######## block 1 ########
$ cat src/rtl/uvma_axis_pkt_fifo.sv
// AXI-Stream beat FIFO with cut-through or store-and-forward presentation,
// plus occupancy / packet-count status and an oversize-packet release pulse.
module uvma_axis_pkt_fifo #(
    parameter int TDATA_WIDTH = 8,
    parameter int TUSER_WIDTH = 1,
    parameter int TDEST_WIDTH = 1,
    parameter int TID_WIDTH   = 1,
    parameter int DEPTH       = 16,
    parameter int PKT_MODE    = 0
) (
    input  logic                       clk,
    input  logic                       reset_n,

    input  logic                       s_tvalid,
    output logic                       s_tready,
    input  logic [8*TDATA_WIDTH-1:0]   s_tdata,
    input  logic [TDATA_WIDTH-1:0]     s_tstrb,
    input  logic [TDATA_WIDTH-1:0]     s_tkeep,
    input  logic                       s_tlast,
    input  logic [TID_WIDTH-1:0]       s_tid,
    input  logic [TDEST_WIDTH-1:0]     s_tdest,
    input  logic [TUSER_WIDTH-1:0]     s_tuser,

    output logic                       m_tvalid,
    input  logic                       m_tready,
    output logic [8*TDATA_WIDTH-1:0]   m_tdata,
    output logic [TDATA_WIDTH-1:0]     m_tstrb,
    output logic [TDATA_WIDTH-1:0]     m_tkeep,
    output logic                       m_tlast,
    output logic [TID_WIDTH-1:0]       m_tid,
    output logic [TDEST_WIDTH-1:0]     m_tdest,
    output logic [TUSER_WIDTH-1:0]     m_tuser,

    output logic [$clog2(DEPTH):0]     count,
    output logic [$clog2(DEPTH):0]     pkt_count,
    output logic                       oversize
);

    localparam int AW = $clog2(DEPTH);
    localparam int CW = AW + 1;
    localparam int DW = 8 * TDATA_WIDTH;
    localparam int BW = DW + 2 * TDATA_WIDTH + 1 + TID_WIDTH + TDEST_WIDTH + TUSER_WIDTH;
    localparam logic [CW-1:0] FULL = CW'(DEPTH);

    logic [BW-1:0]          mem [DEPTH];
    logic [AW-1:0]          wr_ptr;
    logic [AW-1:0]          rd_ptr;
    logic [CW-1:0]          count_next;
    logic [CW-1:0]          pkt_count_next;
    logic                   pkt_release;
    logic                   wr_en;
    logic                   rd_en;

    logic [DW-1:0]          rd_data;
    logic [TDATA_WIDTH-1:0] rd_strb;
    logic [TDATA_WIDTH-1:0] rd_keep;
    logic                   rd_last;
    logic [TID_WIDTH-1:0]   rd_id;
    logic [TDEST_WIDTH-1:0] rd_dest;
    logic [TUSER_WIDTH-1:0] rd_user;

    assign wr_en = s_tvalid && s_tready;
    assign rd_en = m_tvalid && m_tready;

    assign {rd_data, rd_strb, rd_keep, rd_last, rd_id, rd_dest, rd_user} = mem[rd_ptr];

    // In store-and-forward mode a beat is only offered once its packet is
    // complete, unless a full-but-unterminated packet forced a release.
    assign m_tvalid = (count != '0) && ((PKT_MODE == 0) || (pkt_count != '0) || pkt_release);

    assign m_tdata  = m_tvalid ? rd_data : '0;
    assign m_tstrb  = m_tvalid ? rd_strb : '0;
    assign m_tkeep  = m_tvalid ? rd_keep : '0;
    assign m_tlast  = m_tvalid && rd_last;
    assign m_tid    = m_tvalid ? rd_id   : '0;
    assign m_tdest  = m_tvalid ? rd_dest : '0;
    assign m_tuser  = m_tvalid ? rd_user : '0;

    // NOTE: every always_comb output gets a default first, so no path can
    // leave it unassigned and infer a latch.
    always_comb begin
        count_next     = count;
        pkt_count_next = pkt_count;
        if (wr_en && !rd_en)
            count_next = count + CW'(1);
        else if (rd_en && !wr_en)
            count_next = count - CW'(1);
        if ((wr_en && s_tlast) && !(rd_en && rd_last))
            pkt_count_next = pkt_count + CW'(1);
        else if ((rd_en && rd_last) && !(wr_en && s_tlast))
            pkt_count_next = pkt_count - CW'(1);
    end

    // NOTE: sequential state uses non-blocking assignments so every register
    // samples pre-edge values regardless of statement order.
    always_ff @(posedge clk) begin
        if (!reset_n) begin
            wr_ptr      <= '0;
            rd_ptr      <= '0;
            count       <= '0;
            pkt_count   <= '0;
            s_tready    <= 1'b0;
            pkt_release <= 1'b0;
            oversize    <= 1'b0;
        end else begin
            if (wr_en)
                wr_ptr <= wr_ptr + AW'(1);
            if (rd_en)
                rd_ptr <= rd_ptr + AW'(1);
            count     <= count_next;
            pkt_count <= pkt_count_next;
            s_tready  <= (count_next < FULL);
            oversize  <= 1'b0;
            // A full FIFO holding no tlast can never complete its packet.
            if ((PKT_MODE != 0) && (count == FULL) && (pkt_count == '0) && !pkt_release) begin
                pkt_release <= 1'b1;
                oversize    <= 1'b1;
            end else if (rd_en && rd_last) begin
                pkt_release <= 1'b0;
            end
        end
    end

    // NOTE: storage has no reset; pointers and count alone define validity.
    always_ff @(posedge clk) begin
        if (wr_en)
            mem[wr_ptr] <= {s_tdata, s_tstrb, s_tkeep, s_tlast, s_tid, s_tdest, s_tuser};
    end

endmodule
$ cat config.mk
export PLATFORM = sky130hd
export DESIGN_NAME = uvma_axis_pkt_fifo
export DESIGN_NICKNAME = d
export VERILOG_FILES = /design/src/rtl/uvma_axis_pkt_fifo.sv
export SDC_FILE = /design/constraint.sdc
export NUM_CORES = 1
export LEC_CHECK = 0
export CORE_MARGIN = 2
export CORE_UTILIZATION = 50
export CTS_BUF_LIST = sky130_fd_sc_hd__clkbuf_4 sky130_fd_sc_hd__clkbuf_8
export DETAILED_ROUTE_END_ITERATION = 6
export PLACE_DENSITY = 0.67
export SYNTH_ARGS = -nofsm -noshare
export SYNTH_HDL_FRONTEND = slang
export SYNTH_SLANG_ARGS = --single-unit
$ cat constraint.sdc
create_clock -name clk -period 5.4 [get_ports clk]
set_input_delay 1.62 -clock clk [delete_from_list [all_inputs] [get_ports clk]]
set_output_delay 1.62 -clock clk [all_outputs]
set_load 0.05 [all_outputs]
######## block 2 ########
## src/rtl/uart_responder.sv

```systemverilog
// uart_responder: 8N1 UART peripheral behind an rdn/wrn bus; define UART_RX_FIFO_EN to replace the single RBR with an RX FIFO
module uart_responder #(
  parameter int CLK_DIV       = 434,
  parameter int RX_FIFO_DEPTH = 4
) (
  input  logic       clk,
  input  logic       rst,
  input  logic       wrn,
  input  logic       rdn,
  input  logic [7:0] bus_din,
  output logic [7:0] bus_dout,
  output logic       bus_oe,
  output logic       data_ready,
  output logic       tbre,
  output logic       tsre,
  output logic       txd,
  input  logic       rxd,
  input  logic       err_clr,
  output logic       frame_err,
  output logic       rx_overrun,
  output logic       tx_overrun
);
  localparam int CW = $clog2(CLK_DIV);
  localparam logic [CW-1:0] BIT_END  = CW'(CLK_DIV - 1);
  localparam logic [CW-1:0] HALF_END = CW'(CLK_DIV / 2 - 1);
  typedef enum logic [1:0] {IDLE, START, DATA, STOP} state_t;
  if (CLK_DIV < 4 || RX_FIFO_DEPTH < 2) begin : g_bad_param
    $error("uart_responder: CLK_DIV must be >= 4 and RX_FIFO_DEPTH >= 2");
  end
  state_t        tx_st_q, tx_st_d, rx_st_q, rx_st_d;
  logic [CW-1:0] tx_cnt_q, tx_cnt_d, rx_cnt_q, rx_cnt_d;
  logic [2:0]    tx_bit_q, tx_bit_d, rx_bit_q, rx_bit_d;
  logic [7:0]    thr_q, thr_d, tsr_q, tsr_d, rx_sh_q, rx_sh_d;
  logic          tbre_q, tbre_d, tsre_q, tsre_d, txd_q, txd_d;
  logic          wrn_q, rdn_q, rx_s1_q, rx_s2_q;
  logic          dr_q, dr_d, ferr_q, ferr_d, rxo_q, rxo_d, txo_q, txo_d;
  logic          wr_edge, rd_edge, pop, push, rxo_set, ferr_set;
  assign wr_edge    = ~wrn_q & wrn;
  assign rd_edge    = ~rdn_q & rdn;
  assign pop        = rd_edge & dr_q;
  assign bus_oe     = ~rdn;
  assign data_ready = dr_q;
  assign tbre       = tbre_q;
  assign tsre       = tsre_q;
  assign txd        = txd_q;
  assign frame_err  = ferr_q;
  assign rx_overrun = rxo_q;
  assign tx_overrun = txo_q;
  // State registers; reset abandons any frame and drives the line idle at once
  always_ff @(posedge clk or posedge rst) begin
    if (rst) begin
      tx_st_q  <= IDLE;
      rx_st_q  <= IDLE;
      tx_cnt_q <= '0;
      rx_cnt_q <= '0;
      tx_bit_q <= '0;
      rx_bit_q <= '0;
      thr_q    <= '0;
      tsr_q    <= '0;
      rx_sh_q  <= '0;
      tbre_q   <= 1'b1;
      tsre_q   <= 1'b1;
      txd_q    <= 1'b1;
      wrn_q    <= 1'b1;
      rdn_q    <= 1'b1;
      rx_s1_q  <= 1'b1;
      rx_s2_q  <= 1'b1;
      dr_q     <= 1'b0;
      ferr_q   <= 1'b0;
      rxo_q    <= 1'b0;
      txo_q    <= 1'b0;
    end else begin
      tx_st_q  <= tx_st_d;
      rx_st_q  <= rx_st_d;
      tx_cnt_q <= tx_cnt_d;
      rx_cnt_q <= rx_cnt_d;
      tx_bit_q <= tx_bit_d;
      rx_bit_q <= rx_bit_d;
      thr_q    <= thr_d;
      tsr_q    <= tsr_d;
      rx_sh_q  <= rx_sh_d;
      tbre_q   <= tbre_d;
      tsre_q   <= tsre_d;
      txd_q    <= txd_d;
      wrn_q    <= wrn;
      rdn_q    <= rdn;
      rx_s1_q  <= rxd;
      rx_s2_q  <= rx_s1_q;
      dr_q     <= dr_d;
      ferr_q   <= ferr_d;
      rxo_q    <= rxo_d;
      txo_q    <= txo_d;
    end
  end
  // Holding register write and transmit FSM; a load needs tbre=0 and a write needs tbre=1, so they never collide
  always_comb begin
    tx_st_d  = tx_st_q;
    tx_cnt_d = (tx_cnt_q == BIT_END) ? '0 : tx_cnt_q + 1'b1;
    tx_bit_d = tx_bit_q;
    thr_d    = thr_q;
    tsr_d    = tsr_q;
    tbre_d   = tbre_q;
    tsre_d   = tsre_q;
    txd_d    = txd_q;
    if (wr_edge && tbre_q) begin
      thr_d  = bus_din;
      tbre_d = 1'b0;
    end
    case (tx_st_q)
      IDLE: if (!tbre_q) begin
        tsr_d    = thr_q;
        tbre_d   = 1'b1;
        tsre_d   = 1'b0;
        txd_d    = 1'b0;
        tx_cnt_d = '0;
        tx_st_d  = START;
      end
      START: if (tx_cnt_q == BIT_END) begin
        txd_d    = tsr_q[0];
        tsr_d    = {1'b0, tsr_q[7:1]};
        tx_bit_d = '0;
        tx_st_d  = DATA;
      end
      DATA: if (tx_cnt_q == BIT_END) begin
        txd_d    = (tx_bit_q == 3'd7) ? 1'b1 : tsr_q[0];
        tsr_d    = {1'b0, tsr_q[7:1]};
        tx_bit_d = tx_bit_q + 1'b1;
        tx_st_d  = (tx_bit_q == 3'd7) ? STOP : DATA;
      end
      default: if (tx_cnt_q == BIT_END) begin
        tsre_d  = 1'b1;
        tx_st_d = IDLE;
      end
    endcase
  end
  // Receive FSM: qualify the start bit at half a bit, then sample each bit centre
  always_comb begin
    rx_st_d  = rx_st_q;
    rx_cnt_d = (rx_cnt_q == BIT_END) ? '0 : rx_cnt_q + 1'b1;
    rx_bit_d = rx_bit_q;
    rx_sh_d  = rx_sh_q;
    push     = 1'b0;
    ferr_set = 1'b0;
    case (rx_st_q)
      IDLE: if (!rx_s2_q) begin
        rx_cnt_d = '0;
        rx_st_d  = START;
      end
      START: if (rx_cnt_q == HALF_END) begin
        rx_cnt_d = '0;
        rx_bit_d = '0;
        rx_st_d  = rx_s2_q ? IDLE : DATA;
      end
      DATA: if (rx_cnt_q == BIT_END) begin
        rx_sh_d  = {rx_s2_q, rx_sh_q[7:1]};
        rx_bit_d = rx_bit_q + 1'b1;
        rx_st_d  = (rx_bit_q == 3'd7) ? STOP : DATA;
      end
      default: if (rx_cnt_q == BIT_END) begin
        push     = rx_s2_q;
        ferr_set = ~rx_s2_q;
        rx_st_d  = IDLE;
      end
    endcase
  end
  // Sticky error flags; a set in the same cycle as err_clr wins
  always_comb begin
    ferr_d = ferr_set | (ferr_q & ~err_clr);
    rxo_d  = rxo_set | (rxo_q & ~err_clr);
    txo_d  = (wr_edge & ~tbre_q) | (txo_q & ~err_clr);
  end
`ifdef UART_RX_FIFO_EN
  localparam int PW  = $clog2(RX_FIFO_DEPTH);
  localparam int CNW = PW + 1;
  logic [7:0]     mem_q [RX_FIFO_DEPTH];
  logic [PW-1:0]  wp_q, wp_d, rp_q, rp_d;
  logic [CNW-1:0] cnt_q, cnt_d;
  logic           wr_ok;
  assign bus_dout = mem_q[rp_q];
  // FIFO bookkeeping; a push into a full FIFO is accepted only when a pop frees a slot that cycle
  always_comb begin
    wr_ok   = push & ((cnt_q != CNW'(RX_FIFO_DEPTH)) | pop);
    rxo_set = push & ~wr_ok;
    wp_d    = wr_ok ? wp_q + 1'b1 : wp_q;
    rp_d    = pop ? rp_q + 1'b1 : rp_q;
    cnt_d   = cnt_q + CNW'(wr_ok) - CNW'(pop);
    dr_d    = cnt_d != '0;
  end
  // FIFO storage and pointers
  always_ff @(posedge clk or posedge rst) begin
    if (rst) begin
      mem_q <= '{default: '0};
      wp_q  <= '0;
      rp_q  <= '0;
      cnt_q <= '0;
    end else begin
      if (wr_ok) mem_q[wp_q] <= rx_sh_q;
      wp_q  <= wp_d;
      rp_q  <= rp_d;
      cnt_q <= cnt_d;
    end
  end
`else
  logic [7:0] rbr_q, rbr_d;
  assign bus_dout = rbr_q;
  // Single receive buffer; a byte arriving while one is unread is dropped unless a pop frees it that cycle
  always_comb begin
    rbr_d   = (push && (!dr_q || pop)) ? rx_sh_q : rbr_q;
    dr_d    = push | (dr_q & ~pop);
    rxo_set = push & dr_q & ~pop;
  end
  // Receive buffer register
  always_ff @(posedge clk or posedge rst) begin
    if (rst) rbr_q <= '0;
    else rbr_q <= rbr_d;
  end
`endif
endmodule

```

## config.mk

```make
export PLATFORM = sky130hd
export DESIGN_NAME = uart_responder
export DESIGN_NICKNAME = d
export VERILOG_FILES = /design/src/rtl/uart_responder.sv
export SDC_FILE = /design/constraint.sdc
export NUM_CORES = 1
export LEC_CHECK = 0
export CAP_MARGIN = 5
export CELL_PAD_IN_SITES_DETAIL_PLACEMENT = 1
export CELL_PAD_IN_SITES_GLOBAL_PLACEMENT = 2
export CORE_ASPECT_RATIO = 0.7
export CORE_MARGIN = 4
export CORE_UTILIZATION = 39
export DETAILED_ROUTE_END_ITERATION = 6
export HOLD_SLACK_MARGIN = 0.05
export MAX_ROUTING_LAYER = met4
export PLACE_DENSITY = 0.82
export SLEW_MARGIN = 20
export SYNTH_ARGS = -nofsm -noshare
export SYNTH_HDL_FRONTEND = slang
export SYNTH_SLANG_ARGS = --single-unit
```

## constraint.sdc

```tcl
create_clock -name clk -period 2.9 [get_ports clk]
set_input_delay 0.725 -clock clk [delete_from_list [all_inputs] [get_ports clk]]
set_output_delay 0.725 -clock clk [all_outputs]
set_load 0.005 [all_outputs]
```

######## block 3 ########
[src/rtl/pipeline_pkg.sv]
// Shared pipeline types and constants.
// Used by the fetch stage and by any downstream stage that needs NOP or reset defaults.
package pipeline_pkg;

  typedef enum logic [1:0] {
    FETCH = 2'd0,
    HOLD  = 2'd1,
    KILL  = 2'd2
  } fetch_state_t;

  localparam logic [31:0] NOP_INSTR        = 32'h0000_0000;
  localparam logic [31:0] RESET_PC_DEFAULT = 32'h0000_0000;

  function automatic logic [31:0] pc_next(input logic [31:0] pc);
    return pc + 32'd4;
  endfunction

endpackage

[src/rtl/fetch_stage.sv]
// Instruction-fetch stage: owns the PC, issues imem requests and presents instr_f / pc_plus_4_f.
// Absorbs imem wait states, hazard stalls and decode redirects; emits NOP bubbles otherwise.
//
// state | meaning
// FETCH | request outstanding for pc_q
// HOLD  | fetched word buffered in buf_q while stall_f is high
// KILL  | squashed request to kill_addr_q still outstanding, its data is discarded
module fetch_stage
  import pipeline_pkg::*;
#(
  parameter logic [31:0] RESET_PC = RESET_PC_DEFAULT
) (
  input  logic        clk,
  input  logic        rst,
  input  logic        stall_f,
  input  logic        redirect_valid,
  input  logic [31:0] redirect_pc,
  output logic        imem_req,
  output logic [31:0] imem_addr,
  input  logic        imem_ready,
  input  logic [31:0] imem_rdata,
  output logic [31:0] instr_f,
  output logic [31:0] pc_f,
  output logic [31:0] pc_plus_4_f,
  output logic        fetch_busy
);

  fetch_state_t state_q, state_d;
  logic [31:0]  pc_q, pc_d;
  logic [31:0]  buf_q, buf_d;
  logic [31:0]  kill_addr_q, kill_addr_d;
  logic [31:0]  redirect_tgt;
  logic         req_int;
  logic         deliver;
  logic [31:0]  instr_int;

  assign redirect_tgt = redirect_pc & 32'hFFFF_FFFC;

  always_ff @(posedge clk or negedge rst) begin
    if (!rst) begin
      state_q     <= FETCH;
      pc_q        <= RESET_PC;
      buf_q       <= NOP_INSTR;
      kill_addr_q <= 32'h0;
    end else begin
      state_q     <= state_d;
      pc_q        <= pc_d;
      buf_q       <= buf_d;
      kill_addr_q <= kill_addr_d;
    end
  end

  always_comb begin
    state_d     = state_q;
    pc_d        = pc_q;
    buf_d       = buf_q;
    kill_addr_d = kill_addr_q;
    req_int     = 1'b0;
    imem_addr   = pc_q;
    deliver     = 1'b0;
    instr_int   = NOP_INSTR;
    case (state_q)
      FETCH: begin
        req_int = 1'b1;
        if (redirect_valid) begin
          pc_d = redirect_tgt;
          // The in-flight request cannot be withdrawn, so wait out its completion.
          if (!imem_ready) begin
            kill_addr_d = pc_q;
            state_d     = KILL;
          end
        end else if (imem_ready) begin
          deliver   = 1'b1;
          instr_int = imem_rdata;
          if (stall_f) begin
            buf_d   = imem_rdata;
            state_d = HOLD;
          end else begin
            pc_d = pc_next(pc_q);
          end
        end
      end
      HOLD: begin
        if (redirect_valid) begin
          pc_d    = redirect_tgt;
          state_d = FETCH;
        end else begin
          deliver   = 1'b1;
          instr_int = buf_q;
          if (!stall_f) begin
            pc_d    = pc_next(pc_q);
            state_d = FETCH;
          end
        end
      end
      KILL: begin
        req_int   = 1'b1;
        imem_addr = kill_addr_q;
        if (redirect_valid) pc_d = redirect_tgt;
        if (imem_ready) state_d = FETCH;
      end
      default: state_d = FETCH;
    endcase
  end

  assign imem_req    = req_int & rst;
  assign instr_f     = (deliver && rst) ? instr_int : NOP_INSTR;
  assign fetch_busy  = ~(deliver & rst);
  assign pc_f        = pc_q;
  assign pc_plus_4_f = pc_next(pc_q);

endmodule

[config.mk]
export PLATFORM = sky130hd
export DESIGN_NAME = fetch_stage
export DESIGN_NICKNAME = d
export VERILOG_FILES = /design/src/rtl/pipeline_pkg.sv /design/src/rtl/fetch_stage.sv
export SDC_FILE = /design/constraint.sdc
export NUM_CORES = 1
export LEC_CHECK = 0
export CAP_MARGIN = 20
export CORE_ASPECT_RATIO = 1.25
export CORE_MARGIN = 2
export CORE_UTILIZATION = 40
export CTS_BUF_LIST = sky130_fd_sc_hd__clkbuf_8
export CTS_CLUSTER_SIZE = 8
export DETAILED_ROUTE_END_ITERATION = 8
export MAX_ROUTING_LAYER = met4
export PLACE_DENSITY = 0.83
export REMOVE_ABC_BUFFERS = 1
export SETUP_SLACK_MARGIN = 0.15
export SLEW_MARGIN = 20
export SYNTH_ARGS = -nofsm -noshare
export SYNTH_HDL_FRONTEND = slang
export SYNTH_SLANG_ARGS = --single-unit
[constraint.sdc]
create_clock -name clk -period 2.65 [get_ports clk]
set_input_delay 0.53 -clock clk [delete_from_list [all_inputs] [get_ports clk]]
set_output_delay 0.53 -clock clk [all_outputs]
set_load 0.01 [all_outputs]
######## block 4 ########
### config.mk
export PLATFORM = sky130hd
export DESIGN_NAME = spike_rate_decoder
export DESIGN_NICKNAME = d
export VERILOG_FILES = /design/src/rtl/spike_rate_decoder.sv
export SDC_FILE = /design/constraint.sdc
export NUM_CORES = 1
export LEC_CHECK = 0
export CAP_MARGIN = 20
export CORE_MARGIN = 3
export CORE_UTILIZATION = 50
export CTS_CLUSTER_DIAMETER = 100
export DETAILED_ROUTE_END_ITERATION = 8
export PLACE_DENSITY = 0.75
export RECOVER_POWER = 50
export SETUP_SLACK_MARGIN = 0.1
export SLEW_MARGIN = 30
export SYNTH_ARGS = -nofsm -noshare
export SYNTH_HDL_FRONTEND = slang
export SYNTH_SLANG_ARGS = --single-unit
### constraint.sdc
create_clock -name clk -period 1.89 [get_ports clk]
set_input_delay 0.567 -clock clk [delete_from_list [all_inputs] [get_ports clk]]
set_output_delay 0.567 -clock clk [all_outputs]
set_load 0.1 [all_outputs]
### src/rtl/spike_rate_decoder.sv
// Spike-train to rate/ISI decoder: counts rising edges of spike_in over a
// power-of-two window and measures the cycle spacing between consecutive events.
module spike_rate_decoder #(
  parameter int CNT_W        = 8,
  parameter int WIN_LOG2_MIN = 4,
  parameter int WIN_W        = 12
) (
  input  logic             clk,
  input  logic             rst_n,
  input  logic             ena,
  input  logic             clear,
  input  logic             spike_in,
  input  logic [2:0]       window_sel,
  output logic [CNT_W-1:0] rate,
  output logic             rate_valid,
  output logic             overflow,
  output logic [CNT_W-1:0] isi,
  output logic             isi_valid
);

  typedef enum logic {IDLE = 1'b0, COUNT = 1'b1} state_t;

  localparam logic [CNT_W-1:0] CNT_MAX = '1;
  localparam logic [CNT_W-1:0] CNT_ONE = CNT_W'(1);
  localparam logic [WIN_W-1:0] WIN_ONE = WIN_W'(1);

  state_t           state, state_nxt;
  logic             spike_d;
  logic             event_hit;
  logic             has_prev;
  logic             ovf_pend;
  logic             win_done;
  logic             cnt_sat;
  logic [WIN_W-1:0] win_cnt;
  logic [CNT_W-1:0] spike_cnt;
  logic [CNT_W-1:0] spike_inc;
  logic [CNT_W-1:0] isi_tmr;

  // Down-counter load value: the window closes on the cycle win_cnt reads zero.
  function automatic logic [WIN_W-1:0] win_load(input logic [2:0] sel);
    logic [WIN_W:0] len;
    len = (WIN_W+1)'(1) << (int'(sel) + WIN_LOG2_MIN);
    return WIN_W'(len - (WIN_W+1)'(1));
  endfunction

  assign event_hit = spike_in & ~spike_d;
  assign win_done  = (win_cnt == '0);
  assign cnt_sat   = (spike_cnt == CNT_MAX);
  assign spike_inc = cnt_sat ? spike_cnt : spike_cnt + CNT_ONE;

  always_comb begin
    state_nxt = state;
    case (state)
      IDLE:  if (ena && !clear) state_nxt = COUNT;
      COUNT: if (clear || !ena) state_nxt = IDLE;
      default: state_nxt = IDLE;
    endcase
  end

  always_ff @(posedge clk or negedge rst_n) begin
    if (!rst_n) begin
      state   <= IDLE;
      spike_d <= 1'b0;
    end else begin
      state   <= state_nxt;
      spike_d <= spike_in;
    end
  end

  always_ff @(posedge clk or negedge rst_n) begin
    if (!rst_n) begin
      rate       <= '0;
      rate_valid <= 1'b0;
      overflow   <= 1'b0;
      isi        <= '0;
      isi_valid  <= 1'b0;
      win_cnt    <= '0;
      spike_cnt  <= '0;
      ovf_pend   <= 1'b0;
      isi_tmr    <= '0;
      has_prev   <= 1'b0;
    end else begin
      rate_valid <= 1'b0;
      isi_valid  <= 1'b0;
      if (clear) begin
        rate      <= '0;
        isi       <= '0;
        overflow  <= 1'b0;
        spike_cnt <= '0;
        ovf_pend  <= 1'b0;
        isi_tmr   <= '0;
        has_prev  <= 1'b0;
      end else if (state == IDLE) begin
        if (ena) begin
          win_cnt   <= win_load(window_sel);
          spike_cnt <= '0;
          ovf_pend  <= 1'b0;
        end
      end else if (!ena) begin
        // Aborted window is dropped; rate/overflow keep the last published value.
        has_prev <= 1'b0;
      end else begin
        if (win_done) begin
          rate       <= event_hit ? spike_inc : spike_cnt;
          overflow   <= ovf_pend | (event_hit & cnt_sat);
          rate_valid <= 1'b1;
          win_cnt    <= win_load(window_sel);
          spike_cnt  <= '0;
          ovf_pend   <= 1'b0;
        end else begin
          win_cnt <= win_cnt - WIN_ONE;
          if (event_hit) begin
            spike_cnt <= spike_inc;
            if (cnt_sat) ovf_pend <= 1'b1;
          end
        end
        if (event_hit) begin
          if (has_prev) begin
            isi       <= isi_tmr;
            isi_valid <= 1'b1;
          end
          isi_tmr  <= CNT_ONE;
          has_prev <= 1'b1;
        end else if (isi_tmr != CNT_MAX) begin
          isi_tmr <= isi_tmr + CNT_ONE;
        end
      end
    end
  end

endmodule

######## block 5 ########
==> src/rtl/gate_truth_sequencer.sv <==
// Truth-table self-check sequencer for a 2-input combinational gate.
// Steps {a,b} through 00..11, settles each vector, samples s_i and accumulates mismatches.
//
// state  | meaning
// IDLE   | waiting for start|loop_en; results of the last run held
// SETTLE | vector applied, counting SETTLE_CYCLES for the gate to settle
// CHECK  | one cycle; s_i compared against TRUTH[vec_idx] on exit
module gate_truth_sequencer #(
  parameter int         SETTLE_CYCLES = 4,
  parameter logic [3:0] TRUTH         = 4'b1000
) (
  input  logic       clk,
  input  logic       rst_n,
  input  logic       start,
  input  logic       loop_en,
  output logic       a_o,
  output logic       b_o,
  input  logic       s_i,
  output logic       busy,
  output logic       done,
  output logic       pass,
  output logic [3:0] fail_map,
  output logic [2:0] err_count,
  output logic [1:0] vec_idx
);

  localparam int CW = (SETTLE_CYCLES > 1) ? $clog2(SETTLE_CYCLES) : 1;
  localparam logic [CW-1:0] CNT_LAST = CW'(SETTLE_CYCLES - 1);

  typedef enum logic [1:0] {IDLE, SETTLE, CHECK} state_t;

  state_t        state;
  logic [CW-1:0] cnt;
  logic          mismatch;
  logic [1:0]    vec_next;

  assign mismatch = (s_i != TRUTH[vec_idx]);
  assign vec_next = vec_idx + 2'd1;

  always_ff @(posedge clk or negedge rst_n) begin
    if (!rst_n) begin
      state     <= IDLE;
      cnt       <= '0;
      a_o       <= 1'b0;
      b_o       <= 1'b0;
      vec_idx   <= 2'd0;
      busy      <= 1'b0;
      done      <= 1'b0;
      pass      <= 1'b0;
      fail_map  <= 4'd0;
      err_count <= 3'd0;
    end else begin
      done <= 1'b0;
      case (state)
        IDLE: begin
          // done is high during this cycle after a run, so a restart lands one edge after it
          if (start | loop_en) begin
            vec_idx   <= 2'd0;
            a_o       <= 1'b0;
            b_o       <= 1'b0;
            cnt       <= '0;
            fail_map  <= 4'd0;
            err_count <= 3'd0;
            pass      <= 1'b0;
            busy      <= 1'b1;
            state     <= SETTLE;
          end
        end
        SETTLE: begin
          cnt <= cnt + CW'(1);
          if (cnt == CNT_LAST) state <= CHECK;
        end
        CHECK: begin
          if (mismatch) begin
            fail_map[vec_idx] <= 1'b1;
            err_count         <= err_count + 3'd1;
          end
          if (vec_idx != 2'd3) begin
            vec_idx    <= vec_next;
            {a_o, b_o} <= vec_next;
            cnt        <= '0;
            state      <= SETTLE;
          end else begin
            state <= IDLE;
            busy  <= 1'b0;
            done  <= 1'b1;
            pass  <= (err_count == 3'd0) && !mismatch;
          end
        end
        default: state <= IDLE;
      endcase
    end
  end

endmodule

==> config.mk <==
export PLATFORM = sky130hd
export DESIGN_NAME = gate_truth_sequencer
export DESIGN_NICKNAME = d
export VERILOG_FILES = /design/src/rtl/gate_truth_sequencer.sv
export SDC_FILE = /design/constraint.sdc
export NUM_CORES = 1
export LEC_CHECK = 0
export ABC_AREA = 0
export ABC_CLOCK_PERIOD_IN_PS = 1300
export CORE_MARGIN = 2
export CORE_UTILIZATION = 44
export DETAILED_ROUTE_END_ITERATION = 10
export GPL_TIMING_DRIVEN = 0
export PLACE_DENSITY_LB_ADDON = 0.05
export SYNTH_ARGS = -nofsm -noshare
export SYNTH_HDL_FRONTEND = slang
export SYNTH_SLANG_ARGS = --single-unit
==> constraint.sdc <==
create_clock -name clk -period 1.3 [get_ports clk]
set_input_delay 0.39 -clock clk [delete_from_list [all_inputs] [get_ports clk]]
set_output_delay 0.39 -clock clk [all_outputs]
set_load 0.02 [all_outputs]
block_3/port_nets.png
Drawn at 3 px/um.
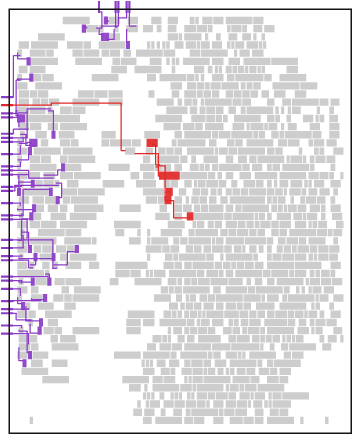
Purple shows instr_f, bits 32, direction output, edge 27 left, 5 top, end cells 32, buffers 32, wire 495 um. Red shows stall_f, bits 1, direction input, edge left, end cells 5, buffers 2, wire 109 um.

==> ci_impl_report.md, block 3 <==
### Yosys + OpenROAD results

| Metric | Value |
|---|---|
| Fin util | `0.642` |
| Post-synth ARST share | `1.00` |
| Residual DRC count | `0` |
| Power Total | `6.19 mW` |
| Nonclk buf count | `roughly 340` |
| Tapcells | `182` |
| Failing checks | `negative setup slack` |
| Final WS setup | `-0.126 ns` |
| Final Setup Violations | `7` |
| Sequential share of cell area | `0.247` |
| Fill cell count | `1,130` |
| CTS tree | `built` |
| FP Util | `0.404` |
| Area fraction in xor and xnor cells | `0.0409` |
| Global-route wire length before repair | `33,900 um` |
| Insertion Delay late pin | `0.37 ns` |
| Die area | `16,000 um2` |
| Status | `complete, but fails checks` |
| Fin. Hold Viols | `0` |
-- block 3: report_power, final --
part	total, mW	internal [mW]	switching (mW)
clock network	1.00	0.481	0.523
logic	2.99	1.56	1.43
registers	2.19	1.87	0.324
-- block 3: timing repair --
| item | in CTS | in global routing |
|---|---|---|
| endpoints found under the hold margin | 5 | 0 |
| hold buffers | 1 | 0 |
| pin swaps | 15 | 28 |
| buffers inserted | 36 | 24 |
| endpoints found under the setup margin | 89 | 60 |
| resized | 251 | 81 |
| gates cloned | 4 | 1 |
-- block 3: registers in the layout (all words and copies together), names as in the netlist --
signal / count
kill_addr_q: 30
state_q: 2
pc_f: 30
buf_q: 32
-- block 3: synthesized netlist by cell type, types with 11 or more instances --
cell,count
nand4_1,11
nand2_1,89
o21ai_0,26
dfrtp_1,94
xnor2_1,19
a21oi_1,15
mux2_4,20
mux2_2,34
nand3_1,22
a22oi_1,37
inv_1,17
nor2_1,37
buf_2,25
nor3_1,15
clkbuf_1,23
-- block 3: logic make-up (layout without fill, tap and decap cells) --
logic type,after synthesis,after routing
other cells,1,7
compound gates,133,133
fa+ha+maj,1,1
simple gates,224,224
flops,94,94
buf+inv,89,373
xor+xnor,28,28
mux,70,70
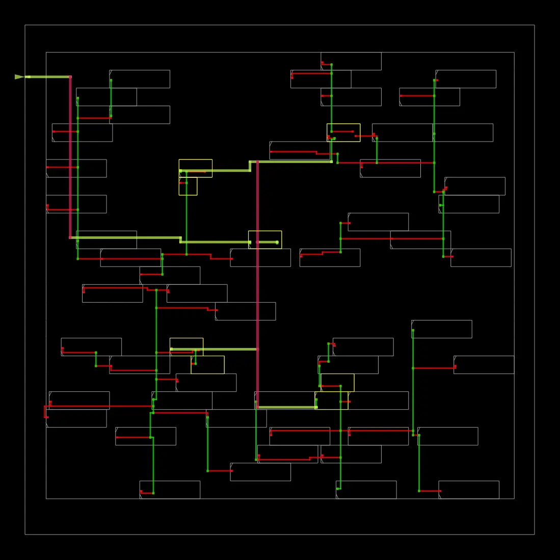
block_4/final_clocks.png
Worst Clk Skew: 0.0119 ns
Insertion Delay late pin: 0.31 ns

block_4/cell_classes.png
Drawn at 4 px/um.
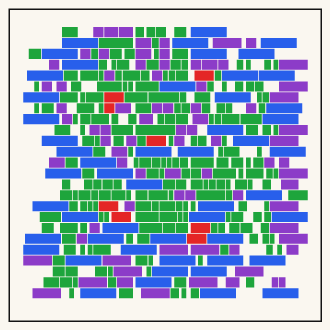
Red shows clock drivers and dummy loads, cells 8, share of their area 2.7%. Blue shows flip-flops, cells 51, share of their area 33%. Purple shows other buffers and delay cells, cells 79, share of their area 23%. Green shows all other logic, cells 214, share of their area 41%.

==> ci_impl_report.md, block 4 <==
### Yosys + OpenROAD results

| Metric | Value |
|---|---|
| Status | `complete, but fails checks` |
| Failing checks | `negative setup slack` |
| Synth top cell by count | `dfrtp_1` |
| Number of synthesized register bits | `51` |
| Area of placed instances | `3410 um2` |
| Ports | `27` |
| FP Util | `0.529` |
| Max Used Layer | `met4` |
| RSZ-0062 raised after global routing | `yes` |
| Worst path max stage delay | `0.60 ns` |
| Final WS setup | `-0.157 ns` |
| Mapped Area | `2560 um2` |
| Final Setup Violations | `12` |
| Vias in the first global route | `roughly 2,400` |
| Max-slew headroom | `0.162` |
| # Cells Yosys | `274` |
| Distinct lib cells | `about 47` |
| Layout cells sized above 1 | `0.406` |
| Fin util | `0.809` |
| Synth top area cells | `dfrtp_1 (50%), nand2_1 (5.6%), o21ai_0 (5.1%)` |
-- block 4: cell type report --
type                            count  area [um2]  share of cell area
Multi-Input combinational cell    208        1550               0.395
Sequential cell                    51        1280               0.325
Timing Repair Buffer               79         888               0.226
Clock buffer                        7        96.3              0.0246
Tap cell                           67        83.8              0.0214
Inverter                            6        22.5             0.00574
Clock inverter                      1        7.51             0.00191
-- block 4: through the flow --
step                hold slack (ns)  instances
detailed placement            0.535        399
global placement              0.514        399
floorplan                     0.271        274
global route                  0.559        419
CTS                           0.242        409
finish                        0.549        419
-- block 4: worst max path at each step --
stage                     from      endpoint  cells past startpoint
global placement           ena       rate[0]                      6
global route        win_cnt[2]    win_cnt[5]                      6
detailed placement         ena       rate[6]                      6
floorplan           win_cnt[7]  spike_cnt[0]                      5
CTS                 win_cnt[7]    win_cnt[6]                      5
finish              win_cnt[7]    win_cnt[7]                      5
-- block 4: flip-flops by register name, summed over array words and instances (netlist names) --
register / count
spike_cnt: 8
isi_valid: 1
overflow: 1
has_prev: 1
ovf_pend: 1
spike_d: 1
isi: 8
rate_valid: 1
rate: 8
isi_tmr: 8
state: 1
win_cnt: 12
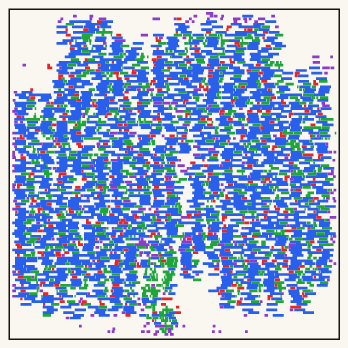
block_1/cell_classes.png
Drawn at 1 px/um.
Blue shows flip-flops, cells 1,367, share of their area 69%. Purple shows other buffers and delay cells, cells 279, share of their area 4.9%. Red shows clock drivers and dummy loads, cells 383, share of their area 6.8%. Green shows all other logic, cells 973, share of their area 19%.

block_1/clock_map.png
Drawn at 1.5 px/um.
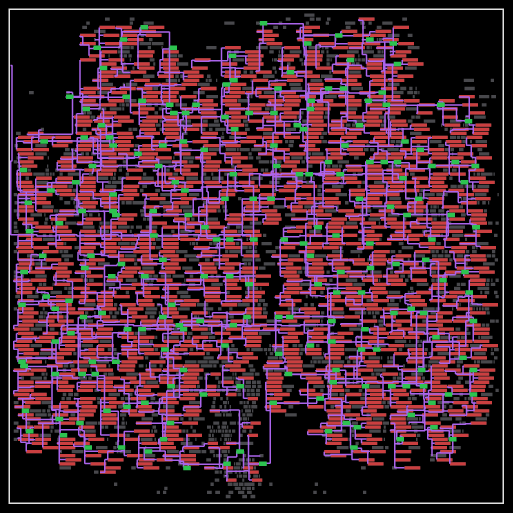
Purple shows clock wires, length 15,500 um. Green shows cells driving clock nets, count 210. Red shows flip-flops, count 1,367.
There are 211 routed clock nets. Position of the flops: spread over the die.
P_clk: 8.18 mW
Clk pwr share: 0.377
Worst Clk Skew: 0.0352 ns
Insertion Delay late pin: 0.88 ns

==> ci_impl_report.md, block 1 <==
### Yosys + OpenROAD results

| Metric | Value |
|---|---|
| Total congestion overflow | `0` |
| CORE AREA | `105,000 um2` |
| Slew Limit Fails | `0` |
| DRT iter0 DRCs | `2,842` |
| Max-cap violations | `0` |
| Post-synth EDFFs | `approximately 1,300` |
| Mapped Area | `52,600 um2` |
| Final HPWL DP | `approximately 67,000 um` |
| Post-Synth Adder-Cell Area | `0.00371` |
| Most numerous logic cells after layout | `edfxtp_1 (1,344), mux4_2 (253), clkbuf_8 (210)` |
| Clock Path Buffers | `3` |
| Final Setup Violations | `0` |
| CTS Sinks | `approximately 1,400` |
| Clk slew on worst S/H paths | `0.06 ns` |
| Cells after Synth | `2,484` |
| Seq. pwr | `11.8 mW` |
| Routed length on met1 | `49,500 um` |
| Top Usage Layer GRT | `met2` |
| Net Sw Power | `5.08 mW` |
| Net Sw Frac | `0.234` |
| Fin. Hold Viols | `0` |
| Status | `complete, no violations` |
| Setup crit end | `m_tdata[19]` |
| Root Driver | `clkbuf_8` |
| # Cells Yosys | `2,484` |
| Fill cell count | `7,670` |
| Ports | `185` |
| Worst-path maximum fanout | `40` |
## block 1: cell type report
cell class | count | area (um2) | area share
diodes | 5 | 12.5 | 0.000206
clock buffers | 267 | 3320 | 0.0547
inverters | 7 | 26.3 | 0.000433
well taps | 1391 | 1740 | 0.0287
flip-flops and latches | 1367 | 40800 | 0.673
multi-input cells | 966 | 11200 | 0.184
clock inverters | 116 | 694 | 0.0114
repair buffers | 279 | 2910 | 0.0479
## block 1: flip-flops by register name (all words and copies together) (netlist names), named ones only
register / cells
mem: 1344
count: 5
pkt_count: 5
rd_ptr: 4
wr_ptr: 4
s_tready: 1
## block 1: metrics by stage
step / instance area, um2 / setup slack (ns) / total power, mW / cells / hold WS (ns)
global route: 60700 / 0.0392 / 22.5 / 4398 / 0.514
global placement: 56600 / 0.954 / 13.7 / 4006 / 0.465
finish: 60700 / 0.214 / 21.7 / 4398 / 0.482
detailed placement: 56600 / 0.872 / 13.8 / 4006 / 0.472
CTS: 60700 / 0.107 / 21.9 / 4393 / 0.483
floorplan: 52600 / 0.737 / 13.1 / 2484 / 0.475
## block 1: what timing repair did
item / 4_1_cts / 5_1_grt
setup buffers: 3 / 0
gates resized: 1 / 0
setup endpoints to repair: 11 / 0
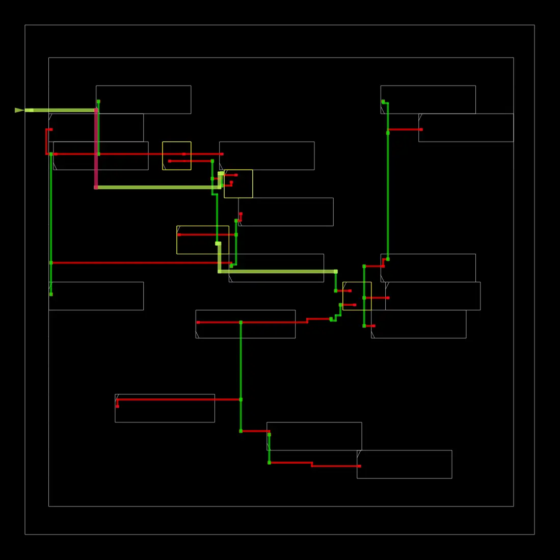
block_5/final_clocks.png
CTS Buf Count: 3
CTS Sinks: 16
sequential cell count: 16
Clock buffer cells: 4
Worst Clk Skew: 0.00946 ns

block_5/clock_map.png
Drawn at 10 px/um.
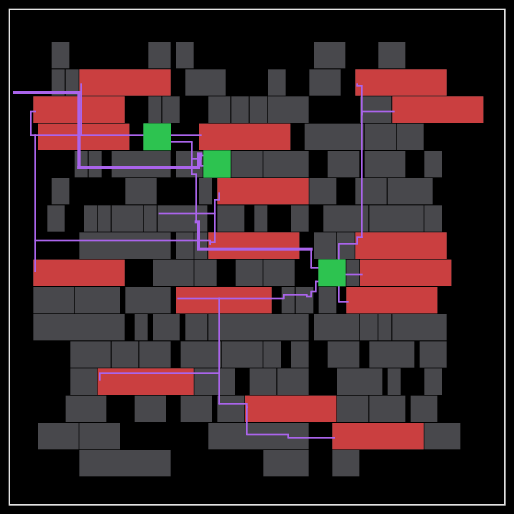
Green shows cells driving clock nets, count 3. Purple shows clock wires, length 217 um. Red shows flip-flops, count 16.
Position of the flops: spread over the die. There are 4 routed clock nets.
Insertion Delay late pin: 0.29 ns
Clk pwr share: 0.170
P_clk: 0.335 mW

==> ci_impl_report.md, block 5 <==
### Yosys + OpenROAD results

| Metric | Value |
|---|---|
| Warning total across the stage logs | `34` |
| Fill cell count | `about 160` |
| Worst slew pin tran | `0.741 ns` |
| Setup TNS | `-1.68 ns` |
| Yosys top cell by area | `dfrtp_1` |
| Final weighted congestion in routability-driven placement | `0.796` |
| Hold Crit Class | `reg -> reg` |
| Comb gates | `60` |
| Status | `complete, but fails checks` |
| Worst Setup End Kind | `flop` |
| Commonest Layout Cell | `dfrtp_1` |
| CP max-delay cell | `dfrtp_2` |
| Initial antenna violation count | `0` |
| Sequential share of cell area | `0.295` |
| Largest class | `logic gates` |
| Final WS setup | `-0.190 ns` |
| Residual DRC count | `0` |
| Cells after Synth | `87` |
| Failing checks | `negative setup slack` |
| Number of synthesized register bits | `16` |
| CTS H-Tree Depth | `1` |
| Root Driver | `clkbuf_4` |
| Hold_sp | `pass` |
| Post-placement setup slack | `-0.453 ns` |
| Final Setup Violations | `13` |
| CP top delay family | `flip-flops` |
| Synth top area cells | `dfrtp_1 (44%), ha_1 (11%), a22o_1 (4.8%)` |
| Worst R2R Setup Slack | `-0.19 ns` |
| Hold WS | `roughly 0.51 ns` |
| Post-DRT Antenna Nets | `0` |
==> block 5: metal layers <==
layer,vias up,wire length (um),GRT usage
met5,-,0,0
met2,16,1120,0.329
met3,6,82,0.0399
met1,380,988,0.219
met4,0,47,0.0509
li1,380,-,-
==> block 5: cells by family after synthesis <==
kind of cell               count (synthesis)  synth area share
DFF                                       16             0.441
adders and majority gates                  8             0.110
muxes                                      2            0.0248
and+or+nand+nor                           24             0.146
AOI/OAI and AO/OA                         23             0.179
buffers and inverters                     11            0.0607
xor gates and xnor gates                   3            0.0372
==> block 5: sequential cells by signal (all words and copies together) (netlist names) <==
register   cells
cnt            2
vec_idx        2
err_count      3
done           1
fail_map       4
state          2
pass           1
busy           1
==> block 5: power breakdown <==
| group | switching, mW | internal, mW | total, mW |
|---|---|---|---|
| logic | 0.482 | 0.470 | 0.952 |
| clock network | 0.165 | 0.171 | 0.335 |
| registers | 0.0822 | 0.601 | 0.684 |
| total | 0.729 | 1.24 | 1.97 |
==> block 5: through the flow <==
step | utilization | area [um2]
floorplan | - | 951
global placement | 0.594 | 1160
detailed placement | 0.594 | 1160
CTS | 0.640 | 1260
global route | 0.696 | 1370
finish | 0.696 | 1370
block_2/clock_map.png
Drawn at 4 px/um.
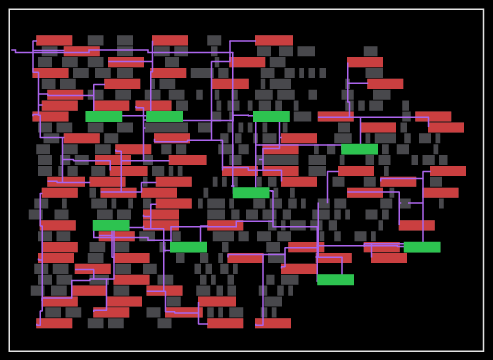
Red shows flip-flops, count 71. Purple shows clock wires, length 1,000 um. Green shows cells driving clock nets, count 9.
There are 10 routed clock nets. Position of the flops: spread over the die.
Clk pwr share: 0.500
Insertion Delay late pin: 0.33 ns
P_clk: 1.21 mW
Worst Clk Skew: 0.00614 ns

==> ci_impl_report.md, block 2 <==
### Yosys + OpenROAD results

| Metric | Value |
|---|---|
| Status | `complete, no violations` |
| Distinct lib cells | `50` |
| Hold buffer count at CTS | `0` |
| Setup crit end | `bus_oe` |
| Fmax | `404 MHz` |
| Commonest Layout Cell | `dfrtp_1` |
| Ports | `30` |
| Top FF cell, synth | `dfrtp_1` |
| Inverters | `16` |
| Area of placed instances | `3720 um2` |
| CTS tree | `built` |
| Clock Path Buffers | `2` |
| Worst path cell trace | `clkdlybuf4s50_1 > inv_1 > clkdlybuf4s50_1` |
| Post-CTS sizing | `0` |
| Sequential fraction of the synthesis area | `0.539` |
| Final Setup Violations | `0` |
| Metal3 WL | `282 um` |
| Reg-to-reg startpoint | `rx_cnt_q[0]` |
| Worst slew pin tran | `around 0.71 ns` |
| Fill cell count | `around 860` |
| Max-slew headroom | `0.526` |
[block 2: cell usage after synthesis (2+ instances only)]
cell type,number,area [um2]
dfrtp_1,64,1600
mux2_2,40,450
nor2_1,23,86.3
inv_1,16,60.1
ha_1,13,163
nand2_1,13,48.8
o21ai_0,10,50.1
xor2_1,9,78.8
nand3_1,8,40.0
dfstp_2,7,184
a21oi_1,6,30.0
nand4_1,6,37.5
clkbuf_1,5,18.8
and3_1,4,25.0
xnor2_1,4,35.0
a31oi_1,3,18.8
and4_1,3,26.3
buf_2,3,15.0
mux2i_1,3,30.0
a32o_1,2,20.0
nor4b_2,2,30.0
o21a_1,2,15.0
or3_1,2,12.5
[block 2: where the power goes]
| part | switching, mW | internal (mW) |
|---|---|---|
| registers | 0.0393 | 1.06 |
| clock network | 0.430 | 0.782 |
| logic | 0.0439 | 0.0725 |
[block 2: registers in the layout, indices dropped and copies added, names as in the netlist, 2 cells and up]
register and count:
bus_dout 8, rx_bit_q 3, rx_cnt_q 9, rx_sh_q 8, rx_st_q 2, thr_q 8, tsr_q 8, tx_bit_q 3
tx_cnt_q 9, tx_st_q 2

==> layout pictures side by side <==
M3 wires.
Plate I
Drawn at 4 px/um.
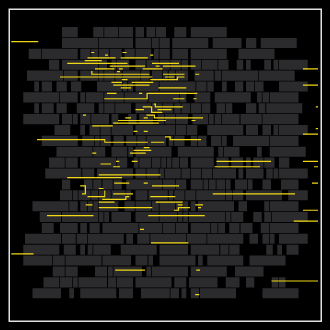
Plate II
Drawn at 8 px/um.
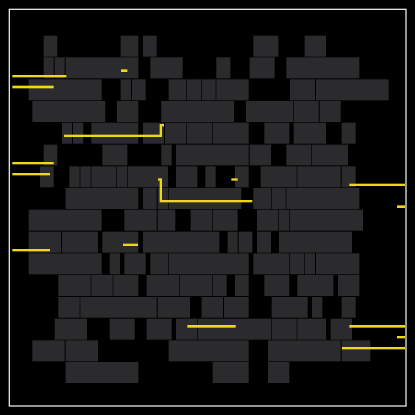
Plate III
Drawn at 3 px/um.
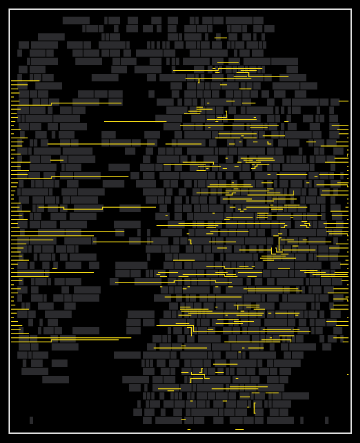
Plate IV
Drawn at 1 px/um.
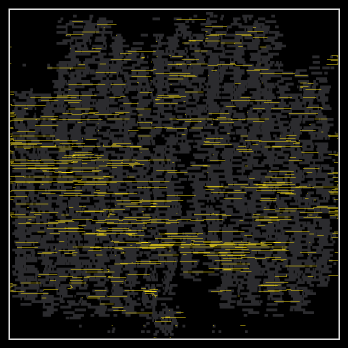
Plate V
Drawn at 3 px/um.
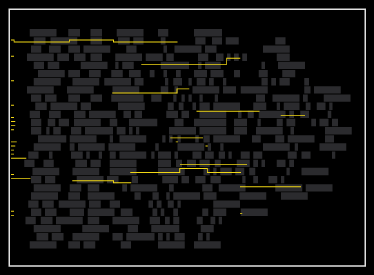
For block 4, see Plate I.
For block 2, see Plate V.
For block 3, see Plate III.
For block 1, see Plate IV.
For block 5, see Plate II.
- largest die: Plate IV
- smallest die: Plate II


######## block 6 ########
block_6/port_nets.png
Drawn at 8 px/um.
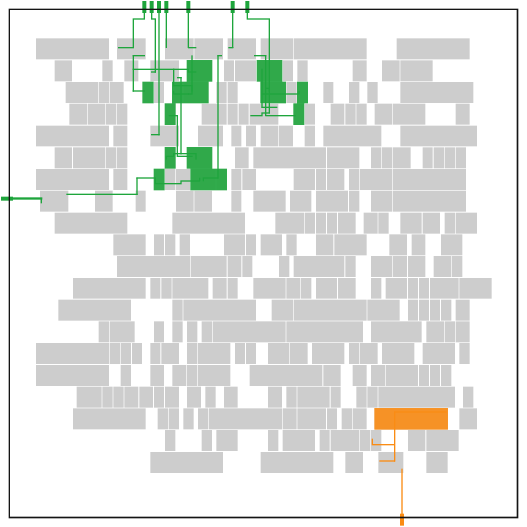

### src/rtl/uart_tx.sv
// UART transmitter: pops bytes from a first-word-fall-through FIFO and sends
// start, 8 data bits LSB first, parity and one stop bit per frame.
module uart_tx #(
    parameter int unsigned CLKS_PER_BIT = 8,
    parameter bit          ODD_PARITY   = 1'b1
) (
    input  logic       tx_sclk_i,
    input  logic       tx_rst_i,
    input  logic [7:0] rdata_i,
    input  logic       rempty_i,
    output logic       rinc_o,
    output logic       tx_data_o,
    output logic       tx_busy_o
);

    localparam int unsigned CNT_W = 8;
    localparam logic [CNT_W-1:0] CNT_LAST = CNT_W'(CLKS_PER_BIT - 1);

    typedef enum logic [4:0] {
        IDLE   = 5'b00001,
        START  = 5'b00010,
        DATA   = 5'b00100,
        PARITY = 5'b01000,
        STOP   = 5'b10000
    } state_t;

    state_t           state;
    logic [CNT_W-1:0] cnt;
    logic [2:0]       bit_idx;
    logic [7:0]       shreg;
    logic             par;
    logic             bit_end;
    logic             load;

    function automatic logic parity_of(input logic [7:0] d);
        return ODD_PARITY ? ~^d : ^d;
    endfunction

    assign bit_end = (cnt == CNT_LAST);

    // Pop is qualified directly by rempty_i so it can never fire against an empty FIFO
    assign load   = ~tx_rst_i & ~rempty_i & ((state == IDLE) | ((state == STOP) & bit_end));
    assign rinc_o = load;

    always_ff @(posedge tx_sclk_i or posedge tx_rst_i) begin
        if (tx_rst_i) begin
            state     <= IDLE;
            cnt       <= '0;
            bit_idx   <= '0;
            shreg     <= '0;
            par       <= 1'b0;
            tx_data_o <= 1'b1;
            tx_busy_o <= 1'b0;
        end else begin
            unique case (state)
                IDLE: begin
                    cnt <= '0;
                    if (load) begin
                        state     <= START;
                        shreg     <= rdata_i;
                        par       <= parity_of(rdata_i);
                        tx_data_o <= 1'b0;
                        tx_busy_o <= 1'b1;
                    end
                end
                START: begin
                    if (bit_end) begin
                        state     <= DATA;
                        cnt       <= '0;
                        tx_data_o <= shreg[0];
                    end else begin
                        cnt <= cnt + CNT_W'(1);
                    end
                end
                DATA: begin
                    if (bit_end) begin
                        cnt     <= '0;
                        bit_idx <= bit_idx + 3'd1;
                        if (bit_idx == 3'd7) begin
                            state     <= PARITY;
                            tx_data_o <= par;
                        end else begin
                            shreg     <= {1'b0, shreg[7:1]};
                            tx_data_o <= shreg[1];
                        end
                    end else begin
                        cnt <= cnt + CNT_W'(1);
                    end
                end
                PARITY: begin
                    if (bit_end) begin
                        state     <= STOP;
                        cnt       <= '0;
                        tx_data_o <= 1'b1;
                    end else begin
                        cnt <= cnt + CNT_W'(1);
                    end
                end
                STOP: begin
                    if (bit_end) begin
                        cnt <= '0;
                        // Next byte waiting: go straight to a new start bit, no idle gap
                        if (load) begin
                            state     <= START;
                            shreg     <= rdata_i;
                            par       <= parity_of(rdata_i);
                            tx_data_o <= 1'b0;
                        end else begin
                            state     <= IDLE;
                            tx_data_o <= 1'b1;
                            tx_busy_o <= 1'b0;
                        end
                    end else begin
                        cnt <= cnt + CNT_W'(1);
                    end
                end
                default: begin
                    state     <= IDLE;
                    cnt       <= '0;
                    bit_idx   <= '0;
                    tx_data_o <= 1'b1;
                    tx_busy_o <= 1'b0;
                end
            endcase
        end
    end

endmodule

### config.mk
export PLATFORM = sky130hd
export DESIGN_NAME = uart_tx
export DESIGN_NICKNAME = d
export VERILOG_FILES = /design/src/rtl/uart_tx.sv
export SDC_FILE = /design/constraint.sdc
export NUM_CORES = 1
export LEC_CHECK = 0
export ABC_AREA = 1
export CORE_MARGIN = 3
export CORE_UTILIZATION = 52
export DETAILED_ROUTE_END_ITERATION = 8
export GPL_TIMING_DRIVEN = 0
export PLACE_DENSITY_LB_ADDON = 0.12
export SLEW_MARGIN = 25
export SYNTH_ARGS = -nofsm -noshare
export SYNTH_HDL_FRONTEND = slang
export SYNTH_SLANG_ARGS = --single-unit
### constraint.sdc
create_clock -name tx_sclk_i -period 1.4 [get_ports tx_sclk_i]
set_input_delay 0.28 -clock tx_sclk_i [delete_from_list [all_inputs] [get_ports tx_sclk_i]]
set_output_delay 0.28 -clock tx_sclk_i [all_outputs]
set_load 0.02 [all_outputs]
######## block 7 ########
[src/rtl/result_src_arbiter_if.sv]
// Writeback result-path bundle: four requester lanes in, one registered writeback entry out.
// The slave modport is the arbiter side; the master modport drives requests and consumes writeback.
interface result_src_arbiter_if #(
    parameter int DATA_WIDTH = 64,
    parameter int ADDR_WIDTH = 5
);
    logic [3:0]              i_req_valid;
    logic [4*DATA_WIDTH-1:0] i_req_data;
    logic [4*ADDR_WIDTH-1:0] i_req_rd;
    logic [3:0]              o_req_ready;
    logic [1:0]              o_result_src;
    logic                    o_wb_valid;
    logic [DATA_WIDTH-1:0]   o_wb_data;
    logic [ADDR_WIDTH-1:0]   o_wb_rd;
    logic                    i_wb_ready;
    logic                    o_busy;

    modport slave (
        input  i_req_valid, i_req_data, i_req_rd, i_wb_ready,
        output o_req_ready, o_result_src, o_wb_valid, o_wb_data, o_wb_rd, o_busy
    );

    modport master (
        output i_req_valid, i_req_data, i_req_rd, i_wb_ready,
        input  o_req_ready, o_result_src, o_wb_valid, o_wb_data, o_wb_rd, o_busy
    );
endinterface

[src/rtl/result_src_arbiter.sv]
// Four-way arbiter for the writeback result mux with a single-entry output register.
// Default is fixed priority load > ALU > CSR/imm > PC+4; define RESULT_ARB_RR_EN for round-robin.
//
// state    | meaning
// ST_EMPTY | no writeback entry held (o_wb_valid = 0)
// ST_FULL  | entry held and presented to writeback (o_wb_valid = 1)
module result_src_arbiter #(
    parameter int DATA_WIDTH = 64,
    parameter int ADDR_WIDTH = 5
) (
    input  logic                  clk,
    input  logic                  rst,
    result_src_arbiter_if.slave   bus
);

    typedef enum logic {
        ST_EMPTY = 1'b0,
        ST_FULL  = 1'b1
    } state_t;

    state_t                r_state;
    state_t                w_state_nxt;
    logic [DATA_WIDTH-1:0] r_wb_data;
    logic [ADDR_WIDTH-1:0] r_wb_rd;
    logic [1:0]            r_result_src;

    logic                  w_can_accept;
    logic                  w_grant_vld;
    logic [1:0]            w_grant_idx;
    logic                  w_fire;
    logic [3:0]            w_grant;

    assign w_can_accept = (r_state == ST_EMPTY) || bus.i_wb_ready;

`ifdef RESULT_ARB_RR_EN
    logic [1:0] r_ptr;
    logic [1:0] w_scan;

    always_comb begin
        w_grant_vld = 1'b0;
        w_grant_idx = 2'd0;
        w_scan      = 2'd0;
        for (int i = 0; i < 4; i++) begin
            w_scan = r_ptr + 2'(i);
            if (!w_grant_vld && bus.i_req_valid[w_scan]) begin
                w_grant_vld = 1'b1;
                w_grant_idx = w_scan;
            end
        end
    end

    always_ff @(posedge clk) begin
        if (rst) begin
            r_ptr <= 2'd0;
        end else if (w_fire) begin
            r_ptr <= w_grant_idx + 2'd1;
        end
    end
`else
    always_comb begin
        w_grant_vld = 1'b1;
        w_grant_idx = 2'd0;
        if (bus.i_req_valid[1]) begin
            w_grant_idx = 2'd1;
        end else if (bus.i_req_valid[0]) begin
            w_grant_idx = 2'd0;
        end else if (bus.i_req_valid[3]) begin
            w_grant_idx = 2'd3;
        end else if (bus.i_req_valid[2]) begin
            w_grant_idx = 2'd2;
        end else begin
            w_grant_vld = 1'b0;
        end
    end
`endif

    // Reset blocks the grant so a request is never consumed by a cycle that drops its entry.
    assign w_fire  = w_grant_vld && w_can_accept && !rst;
    assign w_grant = w_fire ? (4'b0001 << w_grant_idx) : 4'b0000;

    always_comb begin
        w_state_nxt = r_state;
        case (r_state)
            ST_EMPTY: begin
                if (w_fire) begin
                    w_state_nxt = ST_FULL;
                end
            end
            ST_FULL: begin
                if (w_fire) begin
                    w_state_nxt = ST_FULL;
                end else if (bus.i_wb_ready) begin
                    w_state_nxt = ST_EMPTY;
                end
            end
            default: w_state_nxt = ST_EMPTY;
        endcase
    end

    always_ff @(posedge clk) begin
        if (rst) begin
            r_state <= ST_EMPTY;
        end else begin
            r_state <= w_state_nxt;
        end
    end

    always_ff @(posedge clk) begin
        if (rst) begin
            r_wb_data    <= '0;
            r_wb_rd      <= '0;
            r_result_src <= 2'd0;
        end else if (w_fire) begin
            r_wb_data    <= bus.i_req_data[w_grant_idx*DATA_WIDTH +: DATA_WIDTH];
            r_wb_rd      <= bus.i_req_rd[w_grant_idx*ADDR_WIDTH +: ADDR_WIDTH];
            r_result_src <= w_grant_idx;
        end
    end

    assign bus.o_req_ready  = w_grant;
    assign bus.o_wb_valid   = (r_state == ST_FULL);
    assign bus.o_wb_data    = r_wb_data;
    assign bus.o_wb_rd      = r_wb_rd;
    assign bus.o_result_src = r_result_src;
    assign bus.o_busy       = (r_state == ST_FULL) || (|bus.i_req_valid);

endmodule

[src/flat_wrapper.sv]
// flat-port wrapper written by rule: the top's interface ports become plain ports
module result_src_arbiter_flat 
#(
    parameter int DATA_WIDTH = 64,
    parameter int ADDR_WIDTH = 5
)
  (clk, rst, bus_i_req_valid, bus_i_req_data, bus_i_req_rd, bus_i_wb_ready, bus_o_req_ready, bus_o_result_src, bus_o_wb_valid, bus_o_wb_data, bus_o_wb_rd, bus_o_busy);
  result_src_arbiter_if #(.DATA_WIDTH(DATA_WIDTH), .ADDR_WIDTH(ADDR_WIDTH)) bus_i ();
  input  logic clk;
  input  logic rst;
  input wire logic [$bits(bus_i.i_req_valid)-1:0] bus_i_req_valid;
  input wire logic [$bits(bus_i.i_req_data)-1:0] bus_i_req_data;
  input wire logic [$bits(bus_i.i_req_rd)-1:0] bus_i_req_rd;
  input wire logic [$bits(bus_i.i_wb_ready)-1:0] bus_i_wb_ready;
  output wire logic [$bits(bus_i.o_req_ready)-1:0] bus_o_req_ready;
  output wire logic [$bits(bus_i.o_result_src)-1:0] bus_o_result_src;
  output wire logic [$bits(bus_i.o_wb_valid)-1:0] bus_o_wb_valid;
  output wire logic [$bits(bus_i.o_wb_data)-1:0] bus_o_wb_data;
  output wire logic [$bits(bus_i.o_wb_rd)-1:0] bus_o_wb_rd;
  output wire logic [$bits(bus_i.o_busy)-1:0] bus_o_busy;
  assign bus_i.i_req_valid = bus_i_req_valid;
  assign bus_i.i_req_data = bus_i_req_data;
  assign bus_i.i_req_rd = bus_i_req_rd;
  assign bus_i.i_wb_ready = bus_i_wb_ready;
  assign bus_o_req_ready = bus_i.o_req_ready;
  assign bus_o_result_src = bus_i.o_result_src;
  assign bus_o_wb_valid = bus_i.o_wb_valid;
  assign bus_o_wb_data = bus_i.o_wb_data;
  assign bus_o_wb_rd = bus_i.o_wb_rd;
  assign bus_o_busy = bus_i.o_busy;
  result_src_arbiter #(.DATA_WIDTH(DATA_WIDTH), .ADDR_WIDTH(ADDR_WIDTH)) u_core (.clk(clk), .rst(rst), .bus(bus_i));
endmodule
[config.mk]
export PLATFORM = sky130hd
export DESIGN_NAME = result_src_arbiter_flat
export DESIGN_NICKNAME = d
export VERILOG_FILES = /design/src/rtl/result_src_arbiter_if.sv /design/src/rtl/result_src_arbiter.sv /design/src/flat_wrapper.sv
export SDC_FILE = /design/constraint.sdc
export NUM_CORES = 1
export LEC_CHECK = 0
export CAP_MARGIN = 20
export CORE_AREA = 2 2 141 143
export CTS_CLUSTER_DIAMETER = 100
export DETAILED_ROUTE_END_ITERATION = 10
export DIE_AREA = 0 0 143 145
export GPL_TIMING_DRIVEN = 0
export PLACE_DENSITY = 0.57
export SETUP_SLACK_MARGIN = 0.1
export SYNTH_ARGS = -nofsm -noshare
export SYNTH_HDL_FRONTEND = slang
export SYNTH_SLANG_ARGS = --single-unit
export TNS_END_PERCENT = 100
[constraint.sdc]
create_clock -name clk -period 3 [get_ports clk]
set_input_delay 0.6 -clock clk [delete_from_list [all_inputs] [get_ports clk]]
set_output_delay 0.6 -clock clk [all_outputs]
set_load 0.02 [all_outputs]
block_6/final_clocks.png
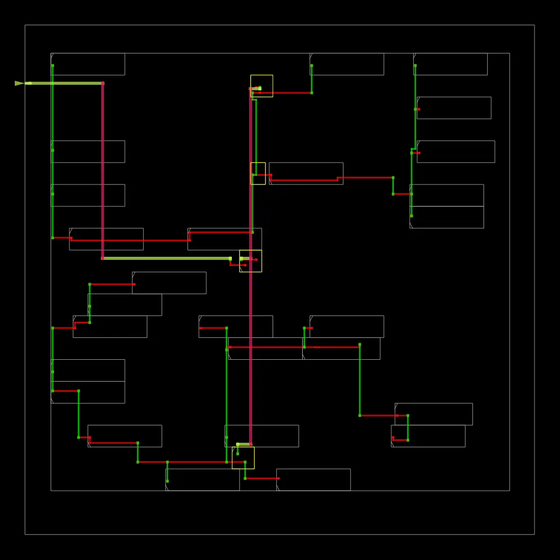
Clock buffer cells: 3
Insertion Delay late pin: 0.33 ns

block_6/met3.png
Drawn at 6 px/um.
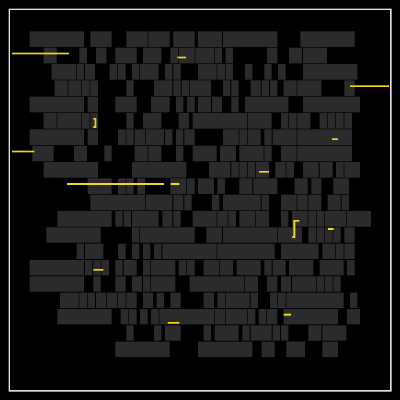
The longest straight run is 15.9 um. 10 nets have wire on it.

Notes on block_6/port_nets.png above:
Orange shows tx_busy_o, bits 1, direction output, edge bottom, end cells 1, buffers 1, wire 23.4 um. Green shows rdata_i, bits 8, direction input, edge 7 top, 1 left, end cells 14, buffers 8, wire 181 um.
Ports: 14
port bufs: 13

==> ci_impl_report.md, block 6 <==
### Yosys + OpenROAD results

| Metric | Value |
|---|---|
| Post-synth ARST share | `1.00` |
| Final WS setup | `-0.462 ns` |
| Max-cap violations | `0` |
| Clock Path Buffers | `2` |
| Status | `complete, but fails checks` |
| Area of placed instances | `approximately 1900 um2` |
| Area occupied by registers | `679 um2` |
| Final Setup Violations | `26` |
| Final weighted congestion in routability-driven placement | `0.864` |
| Failing checks | `negative setup slack` |
| Worst-path maximum fanout | `5` |
| Vias/cell | `between 4 and 5` |
| Worst path cell trace | `nor2_4 > nand2_2 > nor2_4 > nand2_4 > nand3_4 > inv_2 > buf_6` |
| Top FF cell, synth | `dfrtp_1` |
| Sequential share of cell area | `0.312` |
| CTS Sinks | `27` |
| Met1 global-route usage | `0.257` |
-- block 6: final timing paths --
kind                            from        end  slack [ns]  depth (start not counted)
min reg2reg                tx_data_o  tx_data_o        0.48                          2
min                         tx_rst_i   shreg[4]        0.33                          2
min in group tx_sclk_i     tx_data_o  tx_data_o        0.48                          2
max in group asynchronous   tx_rst_i   state[1]        0.67                          2
max                         state[3]     rinc_o       -0.46                          7
max reg2reg                 state[0]   shreg[7]       -0.37                         11
-- block 6: kinds of logic (layout without fill, tap and decap cells) --
group	after synthesis	after routing	synth area share
XOR/XNOR	10	10	0.0512
adder cells (fa/ha/maj)	3	3	0.0219
flip-flops	27	27	0.396
AND-OR/OR-AND	9	9	0.0278
buffers and inverters	24	57	0.0578
AND/OR/NAND/NOR	159	159	0.445
-- block 6: through the flow --
| stage | total power [mW] | TNS [ns] | setup slack (ns) |
|---|---|---|---|
| floorplan | 2.49 | -0.153 | -0.0194 |
| detailed placement | 2.86 | -6.11 | -0.743 |
| finish | 3.86 | -5.34 | -0.462 |
| global route | 4.19 | -8.38 | -0.560 |
| CTS | 3.58 | -4.62 | -0.436 |
| global placement | 2.85 | -11.03 | -0.722 |
block_7/met3.png
Drawn at 2 px/um.
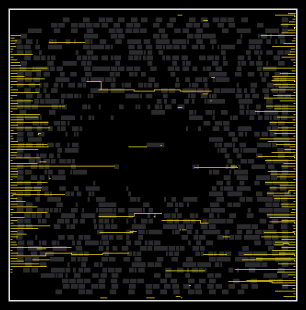
The layer carries 1,920 um of wire. The wires run mostly horizontal. The longest straight run is 51.8 um. 211 nets have wire on it. The layer holds 8.7% of the routed length.

==> ci_impl_report.md, block 7 <==
### Yosys + OpenROAD results

| Metric | Value |
|---|---|
| Status | `complete, no violations` |
| Pin count of the biggest net entering global routing | `20` |
| Global-route wire length before repair | `32,900 um` |
| Reg power frac | `0.338` |
| Detailed Route WL | `approximately 22,000 um` |
| Worst path cell trace | `clkdlybuf4s50_1 > nor4_4 > nor3_4 > nand2_4 > nor3_1 > clkdlybuf4s15_1` |
| FP Util | `0.241` |
| DR vias | `5,408` |
| # Cells Yosys | `around 520` |
| CP max-delay cell | `clkdlybuf4s50_1` |
| Worst path bufs/invs | `2` |
| CP Class | `in -> out` |
| Final HPWL DP | `17,200 um` |
| Layout cells sized above 1 | `0.0649` |
| Reg-to-reg startpoint | `u_core.bus.o_wb_valid` |
| Tcrit/Tclk final | `0.945` |
| Chip Area, Yosys | `4620 um2` |
| Multiplexer share | `0.179` |
| Top FF cell, synth | `dfxtp_1` |
| Nets | `1,174` |
| Synth top cell by count | `dfxtp_1` |
| Setup crit end | `bus_o_req_ready[2]` |
| Setup crit start | `bus_i_req_valid[3]` |
| Setup bufs post-CTS | `1` |
| Simple-Gate Area Share | `0.169` |
| Fin util | `0.460` |
| Pint | `2.30 mW` |
| CORE AREA | `19,200 um2` |
block 7: cell type report:
| type | count | area (um2) | share of cell area |
|---|---|---|---|
| clock buffer | 12 | 256 | 0.0290 |
| buffer | 53 | 268 | 0.0303 |
| sequential | 72 | 1440 | 0.163 |
| tap | 265 | 332 | 0.0375 |
| inverter | 1 | 3.75 | 0.000425 |
| clock inverter | 1 | 5.00 | 0.000567 |
| multi-input combinational | 395 | 2940 | 0.333 |
| timing repair buffer | 359 | 3590 | 0.406 |
block 7: registers in the layout, indices dropped and copies added (netlist names):
signal	count
u_core.bus.o_wb_data	64
u_core.bus.o_wb_valid	1
u_core.bus.o_result_src	2
u_core.bus.o_wb_rd	5
block 7: layer usage:
metal / routed length [um] / vias to the layer above / track usage
met5: 0 / - / 0
met4: 405 / 0 / 0.0535
met3: 1920 / 23 / 0.0637
met2: 10500 / 239 / 0.344
met1: 9250 / 2462 / 0.255
li1: - / 2684 / -

## Gallery

Clock distribution.
picture 1
Drawn at 8 px/um.
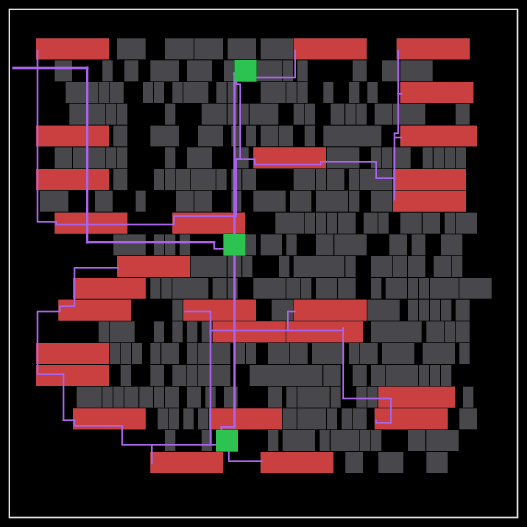
picture 2
Drawn at 3 px/um.
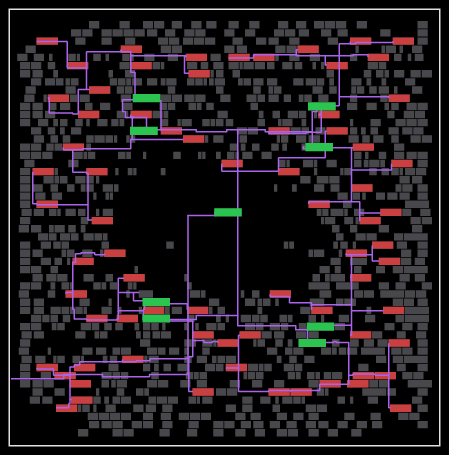
- most sequential cells: picture 2
- largest die: picture 2
picture 2: block 7
picture 1: block 6


######## block 8 ########
block_8/cell_classes.png
Drawn at 3 px/um.
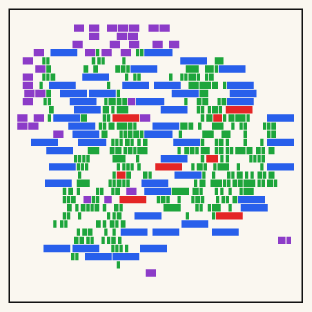

### src/rtl/vga_source_arbiter.sv
// Frame-synchronous selector between two VGA renderers sharing one output.
// Source changes only on a vsync falling edge of the active source; colour is blanked while the monitor re-locks.
module vga_source_arbiter #(
    parameter int unsigned DEBOUNCE_CYCLES = 500000,
    parameter int unsigned BLANK_FRAMES    = 2,
    parameter int unsigned AUTO_FRAMES     = 300
) (
    input  logic       clk,
    input  logic       rst,
    input  logic       sel_sw,
    input  logic       auto_en,
    input  logic [2:0] src0_red,
    input  logic [2:0] src0_green,
    input  logic [1:0] src0_blue,
    input  logic       src0_hsync,
    input  logic       src0_vsync,
    input  logic [2:0] src1_red,
    input  logic [2:0] src1_green,
    input  logic [1:0] src1_blue,
    input  logic       src1_hsync,
    input  logic       src1_vsync,
    output logic [2:0] red,
    output logic [2:0] green,
    output logic [1:0] blue,
    output logic       hsync,
    output logic       vsync,
    output logic       active_src,
    output logic       switching
);

    localparam int unsigned DEB_W   = (DEBOUNCE_CYCLES > 2) ? $clog2(DEBOUNCE_CYCLES) : 1;
    localparam int unsigned BLANK_W = (BLANK_FRAMES > 2) ? $clog2(BLANK_FRAMES) : 1;
    localparam int unsigned AUTO_W  = (AUTO_FRAMES > 2) ? $clog2(AUTO_FRAMES) : 1;

    typedef enum logic [1:0] {
        ST_STABLE    = 2'd0,
        ST_WAIT_EDGE = 2'd1,
        ST_BLANK     = 2'd2
    } state_e;

    state_e               state_q, state_d;
    logic                 active_q, active_d;
    logic                 switching_q, switching_d;
    logic [BLANK_W-1:0]   blank_cnt_q, blank_cnt_d;

    logic                 sw_meta_q, sw_sync_q;
    logic                 deb_q, deb_d;
    logic [DEB_W-1:0]     deb_cnt_q, deb_cnt_d;

    logic [AUTO_W-1:0]    auto_cnt_q, auto_cnt_d;
    logic                 auto_tgt_q, auto_tgt_d;

    logic                 vs0_prev_q, vs1_prev_q;
    logic                 vs_fall0, vs_fall1, vs_fall_act;
    logic                 target;

    logic [2:0]           red_q, red_d;
    logic [2:0]           green_q, green_d;
    logic [1:0]           blue_q, blue_d;
    logic                 hsync_q, hsync_d;
    logic                 vsync_q, vsync_d;

    assign vs_fall0    = vs0_prev_q & ~src0_vsync;
    assign vs_fall1    = vs1_prev_q & ~src1_vsync;
    assign vs_fall_act = active_q ? vs_fall1 : vs_fall0;
    assign target      = auto_en ? auto_tgt_q : deb_q;

    // Switch debounce: synchronised level must differ for DEBOUNCE_CYCLES consecutive clocks.
    always_comb begin
        deb_d     = deb_q;
        deb_cnt_d = '0;
        if (sw_sync_q != deb_q) begin
            if (deb_cnt_q == DEB_W'(DEBOUNCE_CYCLES - 1)) begin
                deb_d = sw_sync_q;
            end else begin
                deb_cnt_d = deb_cnt_q + DEB_W'(1);
            end
        end
    end

    // Auto-cycle target; follows the active source whenever auto mode is off.
    always_comb begin
        auto_cnt_d = '0;
        auto_tgt_d = auto_tgt_q;
        if (!auto_en) begin
            auto_tgt_d = active_q;
        end else if (state_q == ST_STABLE) begin
            auto_cnt_d = auto_cnt_q;
            if (vs_fall_act) begin
                if (auto_cnt_q == AUTO_W'(AUTO_FRAMES - 1)) begin
                    auto_tgt_d = ~auto_tgt_q;
                    auto_cnt_d = '0;
                end else begin
                    auto_cnt_d = auto_cnt_q + AUTO_W'(1);
                end
            end
        end
    end

    // Switch FSM; a cancel in WAIT_EDGE wins over a coincident vsync edge.
    always_comb begin
        state_d     = state_q;
        active_d    = active_q;
        blank_cnt_d = blank_cnt_q;
        case (state_q)
            ST_STABLE: begin
                if (target != active_q) begin
                    state_d = ST_WAIT_EDGE;
                end
            end
            ST_WAIT_EDGE: begin
                if (target == active_q) begin
                    state_d = ST_STABLE;
                end else if (vs_fall_act) begin
                    state_d     = ST_BLANK;
                    active_d    = target;
                    blank_cnt_d = '0;
                end
            end
            ST_BLANK: begin
                if (vs_fall_act) begin
                    if (blank_cnt_q == BLANK_W'(BLANK_FRAMES - 1)) begin
                        state_d     = ST_STABLE;
                        blank_cnt_d = '0;
                    end else begin
                        blank_cnt_d = blank_cnt_q + BLANK_W'(1);
                    end
                end
            end
            default: begin
                state_d = ST_STABLE;
            end
        endcase
    end

    // Output mux keyed on next state so colour blanking lines up with the active_src change.
    always_comb begin
        red_d       = 3'd0;
        green_d     = 3'd0;
        blue_d      = 2'd0;
        hsync_d     = active_d ? src1_hsync : src0_hsync;
        vsync_d     = active_d ? src1_vsync : src0_vsync;
        switching_d = (state_d != ST_STABLE);
        if (state_d != ST_BLANK) begin
            red_d   = active_d ? src1_red   : src0_red;
            green_d = active_d ? src1_green : src0_green;
            blue_d  = active_d ? src1_blue  : src0_blue;
        end
    end

    always_ff @(posedge clk or negedge rst) begin
        if (!rst) begin
            state_q     <= ST_STABLE;
            active_q    <= 1'b0;
            switching_q <= 1'b0;
            blank_cnt_q <= '0;
            sw_meta_q   <= 1'b0;
            sw_sync_q   <= 1'b0;
            deb_q       <= 1'b0;
            deb_cnt_q   <= '0;
            auto_cnt_q  <= '0;
            auto_tgt_q  <= 1'b0;
            vs0_prev_q  <= 1'b1;
            vs1_prev_q  <= 1'b1;
            red_q       <= 3'd0;
            green_q     <= 3'd0;
            blue_q      <= 2'd0;
            hsync_q     <= 1'b1;
            vsync_q     <= 1'b1;
        end else begin
            state_q     <= state_d;
            active_q    <= active_d;
            switching_q <= switching_d;
            blank_cnt_q <= blank_cnt_d;
            sw_meta_q   <= sel_sw;
            sw_sync_q   <= sw_meta_q;
            deb_q       <= deb_d;
            deb_cnt_q   <= deb_cnt_d;
            auto_cnt_q  <= auto_cnt_d;
            auto_tgt_q  <= auto_tgt_d;
            vs0_prev_q  <= src0_vsync;
            vs1_prev_q  <= src1_vsync;
            red_q       <= red_d;
            green_q     <= green_d;
            blue_q      <= blue_d;
            hsync_q     <= hsync_d;
            vsync_q     <= vsync_d;
        end
    end

    assign red        = red_q;
    assign green      = green_q;
    assign blue       = blue_q;
    assign hsync      = hsync_q;
    assign vsync      = vsync_q;
    assign active_src = active_q;
    assign switching  = switching_q;

endmodule

### config.mk
export PLATFORM = sky130hd
export DESIGN_NAME = vga_source_arbiter
export DESIGN_NICKNAME = d
export VERILOG_FILES = /design/src/rtl/vga_source_arbiter.sv
export SDC_FILE = /design/constraint.sdc
export NUM_CORES = 1
export LEC_CHECK = 0
export ABC_AREA = 1
export CAP_MARGIN = 10
export CORE_MARGIN = 2
export CORE_UTILIZATION = 30
export CTS_BUF_LIST = sky130_fd_sc_hd__clkbuf_16
export DETAILED_ROUTE_END_ITERATION = 8
export GPL_TIMING_DRIVEN = 1
export SLEW_MARGIN = 0
export SYNTH_ARGS = -nofsm -noshare
export SYNTH_HDL_FRONTEND = slang
export SYNTH_SLANG_ARGS = --single-unit
### constraint.sdc
create_clock -name clk -period 1.9 [get_ports clk]
set_input_delay 0.19 -clock clk [delete_from_list [all_inputs] [get_ports clk]]
set_output_delay 0.19 -clock clk [all_outputs]
set_load 0.01 [all_outputs]
######## block 9 ########
### config.mk
export PLATFORM = sky130hd
export DESIGN_NAME = maxpool2x2_stage_flat
export DESIGN_NICKNAME = d
export VERILOG_FILES = /design/src/rtl/maxpool2x2_stage_if.sv /design/src/rtl/maxpool2x2_stage.sv /design/src/flat_wrapper.sv
export SDC_FILE = /design/constraint.sdc
export NUM_CORES = 1
export LEC_CHECK = 0
export CAP_MARGIN = 5
export CELL_PAD_IN_SITES_DETAIL_PLACEMENT = 1
export CELL_PAD_IN_SITES_GLOBAL_PLACEMENT = 1
export CORE_MARGIN = 5
export CORE_UTILIZATION = 39
export DETAILED_ROUTE_END_ITERATION = 8
export PLACE_DENSITY = 0.81
export SYNTH_ARGS = -nofsm -noshare
export SYNTH_HDL_FRONTEND = slang
export SYNTH_SLANG_ARGS = --single-unit
### constraint.sdc
create_clock -name clock -period 5.25 [get_ports clock]
set_input_delay 1.05 -clock clock [delete_from_list [all_inputs] [get_ports clock]]
set_output_delay 1.05 -clock clock [all_outputs]
set_load 0.01 [all_outputs]
### src/rtl/maxpool2x2_stage_if.sv
// Bundle between the conv stage (master) and the 2x2 pooling stage (slave).
// The master presents the feature map and start; the slave returns busy/done and the pooled map.
interface maxpool2x2_stage_if #(
   parameter int IN_SIZE   = 5,
   parameter int WIDTH_BIT = 8
);
   localparam int OUT_SIZE = IN_SIZE / 2;

   logic                        start;
   logic signed [WIDTH_BIT-1:0] inpMatrix [IN_SIZE][IN_SIZE];
   logic                        busy;
   logic                        done;
   logic signed [WIDTH_BIT-1:0] poolOut [OUT_SIZE][OUT_SIZE];

   modport master (
      output start, inpMatrix,
      input  busy, done, poolOut
   );

   modport slave (
      input  start, inpMatrix,
      output busy, done, poolOut
   );
endinterface

### src/rtl/maxpool2x2_stage.sv
// 2x2 / stride-2 pooling of a snapshot of the conv-stage feature map, one window per clock.
// Define MAXPOOL_AVG_EN to build average pooling instead of the default signed maximum.
module maxpool2x2_stage #(
   parameter int IN_SIZE   = 5,
   parameter int WIDTH_BIT = 8
) (
   input  logic              clock,
   input  logic              nreset,
   maxpool2x2_stage_if.slave bus
);
   localparam int OUT_SIZE = IN_SIZE / 2;
   localparam int CW       = (OUT_SIZE > 1) ? $clog2(OUT_SIZE) : 1;
   localparam logic [CW-1:0] LAST = CW'(OUT_SIZE - 1);

   // SETTLE separates the last window write from the done pulse.
   typedef enum logic [1:0] {IDLE, POOL, SETTLE, DONE} state_t;

   generate
      if (IN_SIZE < 2) begin : g_bad_size
         $error("maxpool2x2_stage: IN_SIZE must be at least 2");
      end
   endgenerate

   state_t                      state_q, state_d;
   logic [CW-1:0]               r_q, r_d, c_q, c_d;
   logic signed [WIDTH_BIT-1:0] snap_q  [IN_SIZE][IN_SIZE];
   logic signed [WIDTH_BIT-1:0] snap_d  [IN_SIZE][IN_SIZE];
   logic signed [WIDTH_BIT-1:0] pool_q  [OUT_SIZE][OUT_SIZE];
   logic signed [WIDTH_BIT-1:0] pool_d  [OUT_SIZE][OUT_SIZE];
   logic signed [WIDTH_BIT-1:0] win_res [OUT_SIZE][OUT_SIZE];
   logic                        last_win;

   function automatic logic signed [WIDTH_BIT-1:0] pool4(
      input logic signed [WIDTH_BIT-1:0] a,
      input logic signed [WIDTH_BIT-1:0] b,
      input logic signed [WIDTH_BIT-1:0] c,
      input logic signed [WIDTH_BIT-1:0] d
   );
`ifdef MAXPOOL_AVG_EN
      logic signed [WIDTH_BIT+1:0] sum;
      sum = (WIDTH_BIT+2)'(a) + (WIDTH_BIT+2)'(b) + (WIDTH_BIT+2)'(c) + (WIDTH_BIT+2)'(d);
      sum = sum >>> 2;
      return sum[WIDTH_BIT-1:0];
`else
      logic signed [WIDTH_BIT-1:0] m0;
      logic signed [WIDTH_BIT-1:0] m1;
      m0 = (a > b) ? a : b;
      m1 = (c > d) ? c : d;
      return (m0 > m1) ? m0 : m1;
`endif
   endfunction

   // Every window is evaluated in parallel; the counters pick which one lands.
   for (genvar gi = 0; gi < OUT_SIZE; gi++) begin : g_row
      for (genvar gj = 0; gj < OUT_SIZE; gj++) begin : g_col
         assign win_res[gi][gj] = pool4(snap_q[2*gi][2*gj],   snap_q[2*gi][2*gj+1],
                                        snap_q[2*gi+1][2*gj], snap_q[2*gi+1][2*gj+1]);
      end
   end

   assign last_win = (r_q == LAST) && (c_q == LAST);

   always_ff @(posedge clock or negedge nreset) begin
      if (!nreset) begin
         state_q <= IDLE;
      end else begin
         state_q <= state_d;
      end
   end

   always_comb begin
      state_d = state_q;
      case (state_q)
         IDLE:    if (bus.start) state_d = POOL;
         POOL:    if (last_win)  state_d = SETTLE;
         SETTLE:  state_d = DONE;
         DONE:    state_d = IDLE;
         default: state_d = IDLE;
      endcase
   end

   always_comb begin
      bus.busy = (state_q != IDLE);
      bus.done = (state_q == DONE);
   end

   always_comb begin
      r_d    = r_q;
      c_d    = c_q;
      snap_d = snap_q;
      pool_d = pool_q;
      if (state_q == IDLE && bus.start) begin
         snap_d = bus.inpMatrix;
         r_d    = '0;
         c_d    = '0;
      end
      if (state_q == POOL) begin
         pool_d[r_q][c_q] = win_res[r_q][c_q];
         if (last_win) begin
            r_d = '0;
            c_d = '0;
         end else if (c_q == LAST) begin
            c_d = '0;
            r_d = r_q + 1'b1;
         end else begin
            c_d = c_q + 1'b1;
         end
      end
   end

   always_ff @(posedge clock or negedge nreset) begin
      if (!nreset) begin
         r_q <= '0;
         c_q <= '0;
         for (int i = 0; i < IN_SIZE; i++) begin
            for (int j = 0; j < IN_SIZE; j++) begin
               snap_q[i][j] <= '0;
            end
         end
         for (int i = 0; i < OUT_SIZE; i++) begin
            for (int j = 0; j < OUT_SIZE; j++) begin
               pool_q[i][j] <= '0;
            end
         end
      end else begin
         r_q    <= r_d;
         c_q    <= c_d;
         snap_q <= snap_d;
         pool_q <= pool_d;
      end
   end

   assign bus.poolOut = pool_q;
endmodule
### src/flat_wrapper.sv
// flat-port wrapper written by rule: the top's interface ports become plain ports
module maxpool2x2_stage_flat 
#(
   parameter int IN_SIZE   = 5,
   parameter int WIDTH_BIT = 8
)
  (clock, nreset, bus_start, bus_inpMatrix, bus_busy, bus_done, bus_poolOut);
  maxpool2x2_stage_if #(.IN_SIZE(IN_SIZE), .WIDTH_BIT(WIDTH_BIT)) bus_i ();
  input  logic clock;
  input  logic nreset;
  input wire logic [$bits(bus_i.start)-1:0] bus_start;
  input wire logic [$bits(bus_i.inpMatrix)-1:0] bus_inpMatrix;
  output wire logic [$bits(bus_i.busy)-1:0] bus_busy;
  output wire logic [$bits(bus_i.done)-1:0] bus_done;
  output wire logic [$bits(bus_i.poolOut)-1:0] bus_poolOut;
  assign bus_i.start = bus_start;
  assign bus_i.inpMatrix = {>>{bus_inpMatrix}};
  assign bus_busy = bus_i.busy;
  assign bus_done = bus_i.done;
  assign bus_poolOut = {>>{bus_i.poolOut}};
  maxpool2x2_stage #(.IN_SIZE(IN_SIZE), .WIDTH_BIT(WIDTH_BIT)) u_core (.clock(clock), .nreset(nreset), .bus(bus_i));
endmodule

==> screenshots <==
Clock distribution.
shot_01.png
Drawn at 4 px/um.
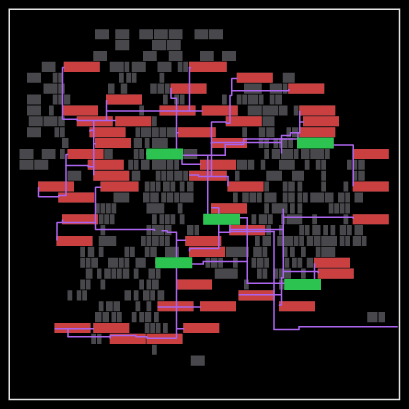
shot_02.png
Drawn at 3 px/um.
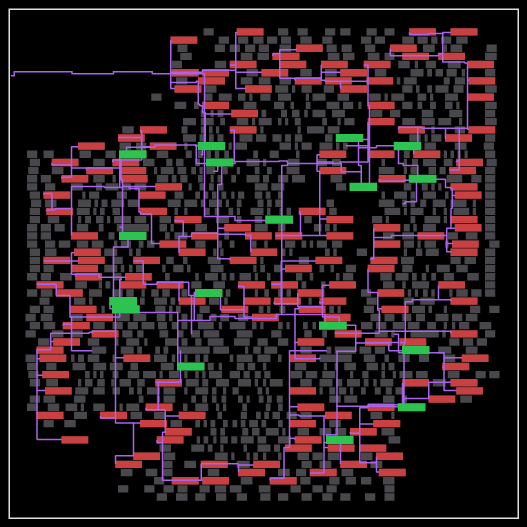
block 8 -> shot_01.png
block 9 -> shot_02.png

block_9/final_clocks.png
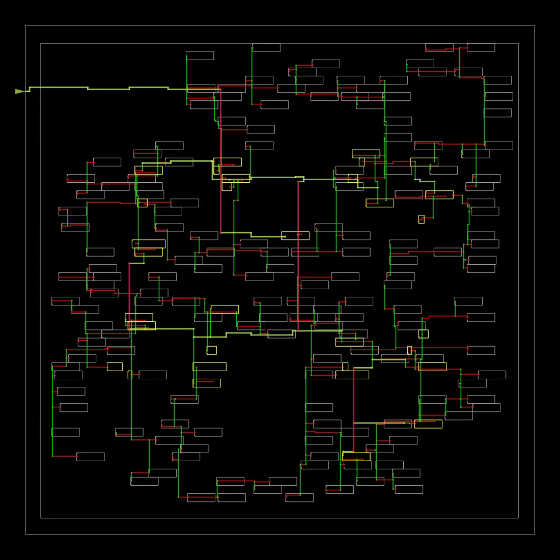
Insertion Delay late pin: 0.44 ns
sequential cell count: 164

==> ci_impl_report.md, block 9 <==
### Yosys + OpenROAD results

| Metric | Value |
|---|---|
| Status | `complete, no violations` |
| CP Data Arrival Time | `around 5 ns` |
| Fill cell count | `2,715` |
| Die Ht | `169 um` |
| Setup crit end | `u_core.bus.poolOut[5]` |
| Post-DRT Antenna Nets | `0` |
| Comb gates | `around 620` |
| DR vias | `7,464` |
| Post-synthesis compound-gate area fraction | `0.123` |
| Max-slew headroom | `0.238` |
| Diodes inserted | `0` |
| Fin util | `0.499` |
| Nonclk buf count | `between 150 and 200` |
| Vias/cell | `5.30` |
| Critical path startpoint category | `flop` |
| Syn_area_per_cell | `11.0 um2` |
| Hold Crit Depth | `2` |
| Multiplexer share | `0.201` |
| Top FF cell, synth | `dfrtp_1` |
| Hold buffer count at CTS | `0` |
| DR WL/cell | `19.2 um` |
| DRT iter0 DRCs | `between 300 and 400` |
| FP Util | `0.395` |
| Setup bufs post-CTS | `0` |
| Worst path cell trace | `inv_1 > ha_1 > a21oi_1 > o22ai_1 > nor3_1 > a21oi_4 > mux2i_1 > ha_1 > nor2b_1 > o21ai_0 > a21oi_1 > o211ai_1 > a21oi_1 > a2111oi_2 > o21ai_0` |
| Detailed Route WL | `27,000 um` |
| Residual DRC count | `0` |
| CP Class | `reg -> reg` |
-- block 9: cells in the final DEF, fill, tap and decap left out, types with 3 or more instances in the layout --
master	count
dfrtp_1	164
clkdlybuf4s50_1	163
mux2_2	146
ha_1	101
inv_1	97
a21oi_1	52
nand2_1	44
o21ai_0	38
mux2i_1	34
nor2_1	32
nand3_1	28
o21a_1	18
clkbuf_16	17
nor2b_1	16
nand4_1	14
nand2b_1	10
a211oi_1	9
a2111oi_2	8
o211ai_1	7
o221ai_2	7
o22ai_1	4
a31oi_1	4
clkinv_2	4
o31ai_1	3
and3_1	3
and2_1	3
clkinv_4	3
bufinv_16	3
-- block 9: sequential cells by signal, indices dropped and copies added (netlist names) --
signal and cells:
u_core.snap_q 128, u_core.bus.poolOut 32, u_core.state_q 2, u_core.c_q 1
u_core.r_q 1
-- block 9: metal layers --
| layer | part of all wire | vias to the layer above | track usage | routed length (um) |
|---|---|---|---|---|
| li1 | - | 3556 | - | - |
| met1 | 0.44 | 3732 | 0.244 | 11800 |
| met2 | 0.50 | 154 | 0.327 | 13400 |
| met3 | 0.057 | 20 | 0.0515 | 1530 |
| met4 | 0.012 | 2 | 0.0420 | 322 |
| met5 | 0.00048 | - | 0 | 13 |
block_8/port_nets.png
Drawn at 4 px/um.
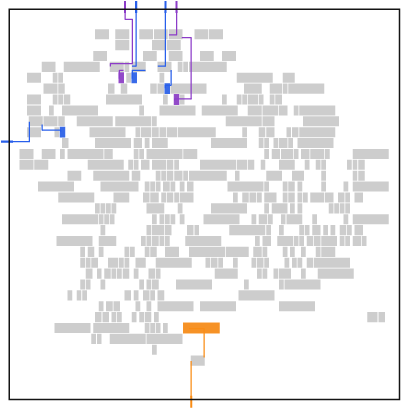
Blue shows src0_red, bits 3, direction input, edge 2 top, 1 left, end cells 3, buffers 3, wire 57.0 um. Orange shows sel_sw, bits 1, direction input, edge bottom, end cells 1, buffers 1, wire 19.8 um. Purple shows src0_blue, bits 2, direction input, edge top, end cells 2, buffers 2, wire 54.0 um.

About block_8/cell_classes.png:
Blue shows flip-flops, cells 49, share of their area 40%. Red shows clock drivers and dummy loads, cells 8, share of their area 5.0%. Green shows all other logic, cells 276, share of their area 43%. Purple shows other buffers and delay cells, cells 39, share of their area 12%.

==> ci_impl_report.md, block 8 <==
### Yosys + OpenROAD results

| Metric | Value |
|---|---|
| Fill cell count | `856` |
| Critical R2R Capture | `deb_cnt_q[5]` |
| Post-synth ARST share | `1.00` |
| Ports | `36` |
| Crit path time final | `1.58 ns` |
| Hold buffer count at CTS | `0` |
| Slew Limit Fails | `0` |
| Post-synthesis compound-gate area fraction | `0.0533` |
| Total congestion overflow | `0` |
| Max Used Layer | `met4` |
| CORE AREA | `8300 um2` |
| Failing checks | `negative hold slack` |
| Warning total across the stage logs | `26` |
| Worst slew pin tran | `0.609 ns` |
| CP Data Arrival Time | `1.76 ns` |
| Vias/cell | `4.50` |
| Metal3 WL | `224 um` |
| DR vias | `2,146` |
| Nets | `between 300 and 400` |
| # Cells Yosys | `approximately 330` |
| Hold WS | `-0.0148 ns` |
| Status | `complete, but fails checks` |
| Final WS setup | `0.321 ns` |
| Simple-Gate Area Share | `0.364` |
| Top non-seq family | `simple AND/OR/NAND/NOR gates` |
| Die area | `9440 um2` |
| Met1 global-route usage | `0.151` |
| Fin. Hold Viols | `20` |
| GR met3 Demand/Resource | `0.0388` |
-- block 8: synth_stat cells, types with 4 or more instances --
cell type,number,area share
a21oi_1,15,0.029
nor2_1,46,0.066
inv_1,41,0.059
nor3_1,8,0.015
xor2_1,4,0.013
nand3_1,23,0.044
o21ai_0,4,0.0077
nand4_1,6,0.014
dfrtp_1,45,0.43
nor2_2,5,0.012
nand3_2,4,0.015
nand2_1,88,0.13
dfstp_2,4,0.040
nand2_2,5,0.012
nor2_4,6,0.026
-- block 8: cell usage in the layout (no fill, tap or decap), types with 2 or more instances in the layout --
cell	synthesis	final
nor3_2	2	2
nor2_2	5	5
clkbuf_16	0	5
nor3_1	8	8
a21oi_1	15	15
ha_1	2	2
nand2_1	88	88
inv_1	41	41
inv_2	2	2
nor3b_1	2	2
dfrtp_1	45	45
nand4_1	6	6
nor2_4	6	6
clkdlybuf4s50_1	0	34
nand2_4	2	2
nand3_1	23	23
dfstp_2	4	4
buf_4	1	4
nor2_1	46	46
nand3_2	4	4
xor2_1	4	4
o21ai_0	4	4
nand2_2	5	5
-- block 8: worst max-delay path, delay by kind of cell (launching register included) --
family          cells  cell delay, ns
fa+ha+maj           1            0.20
flops               1            0.39
compound gates      1            0.35
simple gates        4            0.52

######## block 10 ########
block_10/cell_classes.png
Drawn at 3 px/um.
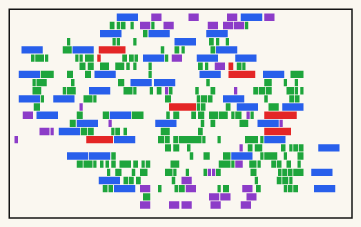

[src/rtl/tdr_pkg.sv]
// Shared types and default widths for the time-domain register ring readout.
package tdr_pkg;

  typedef enum logic [2:0] {
    IDLE  = 3'd0,
    ARM   = 3'd1,
    COUNT = 3'd2,
    DRAIN = 3'd3,
    DONE  = 3'd4
  } tdr_rd_state_t;

  localparam int TDR_CNT_W = 8;
  localparam int TDR_WIN_W = 10;

endpackage

[src/rtl/tdr_sync_edge.sv]
// Multi-flop synchronizer for an asynchronous level, followed by a rising-edge detector.
module tdr_sync_edge #(
  parameter int SYNC_STAGES = 2
) (
  input  logic clk,
  input  logic rst,
  input  logic async_i,
  output logic sync_o,
  output logic rise_o
);

  logic [SYNC_STAGES-1:0] r_sync;
  logic                   r_prev;

  always_ff @(posedge clk) begin
    if (rst) begin
      r_sync <= '0;
      r_prev <= 1'b0;
    end else begin
      r_sync <= {r_sync[SYNC_STAGES-2:0], async_i};
      r_prev <= r_sync[SYNC_STAGES-1];
    end
  end

  assign sync_o = r_sync[SYNC_STAGES-1];
  assign rise_o = r_sync[SYNC_STAGES-1] & ~r_prev;

endmodule

[src/rtl/tdr_ring_reader.sv]
// Gated ring oscillator readout: runs the ring for a programmed window and
// counts its rising edges in the clk domain, saturating with a sticky overflow.
module tdr_ring_reader
  import tdr_pkg::*;
#(
  parameter int CNT_W       = TDR_CNT_W,
  parameter int WIN_W       = TDR_WIN_W,
  parameter int SYNC_STAGES = 2
) (
  input  logic             clk,
  input  logic             rst,
  input  logic             start_i,
  input  logic [WIN_W-1:0] window_i,
  input  logic             ring_i,
  output logic             ring_tsc_o,
  output logic             ring_re_o,
  output logic             busy_o,
  output logic             valid_o,
  output logic [CNT_W-1:0] count_o,
  output logic             ovf_o
);

  localparam int               PH_W    = $clog2(SYNC_STAGES + 1);
  localparam logic [PH_W-1:0]  PH_LAST = PH_W'(SYNC_STAGES - 1);
  localparam logic [CNT_W-1:0] CNT_MAX = {CNT_W{1'b1}};
  localparam logic [WIN_W-1:0] WIN_ONE = WIN_W'(1);

  tdr_rd_state_t    r_state;
  logic [WIN_W-1:0] r_win;
  logic [PH_W-1:0]  r_phase;
  logic [CNT_W-1:0] r_cnt;
  logic             r_ovf;
  logic             r_tsc;
  logic             r_re;
  logic             r_busy;
  logic             r_valid;
  logic [CNT_W-1:0] r_count;
  logic             r_ovf_o;

  logic w_sync;
  logic w_rise;

  tdr_sync_edge #(
    .SYNC_STAGES(SYNC_STAGES)
  ) u_sync_edge (
    .clk    (clk),
    .rst    (rst),
    .async_i(ring_i),
    .sync_o (w_sync),
    .rise_o (w_rise)
  );

  always_ff @(posedge clk) begin
    if (rst) begin
      r_state <= IDLE;
      r_win   <= '0;
      r_phase <= '0;
      r_cnt   <= '0;
      r_ovf   <= 1'b0;
      r_tsc   <= 1'b0;
      r_re    <= 1'b1;
      r_busy  <= 1'b0;
      r_valid <= 1'b0;
      r_count <= '0;
      r_ovf_o <= 1'b0;
    end else begin
      r_valid <= 1'b0;

      // Edges seen in ARM are stale synchronizer contents; DRAIN catches edges still in flight.
      if ((r_state == COUNT || r_state == DRAIN) && w_rise && w_sync) begin
        if (r_cnt == CNT_MAX) begin
          r_ovf <= 1'b1;
        end else begin
          r_cnt <= r_cnt + 1'b1;
        end
      end

      case (r_state)
        IDLE: begin
          if (start_i) begin
            r_win   <= (window_i == '0) ? WIN_ONE : window_i;
            r_phase <= PH_LAST;
            r_cnt   <= '0;
            r_ovf   <= 1'b0;
            r_tsc   <= 1'b1;
            r_re    <= 1'b0;
            r_busy  <= 1'b1;
            r_state <= ARM;
          end
        end
        ARM: begin
          if (r_phase == '0) begin
            r_state <= COUNT;
          end else begin
            r_phase <= r_phase - 1'b1;
          end
        end
        COUNT: begin
          if (r_win == WIN_ONE) begin
            r_phase <= PH_LAST;
            r_tsc   <= 1'b0;
            r_re    <= 1'b1;
            r_state <= DRAIN;
          end else begin
            r_win <= r_win - 1'b1;
          end
        end
        DRAIN: begin
          if (r_phase == '0) begin
            r_busy  <= 1'b0;
            r_state <= DONE;
          end else begin
            r_phase <= r_phase - 1'b1;
          end
        end
        DONE: begin
          r_count <= r_cnt;
          r_ovf_o <= r_ovf;
          r_valid <= 1'b1;
          r_state <= IDLE;
        end
        default: begin
          r_tsc   <= 1'b0;
          r_re    <= 1'b1;
          r_busy  <= 1'b0;
          r_state <= IDLE;
        end
      endcase
    end
  end

  assign ring_tsc_o = r_tsc;
  assign ring_re_o  = r_re;
  assign busy_o     = r_busy;
  assign valid_o    = r_valid;
  assign count_o    = r_count;
  assign ovf_o      = r_ovf_o;

endmodule

[config.mk]
export PLATFORM = sky130hd
export DESIGN_NAME = tdr_ring_reader
export DESIGN_NICKNAME = d
export VERILOG_FILES = /design/src/rtl/tdr_pkg.sv /design/src/rtl/tdr_sync_edge.sv /design/src/rtl/tdr_ring_reader.sv
export SDC_FILE = /design/constraint.sdc
export NUM_CORES = 1
export LEC_CHECK = 0
export CAP_MARGIN = 10
export CORE_ASPECT_RATIO = 0.6
export CORE_UTILIZATION = 25
export DETAILED_ROUTE_END_ITERATION = 8
export GPL_TIMING_DRIVEN = 0
export PLACE_DENSITY = 0.41
export RECOVER_POWER = 25
export SYNTH_ARGS = -nofsm -noshare
export SYNTH_HDL_FRONTEND = slang
export SYNTH_SLANG_ARGS = --single-unit
[constraint.sdc]
create_clock -name clk -period 5.8 [get_ports clk]
set_clock_uncertainty 0.15 [all_clocks]
set_input_delay 1.16 -clock clk [delete_from_list [all_inputs] [get_ports clk]]
set_output_delay 1.16 -clock clk [all_outputs]
set_load 0.02 [all_outputs]
######## block 11 ########
`config.mk`:
```
export PLATFORM = sky130hd
export DESIGN_NAME = cmd_parser
export DESIGN_NICKNAME = d
export VERILOG_FILES = /design/src/rtl/logip_pkg.sv /design/src/rtl/id_responder.sv /design/src/rtl/cmd_parser.sv
export SDC_FILE = /design/constraint.sdc
export NUM_CORES = 1
export LEC_CHECK = 0
export ABC_AREA = 1
export CAP_MARGIN = 10
export CELL_PAD_IN_SITES_DETAIL_PLACEMENT = 2
export CELL_PAD_IN_SITES_GLOBAL_PLACEMENT = 2
export CORE_MARGIN = 2
export CORE_UTILIZATION = 29
export CTS_BUF_LIST = sky130_fd_sc_hd__clkbuf_2 sky130_fd_sc_hd__clkbuf_4 sky130_fd_sc_hd__clkbuf_8
export DETAILED_ROUTE_END_ITERATION = 6
export GPL_TIMING_DRIVEN = 0
export MAX_ROUTING_LAYER = met4
export PLACE_DENSITY_LB_ADDON = 0.1
export SETUP_SLACK_MARGIN = 0.2
export SLEW_MARGIN = 5
export SYNTH_ARGS = -nofsm -noshare
export SYNTH_HDL_FRONTEND = slang
export SYNTH_SLANG_ARGS = --single-unit
```
`constraint.sdc`:
```
create_clock -name clk_i -period 3.8 [get_ports clk_i]
set_input_delay 0.95 -clock clk_i [delete_from_list [all_inputs] [get_ports clk_i]]
set_output_delay 0.95 -clock clk_i [all_outputs]
set_load 0.02 [all_outputs]
```
`src/rtl/logip_pkg.sv`:
```
// Shared definitions for the command parser: opcode map, reply FSM states
// and the default identification word.
package logip_pkg;

    // Identification reply, transmitted least-significant byte first ("1ALS").
    localparam logic [31:0] ID_WORD_DEF = 32'h534C4131;

    // Short opcodes (bit 7 clear, no argument).
    localparam logic [7:0] OPC_SRST  = 8'h00;
    localparam logic [7:0] OPC_ARM   = 8'h01;
    localparam logic [7:0] OPC_ID    = 8'h02;

    // Long opcodes (bit 7 set, 32-bit argument).
    localparam logic [7:0] OPC_DIV   = 8'h80;
    localparam logic [7:0] OPC_CNT   = 8'h81;
    localparam logic [7:0] OPC_FLAGS = 8'h82;

    // Trigger stage opcodes are 0b11ss_sskk: stage in [5:2], register in [1:0].
    localparam logic [1:0] STG_PREFIX   = 2'b11;
    localparam logic [1:0] STG_SEL_MASK = 2'd0;
    localparam logic [1:0] STG_SEL_VAL  = 2'd1;
    localparam logic [1:0] STG_SEL_CFG  = 2'd2;

    typedef enum logic {
        ST_IDLE = 1'b0,
        ST_SEND = 1'b1
    } reply_state_e;

endpackage

```
`src/rtl/id_responder.sv`:
```
// Identification reply engine: streams the four bytes of ID_WORD to the
// UART transmitter with a valid/ready handshake, abortable by soft reset.
module id_responder
    import logip_pkg::*;
#(
    parameter logic [31:0] ID_WORD = ID_WORD_DEF
) (
    input  logic       clk_i,
    input  logic       rst_i,
    input  logic       start_i,
    input  logic       abort_i,
    input  logic       tx_rdy_i,
    output logic [7:0] tx_data_o,
    output logic       tx_stb_o,
    output logic       busy_o
);

    reply_state_e state_q, state_d;
    logic [1:0]   idx_q, idx_d;

    // Next-state: start only from IDLE, abort wins over a same-cycle accept.
    always_comb begin
        state_d = state_q;
        idx_d   = idx_q;
        case (state_q)
            ST_IDLE: begin
                if (start_i) begin
                    state_d = ST_SEND;
                    idx_d   = 2'd0;
                end
            end
            ST_SEND: begin
                if (abort_i) begin
                    state_d = ST_IDLE;
                    idx_d   = 2'd0;
                end else if (tx_rdy_i) begin
                    if (idx_q == 2'd3) begin
                        state_d = ST_IDLE;
                        idx_d   = 2'd0;
                    end else begin
                        idx_d = idx_q + 2'd1;
                    end
                end
            end
            default: begin
                state_d = ST_IDLE;
                idx_d   = 2'd0;
            end
        endcase
    end

    // State and byte index registers.
    always_ff @(posedge clk_i) begin
        if (rst_i) begin
            state_q <= ST_IDLE;
            idx_q   <= 2'd0;
        end else begin
            state_q <= state_d;
            idx_q   <= idx_d;
        end
    end

    // Outputs depend only on registered state, so data holds while stalled.
    always_comb begin
        tx_stb_o  = (state_q == ST_SEND);
        busy_o    = (state_q == ST_SEND);
        tx_data_o = 8'h00;
        if (state_q == ST_SEND) begin
            tx_data_o = ID_WORD[{idx_q, 3'b000} +: 8];
        end
    end

endmodule

```
`src/rtl/cmd_parser.sv`:
```
// Host command decoder: turns opcode/argument strobes from the UART receiver
// into configuration registers and control pulses, and hands ID requests to
// the reply engine.
module cmd_parser
    import logip_pkg::*;
#(
    parameter int          STAGES  = 4,
    parameter logic [31:0] ID_WORD = ID_WORD_DEF
) (
    input  logic                  clk_i,
    input  logic                  rst_i,
    input  logic [7:0]            opc_i,
    input  logic [31:0]           cmd_i,
    input  logic                  stb_i,
    output logic                  srst_o,
    output logic                  arm_o,
    output logic [32*STAGES-1:0]  stg_mask_o,
    output logic [32*STAGES-1:0]  stg_val_o,
    output logic [32*STAGES-1:0]  stg_cfg_o,
    output logic [23:0]           div_o,
    output logic [15:0]           read_cnt_o,
    output logic [15:0]           dly_cnt_o,
    output logic [7:0]            flags_o,
    output logic [7:0]            tx_data_o,
    output logic                  tx_stb_o,
    input  logic                  tx_rdy_i,
    output logic                  busy_o
);

    // Packed per-stage arrays: element s lands at [32*s +: 32] of the flat port.
    logic [STAGES-1:0][31:0] mask_q, mask_d;
    logic [STAGES-1:0][31:0] val_q,  val_d;
    logic [STAGES-1:0][31:0] cfg_q,  cfg_d;
    logic [23:0]             div_q,  div_d;
    logic [15:0]             rcnt_q, rcnt_d;
    logic [15:0]             dcnt_q, dcnt_d;
    logic [7:0]              flags_q, flags_d;
    logic                    srst_q, srst_d;
    logic                    arm_q,  arm_d;

    logic id_start;
    logic id_abort;

    assign id_start = stb_i && (opc_i == OPC_ID);
    assign id_abort = stb_i && (opc_i == OPC_SRST);

    // Command decode; unknown opcodes and out-of-range stages leave state as is.
    always_comb begin
        mask_d  = mask_q;
        val_d   = val_q;
        cfg_d   = cfg_q;
        div_d   = div_q;
        rcnt_d  = rcnt_q;
        dcnt_d  = dcnt_q;
        flags_d = flags_q;
        srst_d  = 1'b0;
        arm_d   = 1'b0;
        if (stb_i) begin
            if (opc_i[7:6] == STG_PREFIX) begin
                for (int s = 0; s < STAGES; s++) begin
                    if (opc_i[5:2] == 4'(s)) begin
                        case (opc_i[1:0])
                            STG_SEL_MASK: mask_d[s] = cmd_i;
                            STG_SEL_VAL:  val_d[s]  = cmd_i;
                            STG_SEL_CFG:  cfg_d[s]  = cmd_i;
                            default: ;
                        endcase
                    end
                end
            end else begin
                case (opc_i)
                    OPC_SRST:  srst_d  = 1'b1;
                    OPC_ARM:   arm_d   = 1'b1;
                    OPC_DIV:   div_d   = cmd_i[23:0];
                    OPC_CNT: begin
                        rcnt_d = cmd_i[15:0];
                        dcnt_d = cmd_i[31:16];
                    end
                    OPC_FLAGS: flags_d = cmd_i[7:0];
                    default: ;
                endcase
            end
        end
    end

    // Configuration and pulse registers; reset also masks a same-cycle strobe.
    always_ff @(posedge clk_i) begin
        if (rst_i) begin
            mask_q  <= '0;
            val_q   <= '0;
            cfg_q   <= '0;
            div_q   <= '0;
            rcnt_q  <= '0;
            dcnt_q  <= '0;
            flags_q <= '0;
            srst_q  <= 1'b0;
            arm_q   <= 1'b0;
        end else begin
            mask_q  <= mask_d;
            val_q   <= val_d;
            cfg_q   <= cfg_d;
            div_q   <= div_d;
            rcnt_q  <= rcnt_d;
            dcnt_q  <= dcnt_d;
            flags_q <= flags_d;
            srst_q  <= srst_d;
            arm_q   <= arm_d;
        end
    end

    assign stg_mask_o = mask_q;
    assign stg_val_o  = val_q;
    assign stg_cfg_o  = cfg_q;
    assign div_o      = div_q;
    assign read_cnt_o = rcnt_q;
    assign dly_cnt_o  = dcnt_q;
    assign flags_o    = flags_q;
    assign srst_o     = srst_q;
    assign arm_o      = arm_q;

    id_responder #(
        .ID_WORD (ID_WORD)
    ) u_id_responder (
        .clk_i     (clk_i),
        .rst_i     (rst_i),
        .start_i   (id_start),
        .abort_i   (id_abort),
        .tx_rdy_i  (tx_rdy_i),
        .tx_data_o (tx_data_o),
        .tx_stb_o  (tx_stb_o),
        .busy_o    (busy_o)
    );

endmodule
```
######## block 12 ########
### src/rtl/bnn_fc.sv
// Binarized fully-connected layer: ten XNOR/popcount class accumulators over FEAT_N features.
// Define BNN_FC_SAT_EN to saturate the accumulators instead of wrapping modulo 1024.
module bnn_fc #(
  parameter int unsigned FEAT_N = 169
) (
  input  logic              clk,
  input  logic              rstn,
  input  logic              start,
  input  logic signed [4:0] feat_sum,
  input  logic              feat_valid,
  input  logic [9:0]        weight_bits,
  output logic              busy,
  output logic signed [9:0] fc_result_0,
  output logic signed [9:0] fc_result_1,
  output logic signed [9:0] fc_result_2,
  output logic signed [9:0] fc_result_3,
  output logic signed [9:0] fc_result_4,
  output logic signed [9:0] fc_result_5,
  output logic signed [9:0] fc_result_6,
  output logic signed [9:0] fc_result_7,
  output logic signed [9:0] fc_result_8,
  output logic signed [9:0] fc_result_9,
  output logic              fc_result_valid
);

  localparam int unsigned NCLS  = 10;
  localparam int unsigned ACC_W = 10;
  localparam int unsigned CNT_W = 10;

  typedef enum logic [1:0] {IDLE, ACC, DONE} state_e;

  state_e                   state_q, state_d;
  logic [CNT_W-1:0]         cnt_q, cnt_d;
  logic signed [ACC_W-1:0]  acc_q [NCLS];
  logic signed [ACC_W-1:0]  acc_d [NCLS];
  logic                     valid_q, valid_d;
  logic                     feat_bit_c;

  assign feat_bit_c = (feat_sum > 5'sd0);

  // One +/-1 step of a class accumulator.
  function automatic logic signed [ACC_W-1:0] acc_step(input logic signed [ACC_W-1:0] a,
                                                       input logic up);
`ifdef BNN_FC_SAT_EN
    if (up) return (a == 10'sh1FF) ? a : a + 10'sd1;
    else    return (a == 10'sh200) ? a : a - 10'sd1;
`else
    return up ? a + 10'sd1 : a - 10'sd1;
`endif
  endfunction

  // Next-state: start always wins, restarting the accumulation from zero.
  always_comb begin
    state_d = state_q;
    cnt_d   = cnt_q;
    acc_d   = acc_q;
    valid_d = 1'b0;
    if (start) begin
      state_d = ACC;
      cnt_d   = '0;
      for (int k = 0; k < NCLS; k++) acc_d[k] = '0;
    end else begin
      unique case (state_q)
        IDLE: state_d = IDLE;
        ACC: begin
          if (feat_valid) begin
            for (int k = 0; k < NCLS; k++)
              acc_d[k] = acc_step(acc_q[k], ~(feat_bit_c ^ weight_bits[k]));
            cnt_d = cnt_q + CNT_W'(1);
            if (cnt_q == CNT_W'(FEAT_N - 1)) begin
              state_d = DONE;
              valid_d = 1'b1;
            end
          end
        end
        DONE:    state_d = DONE;
        default: state_d = IDLE;
      endcase
    end
  end

  always_ff @(posedge clk or negedge rstn) begin
    if (!rstn) begin
      state_q <= IDLE;
      cnt_q   <= '0;
      valid_q <= 1'b0;
      for (int k = 0; k < NCLS; k++) acc_q[k] <= '0;
    end else begin
      state_q <= state_d;
      cnt_q   <= cnt_d;
      valid_q <= valid_d;
      for (int k = 0; k < NCLS; k++) acc_q[k] <= acc_d[k];
    end
  end

  assign busy            = (state_q == ACC);
  assign fc_result_valid = valid_q;
  assign fc_result_0     = acc_q[0];
  assign fc_result_1     = acc_q[1];
  assign fc_result_2     = acc_q[2];
  assign fc_result_3     = acc_q[3];
  assign fc_result_4     = acc_q[4];
  assign fc_result_5     = acc_q[5];
  assign fc_result_6     = acc_q[6];
  assign fc_result_7     = acc_q[7];
  assign fc_result_8     = acc_q[8];
  assign fc_result_9     = acc_q[9];

endmodule

### config.mk
export PLATFORM = sky130hd
export DESIGN_NAME = bnn_fc
export DESIGN_NICKNAME = d
export VERILOG_FILES = /design/src/rtl/bnn_fc.sv
export SDC_FILE = /design/constraint.sdc
export NUM_CORES = 1
export LEC_CHECK = 0
export ABC_AREA = 1
export CAP_MARGIN = 40
export CORE_MARGIN = 5
export CORE_UTILIZATION = 42
export CTS_CLUSTER_SIZE = 28
export DETAILED_ROUTE_END_ITERATION = 8
export PLACE_DENSITY = 0.71
export REMOVE_ABC_BUFFERS = 1
export SLEW_MARGIN = 20
export SYNTH_ARGS = -nofsm -noshare
export SYNTH_HDL_FRONTEND = slang
export SYNTH_SLANG_ARGS = --single-unit
### constraint.sdc
create_clock -name clk -period 3.7 [get_ports clk]
set_input_delay 0.555 -clock clk [delete_from_list [all_inputs] [get_ports clk]]
set_output_delay 0.555 -clock clk [all_outputs]
set_load 0.05 [all_outputs]
block_11/port_nets.png
Drawn at 2 px/um.
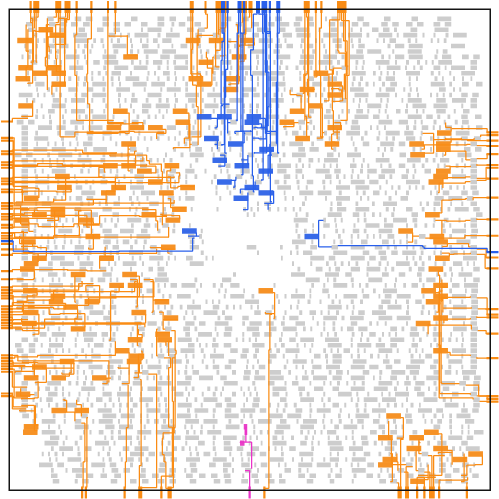
Magenta shows tx_rdy_i, bits 1, direction input, edge bottom, end cells 3, buffers 1, wire 38.5 um. Blue shows dly_cnt_o, bits 16, direction output, edge 14 top, 1 right, 1 left, end cells 16, buffers 16, wire 1,430 um. Orange shows stg_cfg_o, bits 128, direction output, edge 52 left, 35 top, 21 right, 20 bottom, end cells 128, buffers 128, wire 6,960 um.

==> ci_impl_report.md, block 11 <==
### Yosys + OpenROAD results

| Metric | Value |
|---|---|
| Status | `complete, no violations` |
| Post-synth ARST share | `0` |
| Final weighted congestion in routability-driven placement | `0.828` |
| Post-CTS sizing | `0` |
| Commonest Layout Cell | `nor2_1` |
| Top FF cell, synth | `dfxtp_1` |
| Multiplexer share | `0` |
| Detailed Route WL | `83,900 um` |
| Global-route wire length before repair | `about 120,000 um` |
| DR vias | `16,700` |
| Max-cap violations | `0` |
| DR WL/cell | `24.3 um` |
| Pin count of the biggest net entering global routing | `11` |
| Final HPWL DP | `60,800 um` |
| Cells after Synth | `2,062` |
| Clk slew on worst S/H paths | `0.06 ns` |
| Area fraction in xor and xnor cells | `0` |
| Die area | `57,500 um2` |
| P_clk | `4.85 mW` |
| Most frequent cells after synthesis | `nor2_1 (905), dfxtp_1 (453), o21ai_0 (398), buf_2 (60), o21ai_1 (50)` |
| Fmax | `315 MHz` |
| Hold buffer count at CTS | `0` |
| Router iterations before antenna repair | `7` |
block 11: per-layer routing:
| metal | GRT usage | share of wire |
|---|---|---|
| met2 | 0.496 | 0.49 |
| met1 | 0.325 | 0.40 |
| met5 | - | 0 |
| met3 | 0.0895 | 0.074 |
| met4 | 0.118 | 0.041 |
block 11: worst max-delay path: stages, from the launching register on:
cell             delay [ns]
dfxtp_1                0.37
inv_1                  0.13
ha_1                   0.33
nor2_1                 0.12
clkdlybuf4s50_1        0.61
block 11: per-stage QoR:
step | hold slack (ns) | util | cells
floorplan | 0.499 | - | 2062
global placement | 0.461 | 0.401 | 3312
detailed placement | 0.476 | 0.401 | 3312
CTS | 0.489 | 0.432 | 3453
global route | 0.504 | 0.433 | 3458
finish | 0.485 | 0.433 | 3458
block 11: layout make-up:
type / instances / area (um2) / share of cell area
Sequential cell: 453 / 9070 / 0.381
Multi-Input combinational cell: 1412 / 6130 / 0.258
Inverter: 31 / 119 / 0.00500
Tap cell: 748 / 936 / 0.0393
Buffer: 166 / 796 / 0.0335
Clock inverter: 4 / 25.0 / 0.00105
Antenna cell: 5 / 12.5 / 0.000526
Timing Repair Buffer: 502 / 5020 / 0.211
Clock buffer: 137 / 1680 / 0.0706
block_12/port_nets.png
Drawn at 3 px/um.
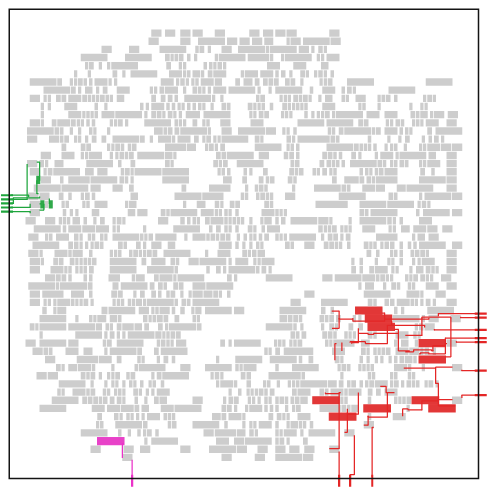
Green shows feat_sum, bits 5, direction input, edge left, end cells 3, buffers 5, wire 66.5 um. Red shows fc_result_9, bits 10, direction output, edge 7 right, 3 bottom, end cells 10, buffers 10, wire 424 um. Magenta shows fc_result_valid, bits 1, direction output, edge bottom, end cells 1, buffers 1, wire 10.8 um.

==> ci_impl_report.md, block 12 <==
### Yosys + OpenROAD results

| Metric | Value |
|---|---|
| Status | `complete, no violations` |
| Row count | `around 53` |
| Chip Width | `156 um` |
| DR WL/cell | `13.4 um` |
| CP Class | `in -> reg` |
| Commonest Layout Cell | `nand2_1` |
| Largest class | `logic gates` |
| Peak VDD IR | `0.331 mV` |
| Fmax | `between 300 and 400 MHz` |
| Diodes inserted | `0` |
| Synth top area cells | `dfrtp_1 (32%), nand2_1 (21%), ha_1 (13%)` |
| Warning total across the stage logs | `35` |
| Port bufs | `120` |
| CTS tree | `built` |
| Net Sw Frac | `0.388` |
| Worst slew pin tran | `between 0.5 and 0.6 ns` |
| Global-route wire length before repair | `39,300 um` |
| Post-synth EDFFs | `0` |
| Simple-Gate Area Share | `0.343` |
| Die Ht | `156 um` |
| Placed cells | `1,682` |
| Top FF cell, synth | `dfrtp_1` |
| Final Setup Violations | `0` |
| Comb pwr | `1.82 mW` |
| Max-slew headroom | `0.608` |
| Final weighted congestion in routability-driven placement | `between 0.8 and 0.9` |
| CP Data Arrival Time | `3.06 ns` |
| Crit path time final | `between 2 and 3 ns` |
| Worst Clk Skew | `0.0115 ns` |
| Data required time of the critical path | `4.04 ns` |
-- block 12: worst paths after layout --
check                               start              to  slack [ns]  cells past startpoint
max                           feat_sum[2]  fc_result_8[7]        0.98                     15
min                                  rstn  fc_result_1[4]        0.06                      1
max reg2reg                    state_q[1]  fc_result_5[5]        1.69                      9
min reg2reg                fc_result_1[5]  fc_result_1[5]        0.52                      2
max in group asynchronous            rstn  fc_result_3[2]        3.05                      2
min in group clk           fc_result_1[5]  fc_result_1[5]        0.52                      2
-- block 12: sequential cells by signal, indices dropped and copies added (netlist names) --
register and cells:
cnt_q 10, fc_result_0 10, fc_result_1 10, fc_result_2 10, fc_result_3 10, fc_result_4 10, fc_result_5 10, fc_result_6 10
fc_result_7 10, fc_result_8 10, fc_result_9 10, fc_result_valid 1, state_q 2
-- block 12: cell families (layout without fill, tap and decap cells) --
kind of cell / Yosys count / count (layout)
xor gates and xnor gates: 12 / 12
and+or+nand+nor: 760 / 760
DFF: 113 / 113
buffers and inverters: 128 / 261
adders and majority gates: 102 / 102
AOI/OAI and AO/OA: 191 / 191
block_10/final_clocks.png
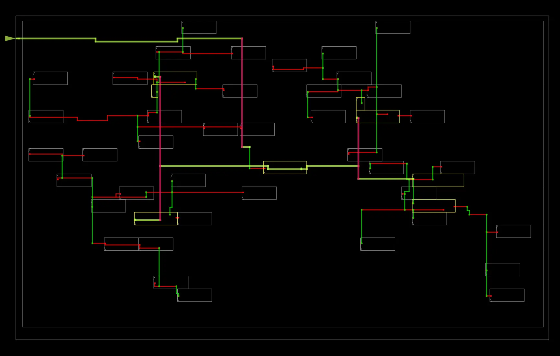
P_clk: 0.313 mW
CTS Sinks: 40
sequential cell count: 40
Insertion Delay late pin: 0.28 ns
Clock buffer cells: 6

block_10/port_nets.png
Drawn at 6 px/um.
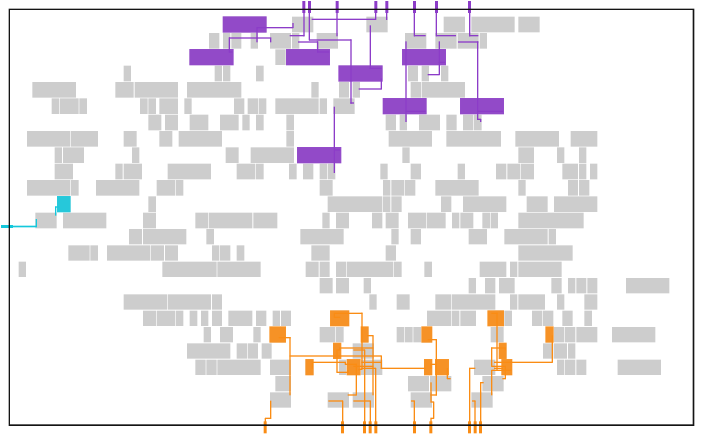
Orange shows window_i, bits 10, direction input, edge bottom, end cells 13, buffers 10, wire 230 um. Cyan shows ring_i, bits 1, direction input, edge left, end cells 1, buffers 1, wire 6.90 um. Purple shows count_o, bits 8, direction output, edge top, end cells 8, buffers 8, wire 163 um.
port bufs: 25
Ports: 27

About block_10/cell_classes.png:
Purple shows other buffers and delay cells, cells 37, share of their area 13%. Red shows clock drivers and dummy loads, cells 8, share of their area 7.2%. Blue shows flip-flops, cells 40, share of their area 35%. Green shows all other logic, cells 185, share of their area 45%.
CORE AREA: 7270 um2
row count: 24
fin util: 0.333
cell area after layout: 2420 um2
sequential share of cell area: 0.331

==> ci_impl_report.md, block 10 <==
### Yosys + OpenROAD results

| Metric | Value |
|---|---|
| Layout area overhead | `29.0%` |
| Clk slew on worst S/H paths | `0.06 ns` |
| Clk pwr share | `0.386` |
| RSZ-0062 raised after global routing | `no` |
| Critical R2R Capture | `r_phase[0]` |
| Area of placed instances | `2250 um2` |
| Post-Synth Adder-Cell Area | `0.0267` |
| Commonest Layout Cell | `dfxtp_1` |
| Final weighted congestion in routability-driven placement | `0.771` |
| Worst-path maximum fanout | `3` |
| Metal3 WL | `137 um` |
| CTS Buf Count | `5` |
| Multiplexer share | `0.00534` |
| Area fraction in xor and xnor cells | `0.0280` |
| Clock-cell share of area | `0.0678` |
| Status | `complete, no violations` |
| CP top delay family | `AND-OR/OR-AND gates` |
| Residual DRC count | `0` |
-- block 10: synth_stat cells, types with 3 or more instances --
master    number  area, um2
nor4_1         3       18.8
a21oi_1       25        125
clkbuf_1      10       37.5
nand2_1       35        131
nor3_1         8       40.0
nand2b_1       6       37.5
nor2_1        34        128
inv_1          6       22.5
a31oi_1        4       25.0
ha_1           4       50.1
o21ai_1        6       30.0
nor2b_1        6       37.5
o31ai_1        3       22.5
o21ai_0        5       25.0
dfxtp_1       40        801
xor2_1         4       35.0
nand3_1        3       15.0
-- block 10: state kept, by name, indices dropped and copies added (netlist names) --
| register | count |
|---|---|
| r_ovf | 1 |
| r_phase | 2 |
| r_win | 10 |
| ovf_o | 1 |
| u_sync_edge.r_sync | 2 |
| count_o | 8 |
| busy_o | 1 |
| ring_re_o | 1 |
| r_cnt | 8 |
| ring_tsc_o | 1 |
| u_sync_edge.r_prev | 1 |
| valid_o | 1 |
| r_state | 3 |

## Gallery

Clock distribution.
image #1
Drawn at 2 px/um.
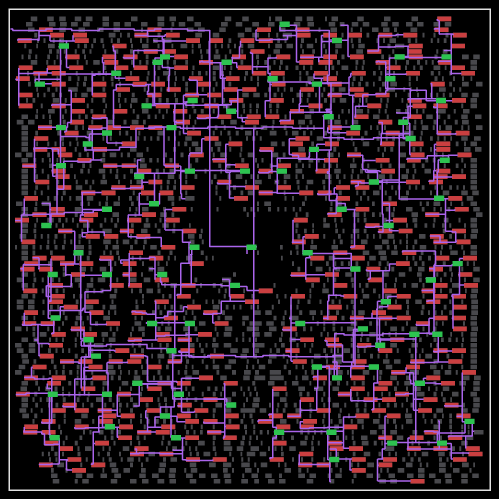
image #2
Drawn at 3 px/um.
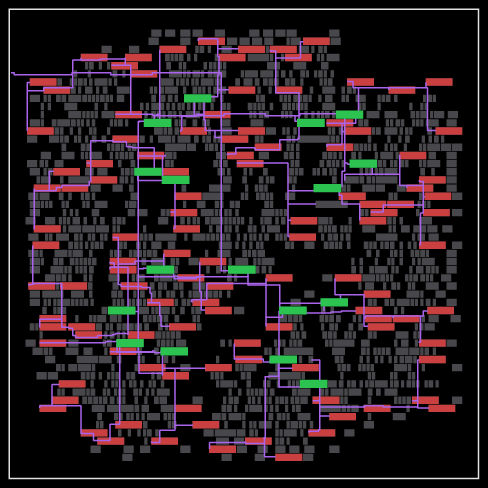
image #3
Drawn at 6 px/um.
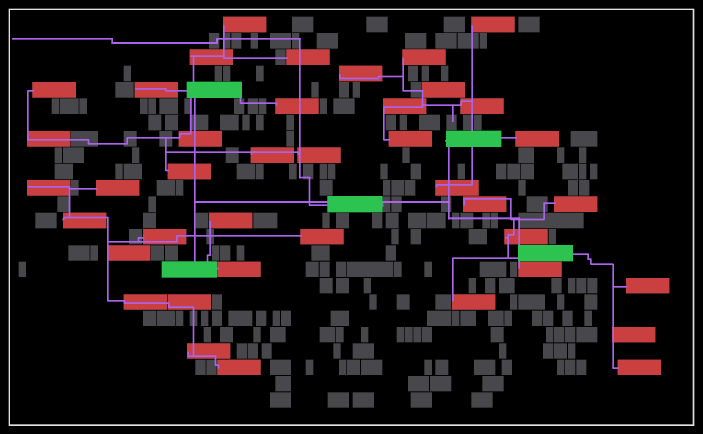
The one with the fewest sequential cells is image #3.
The one with the smallest die is image #3.
Image #3 comes from block 10.
Image #2 comes from block 12.
Image #1 comes from block 11.



==> layout pictures side by side <==
Nets reached from selected ports.
(a)
Drawn at 6 px/um.
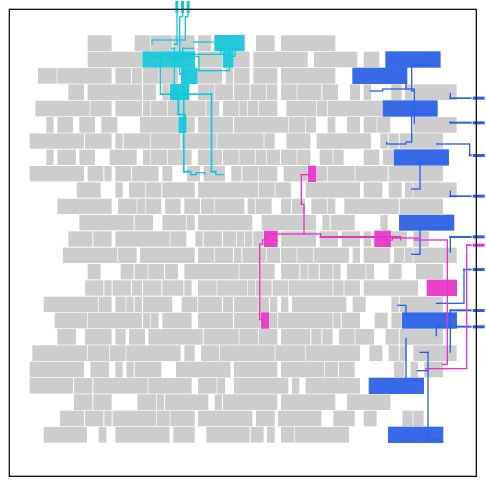
(b)
Drawn at 1.5 px/um.
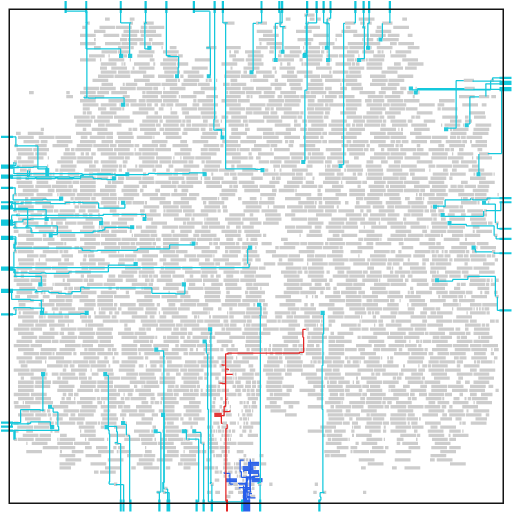
(c)
Drawn at 3 px/um.
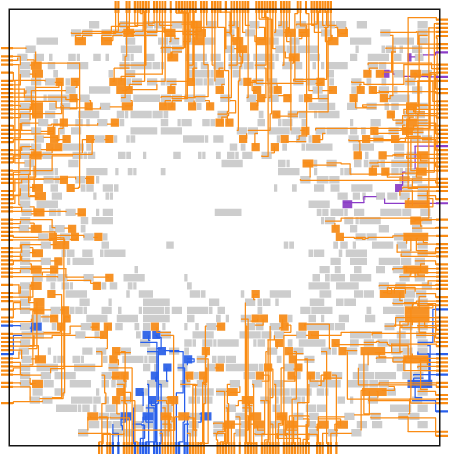
(d)
Drawn at 3 px/um.
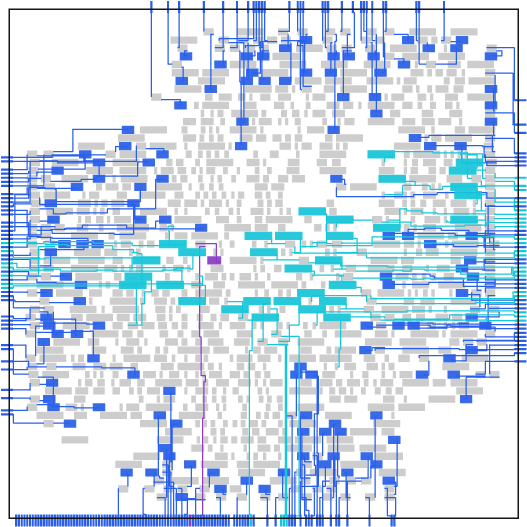
(e)
Drawn at 10 px/um.
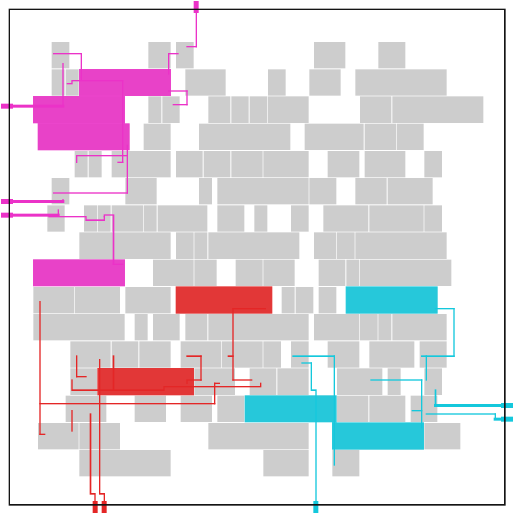
(f)
Drawn at 4 px/um.
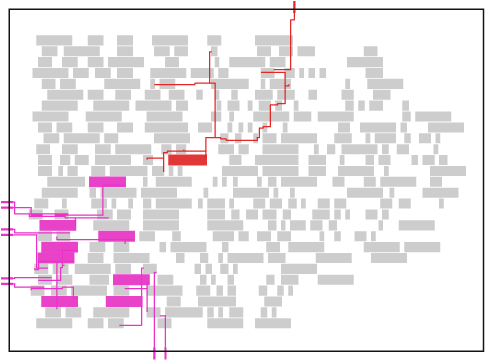
- block 4 = (a)
- block 1 = (b)
- block 9 = (d)
- block 2 = (f)
- block 7 = (c)
- block 5 = (e)

Key to (f):
Magenta shows bus_dout, bits 8, direction output, edge 6 left, 2 bottom, end cells 8, buffers 8, wire 266 um. Red shows tbre, bits 1, direction output, edge top, end cells 1, buffers 1, wire 127 um.


==> notes/layouts.md <==
Pictures saved along the way, in no particular order.

Clock wiring as the flow saved it.
panel A
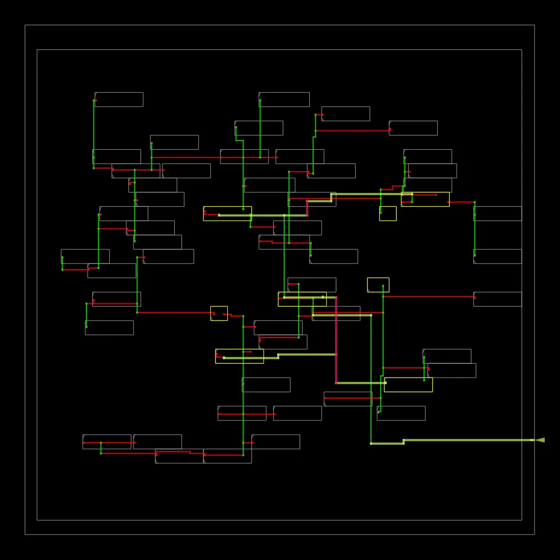
panel B
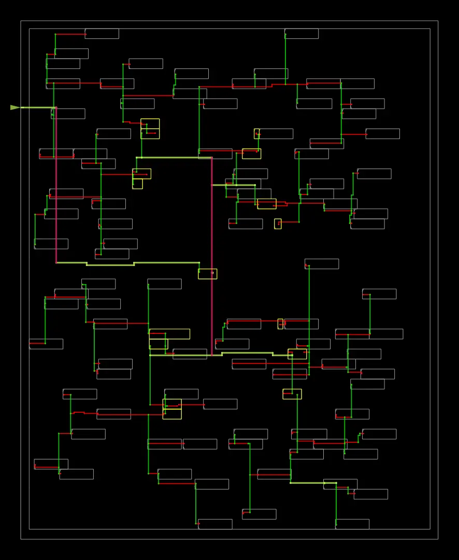
panel C
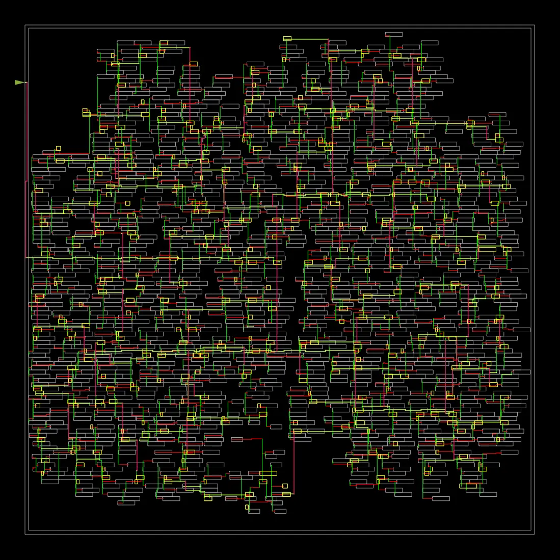
panel D
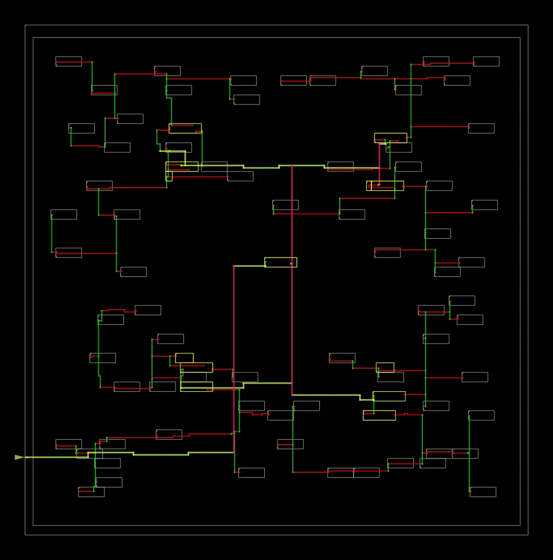
panel E
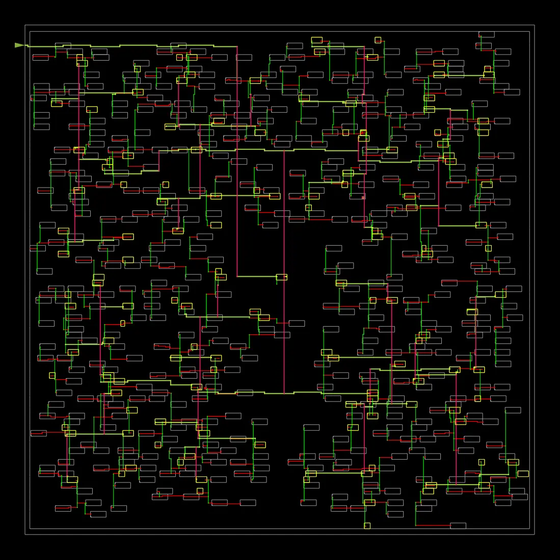
Panel C is block 1.
Panel B is block 3.
Panel A is block 8.
Panel D is block 7.
Panel E is block 11.
- most clock buffers: panel C

Power figures rest on the tool's default switching activity, not on a simulated workload.
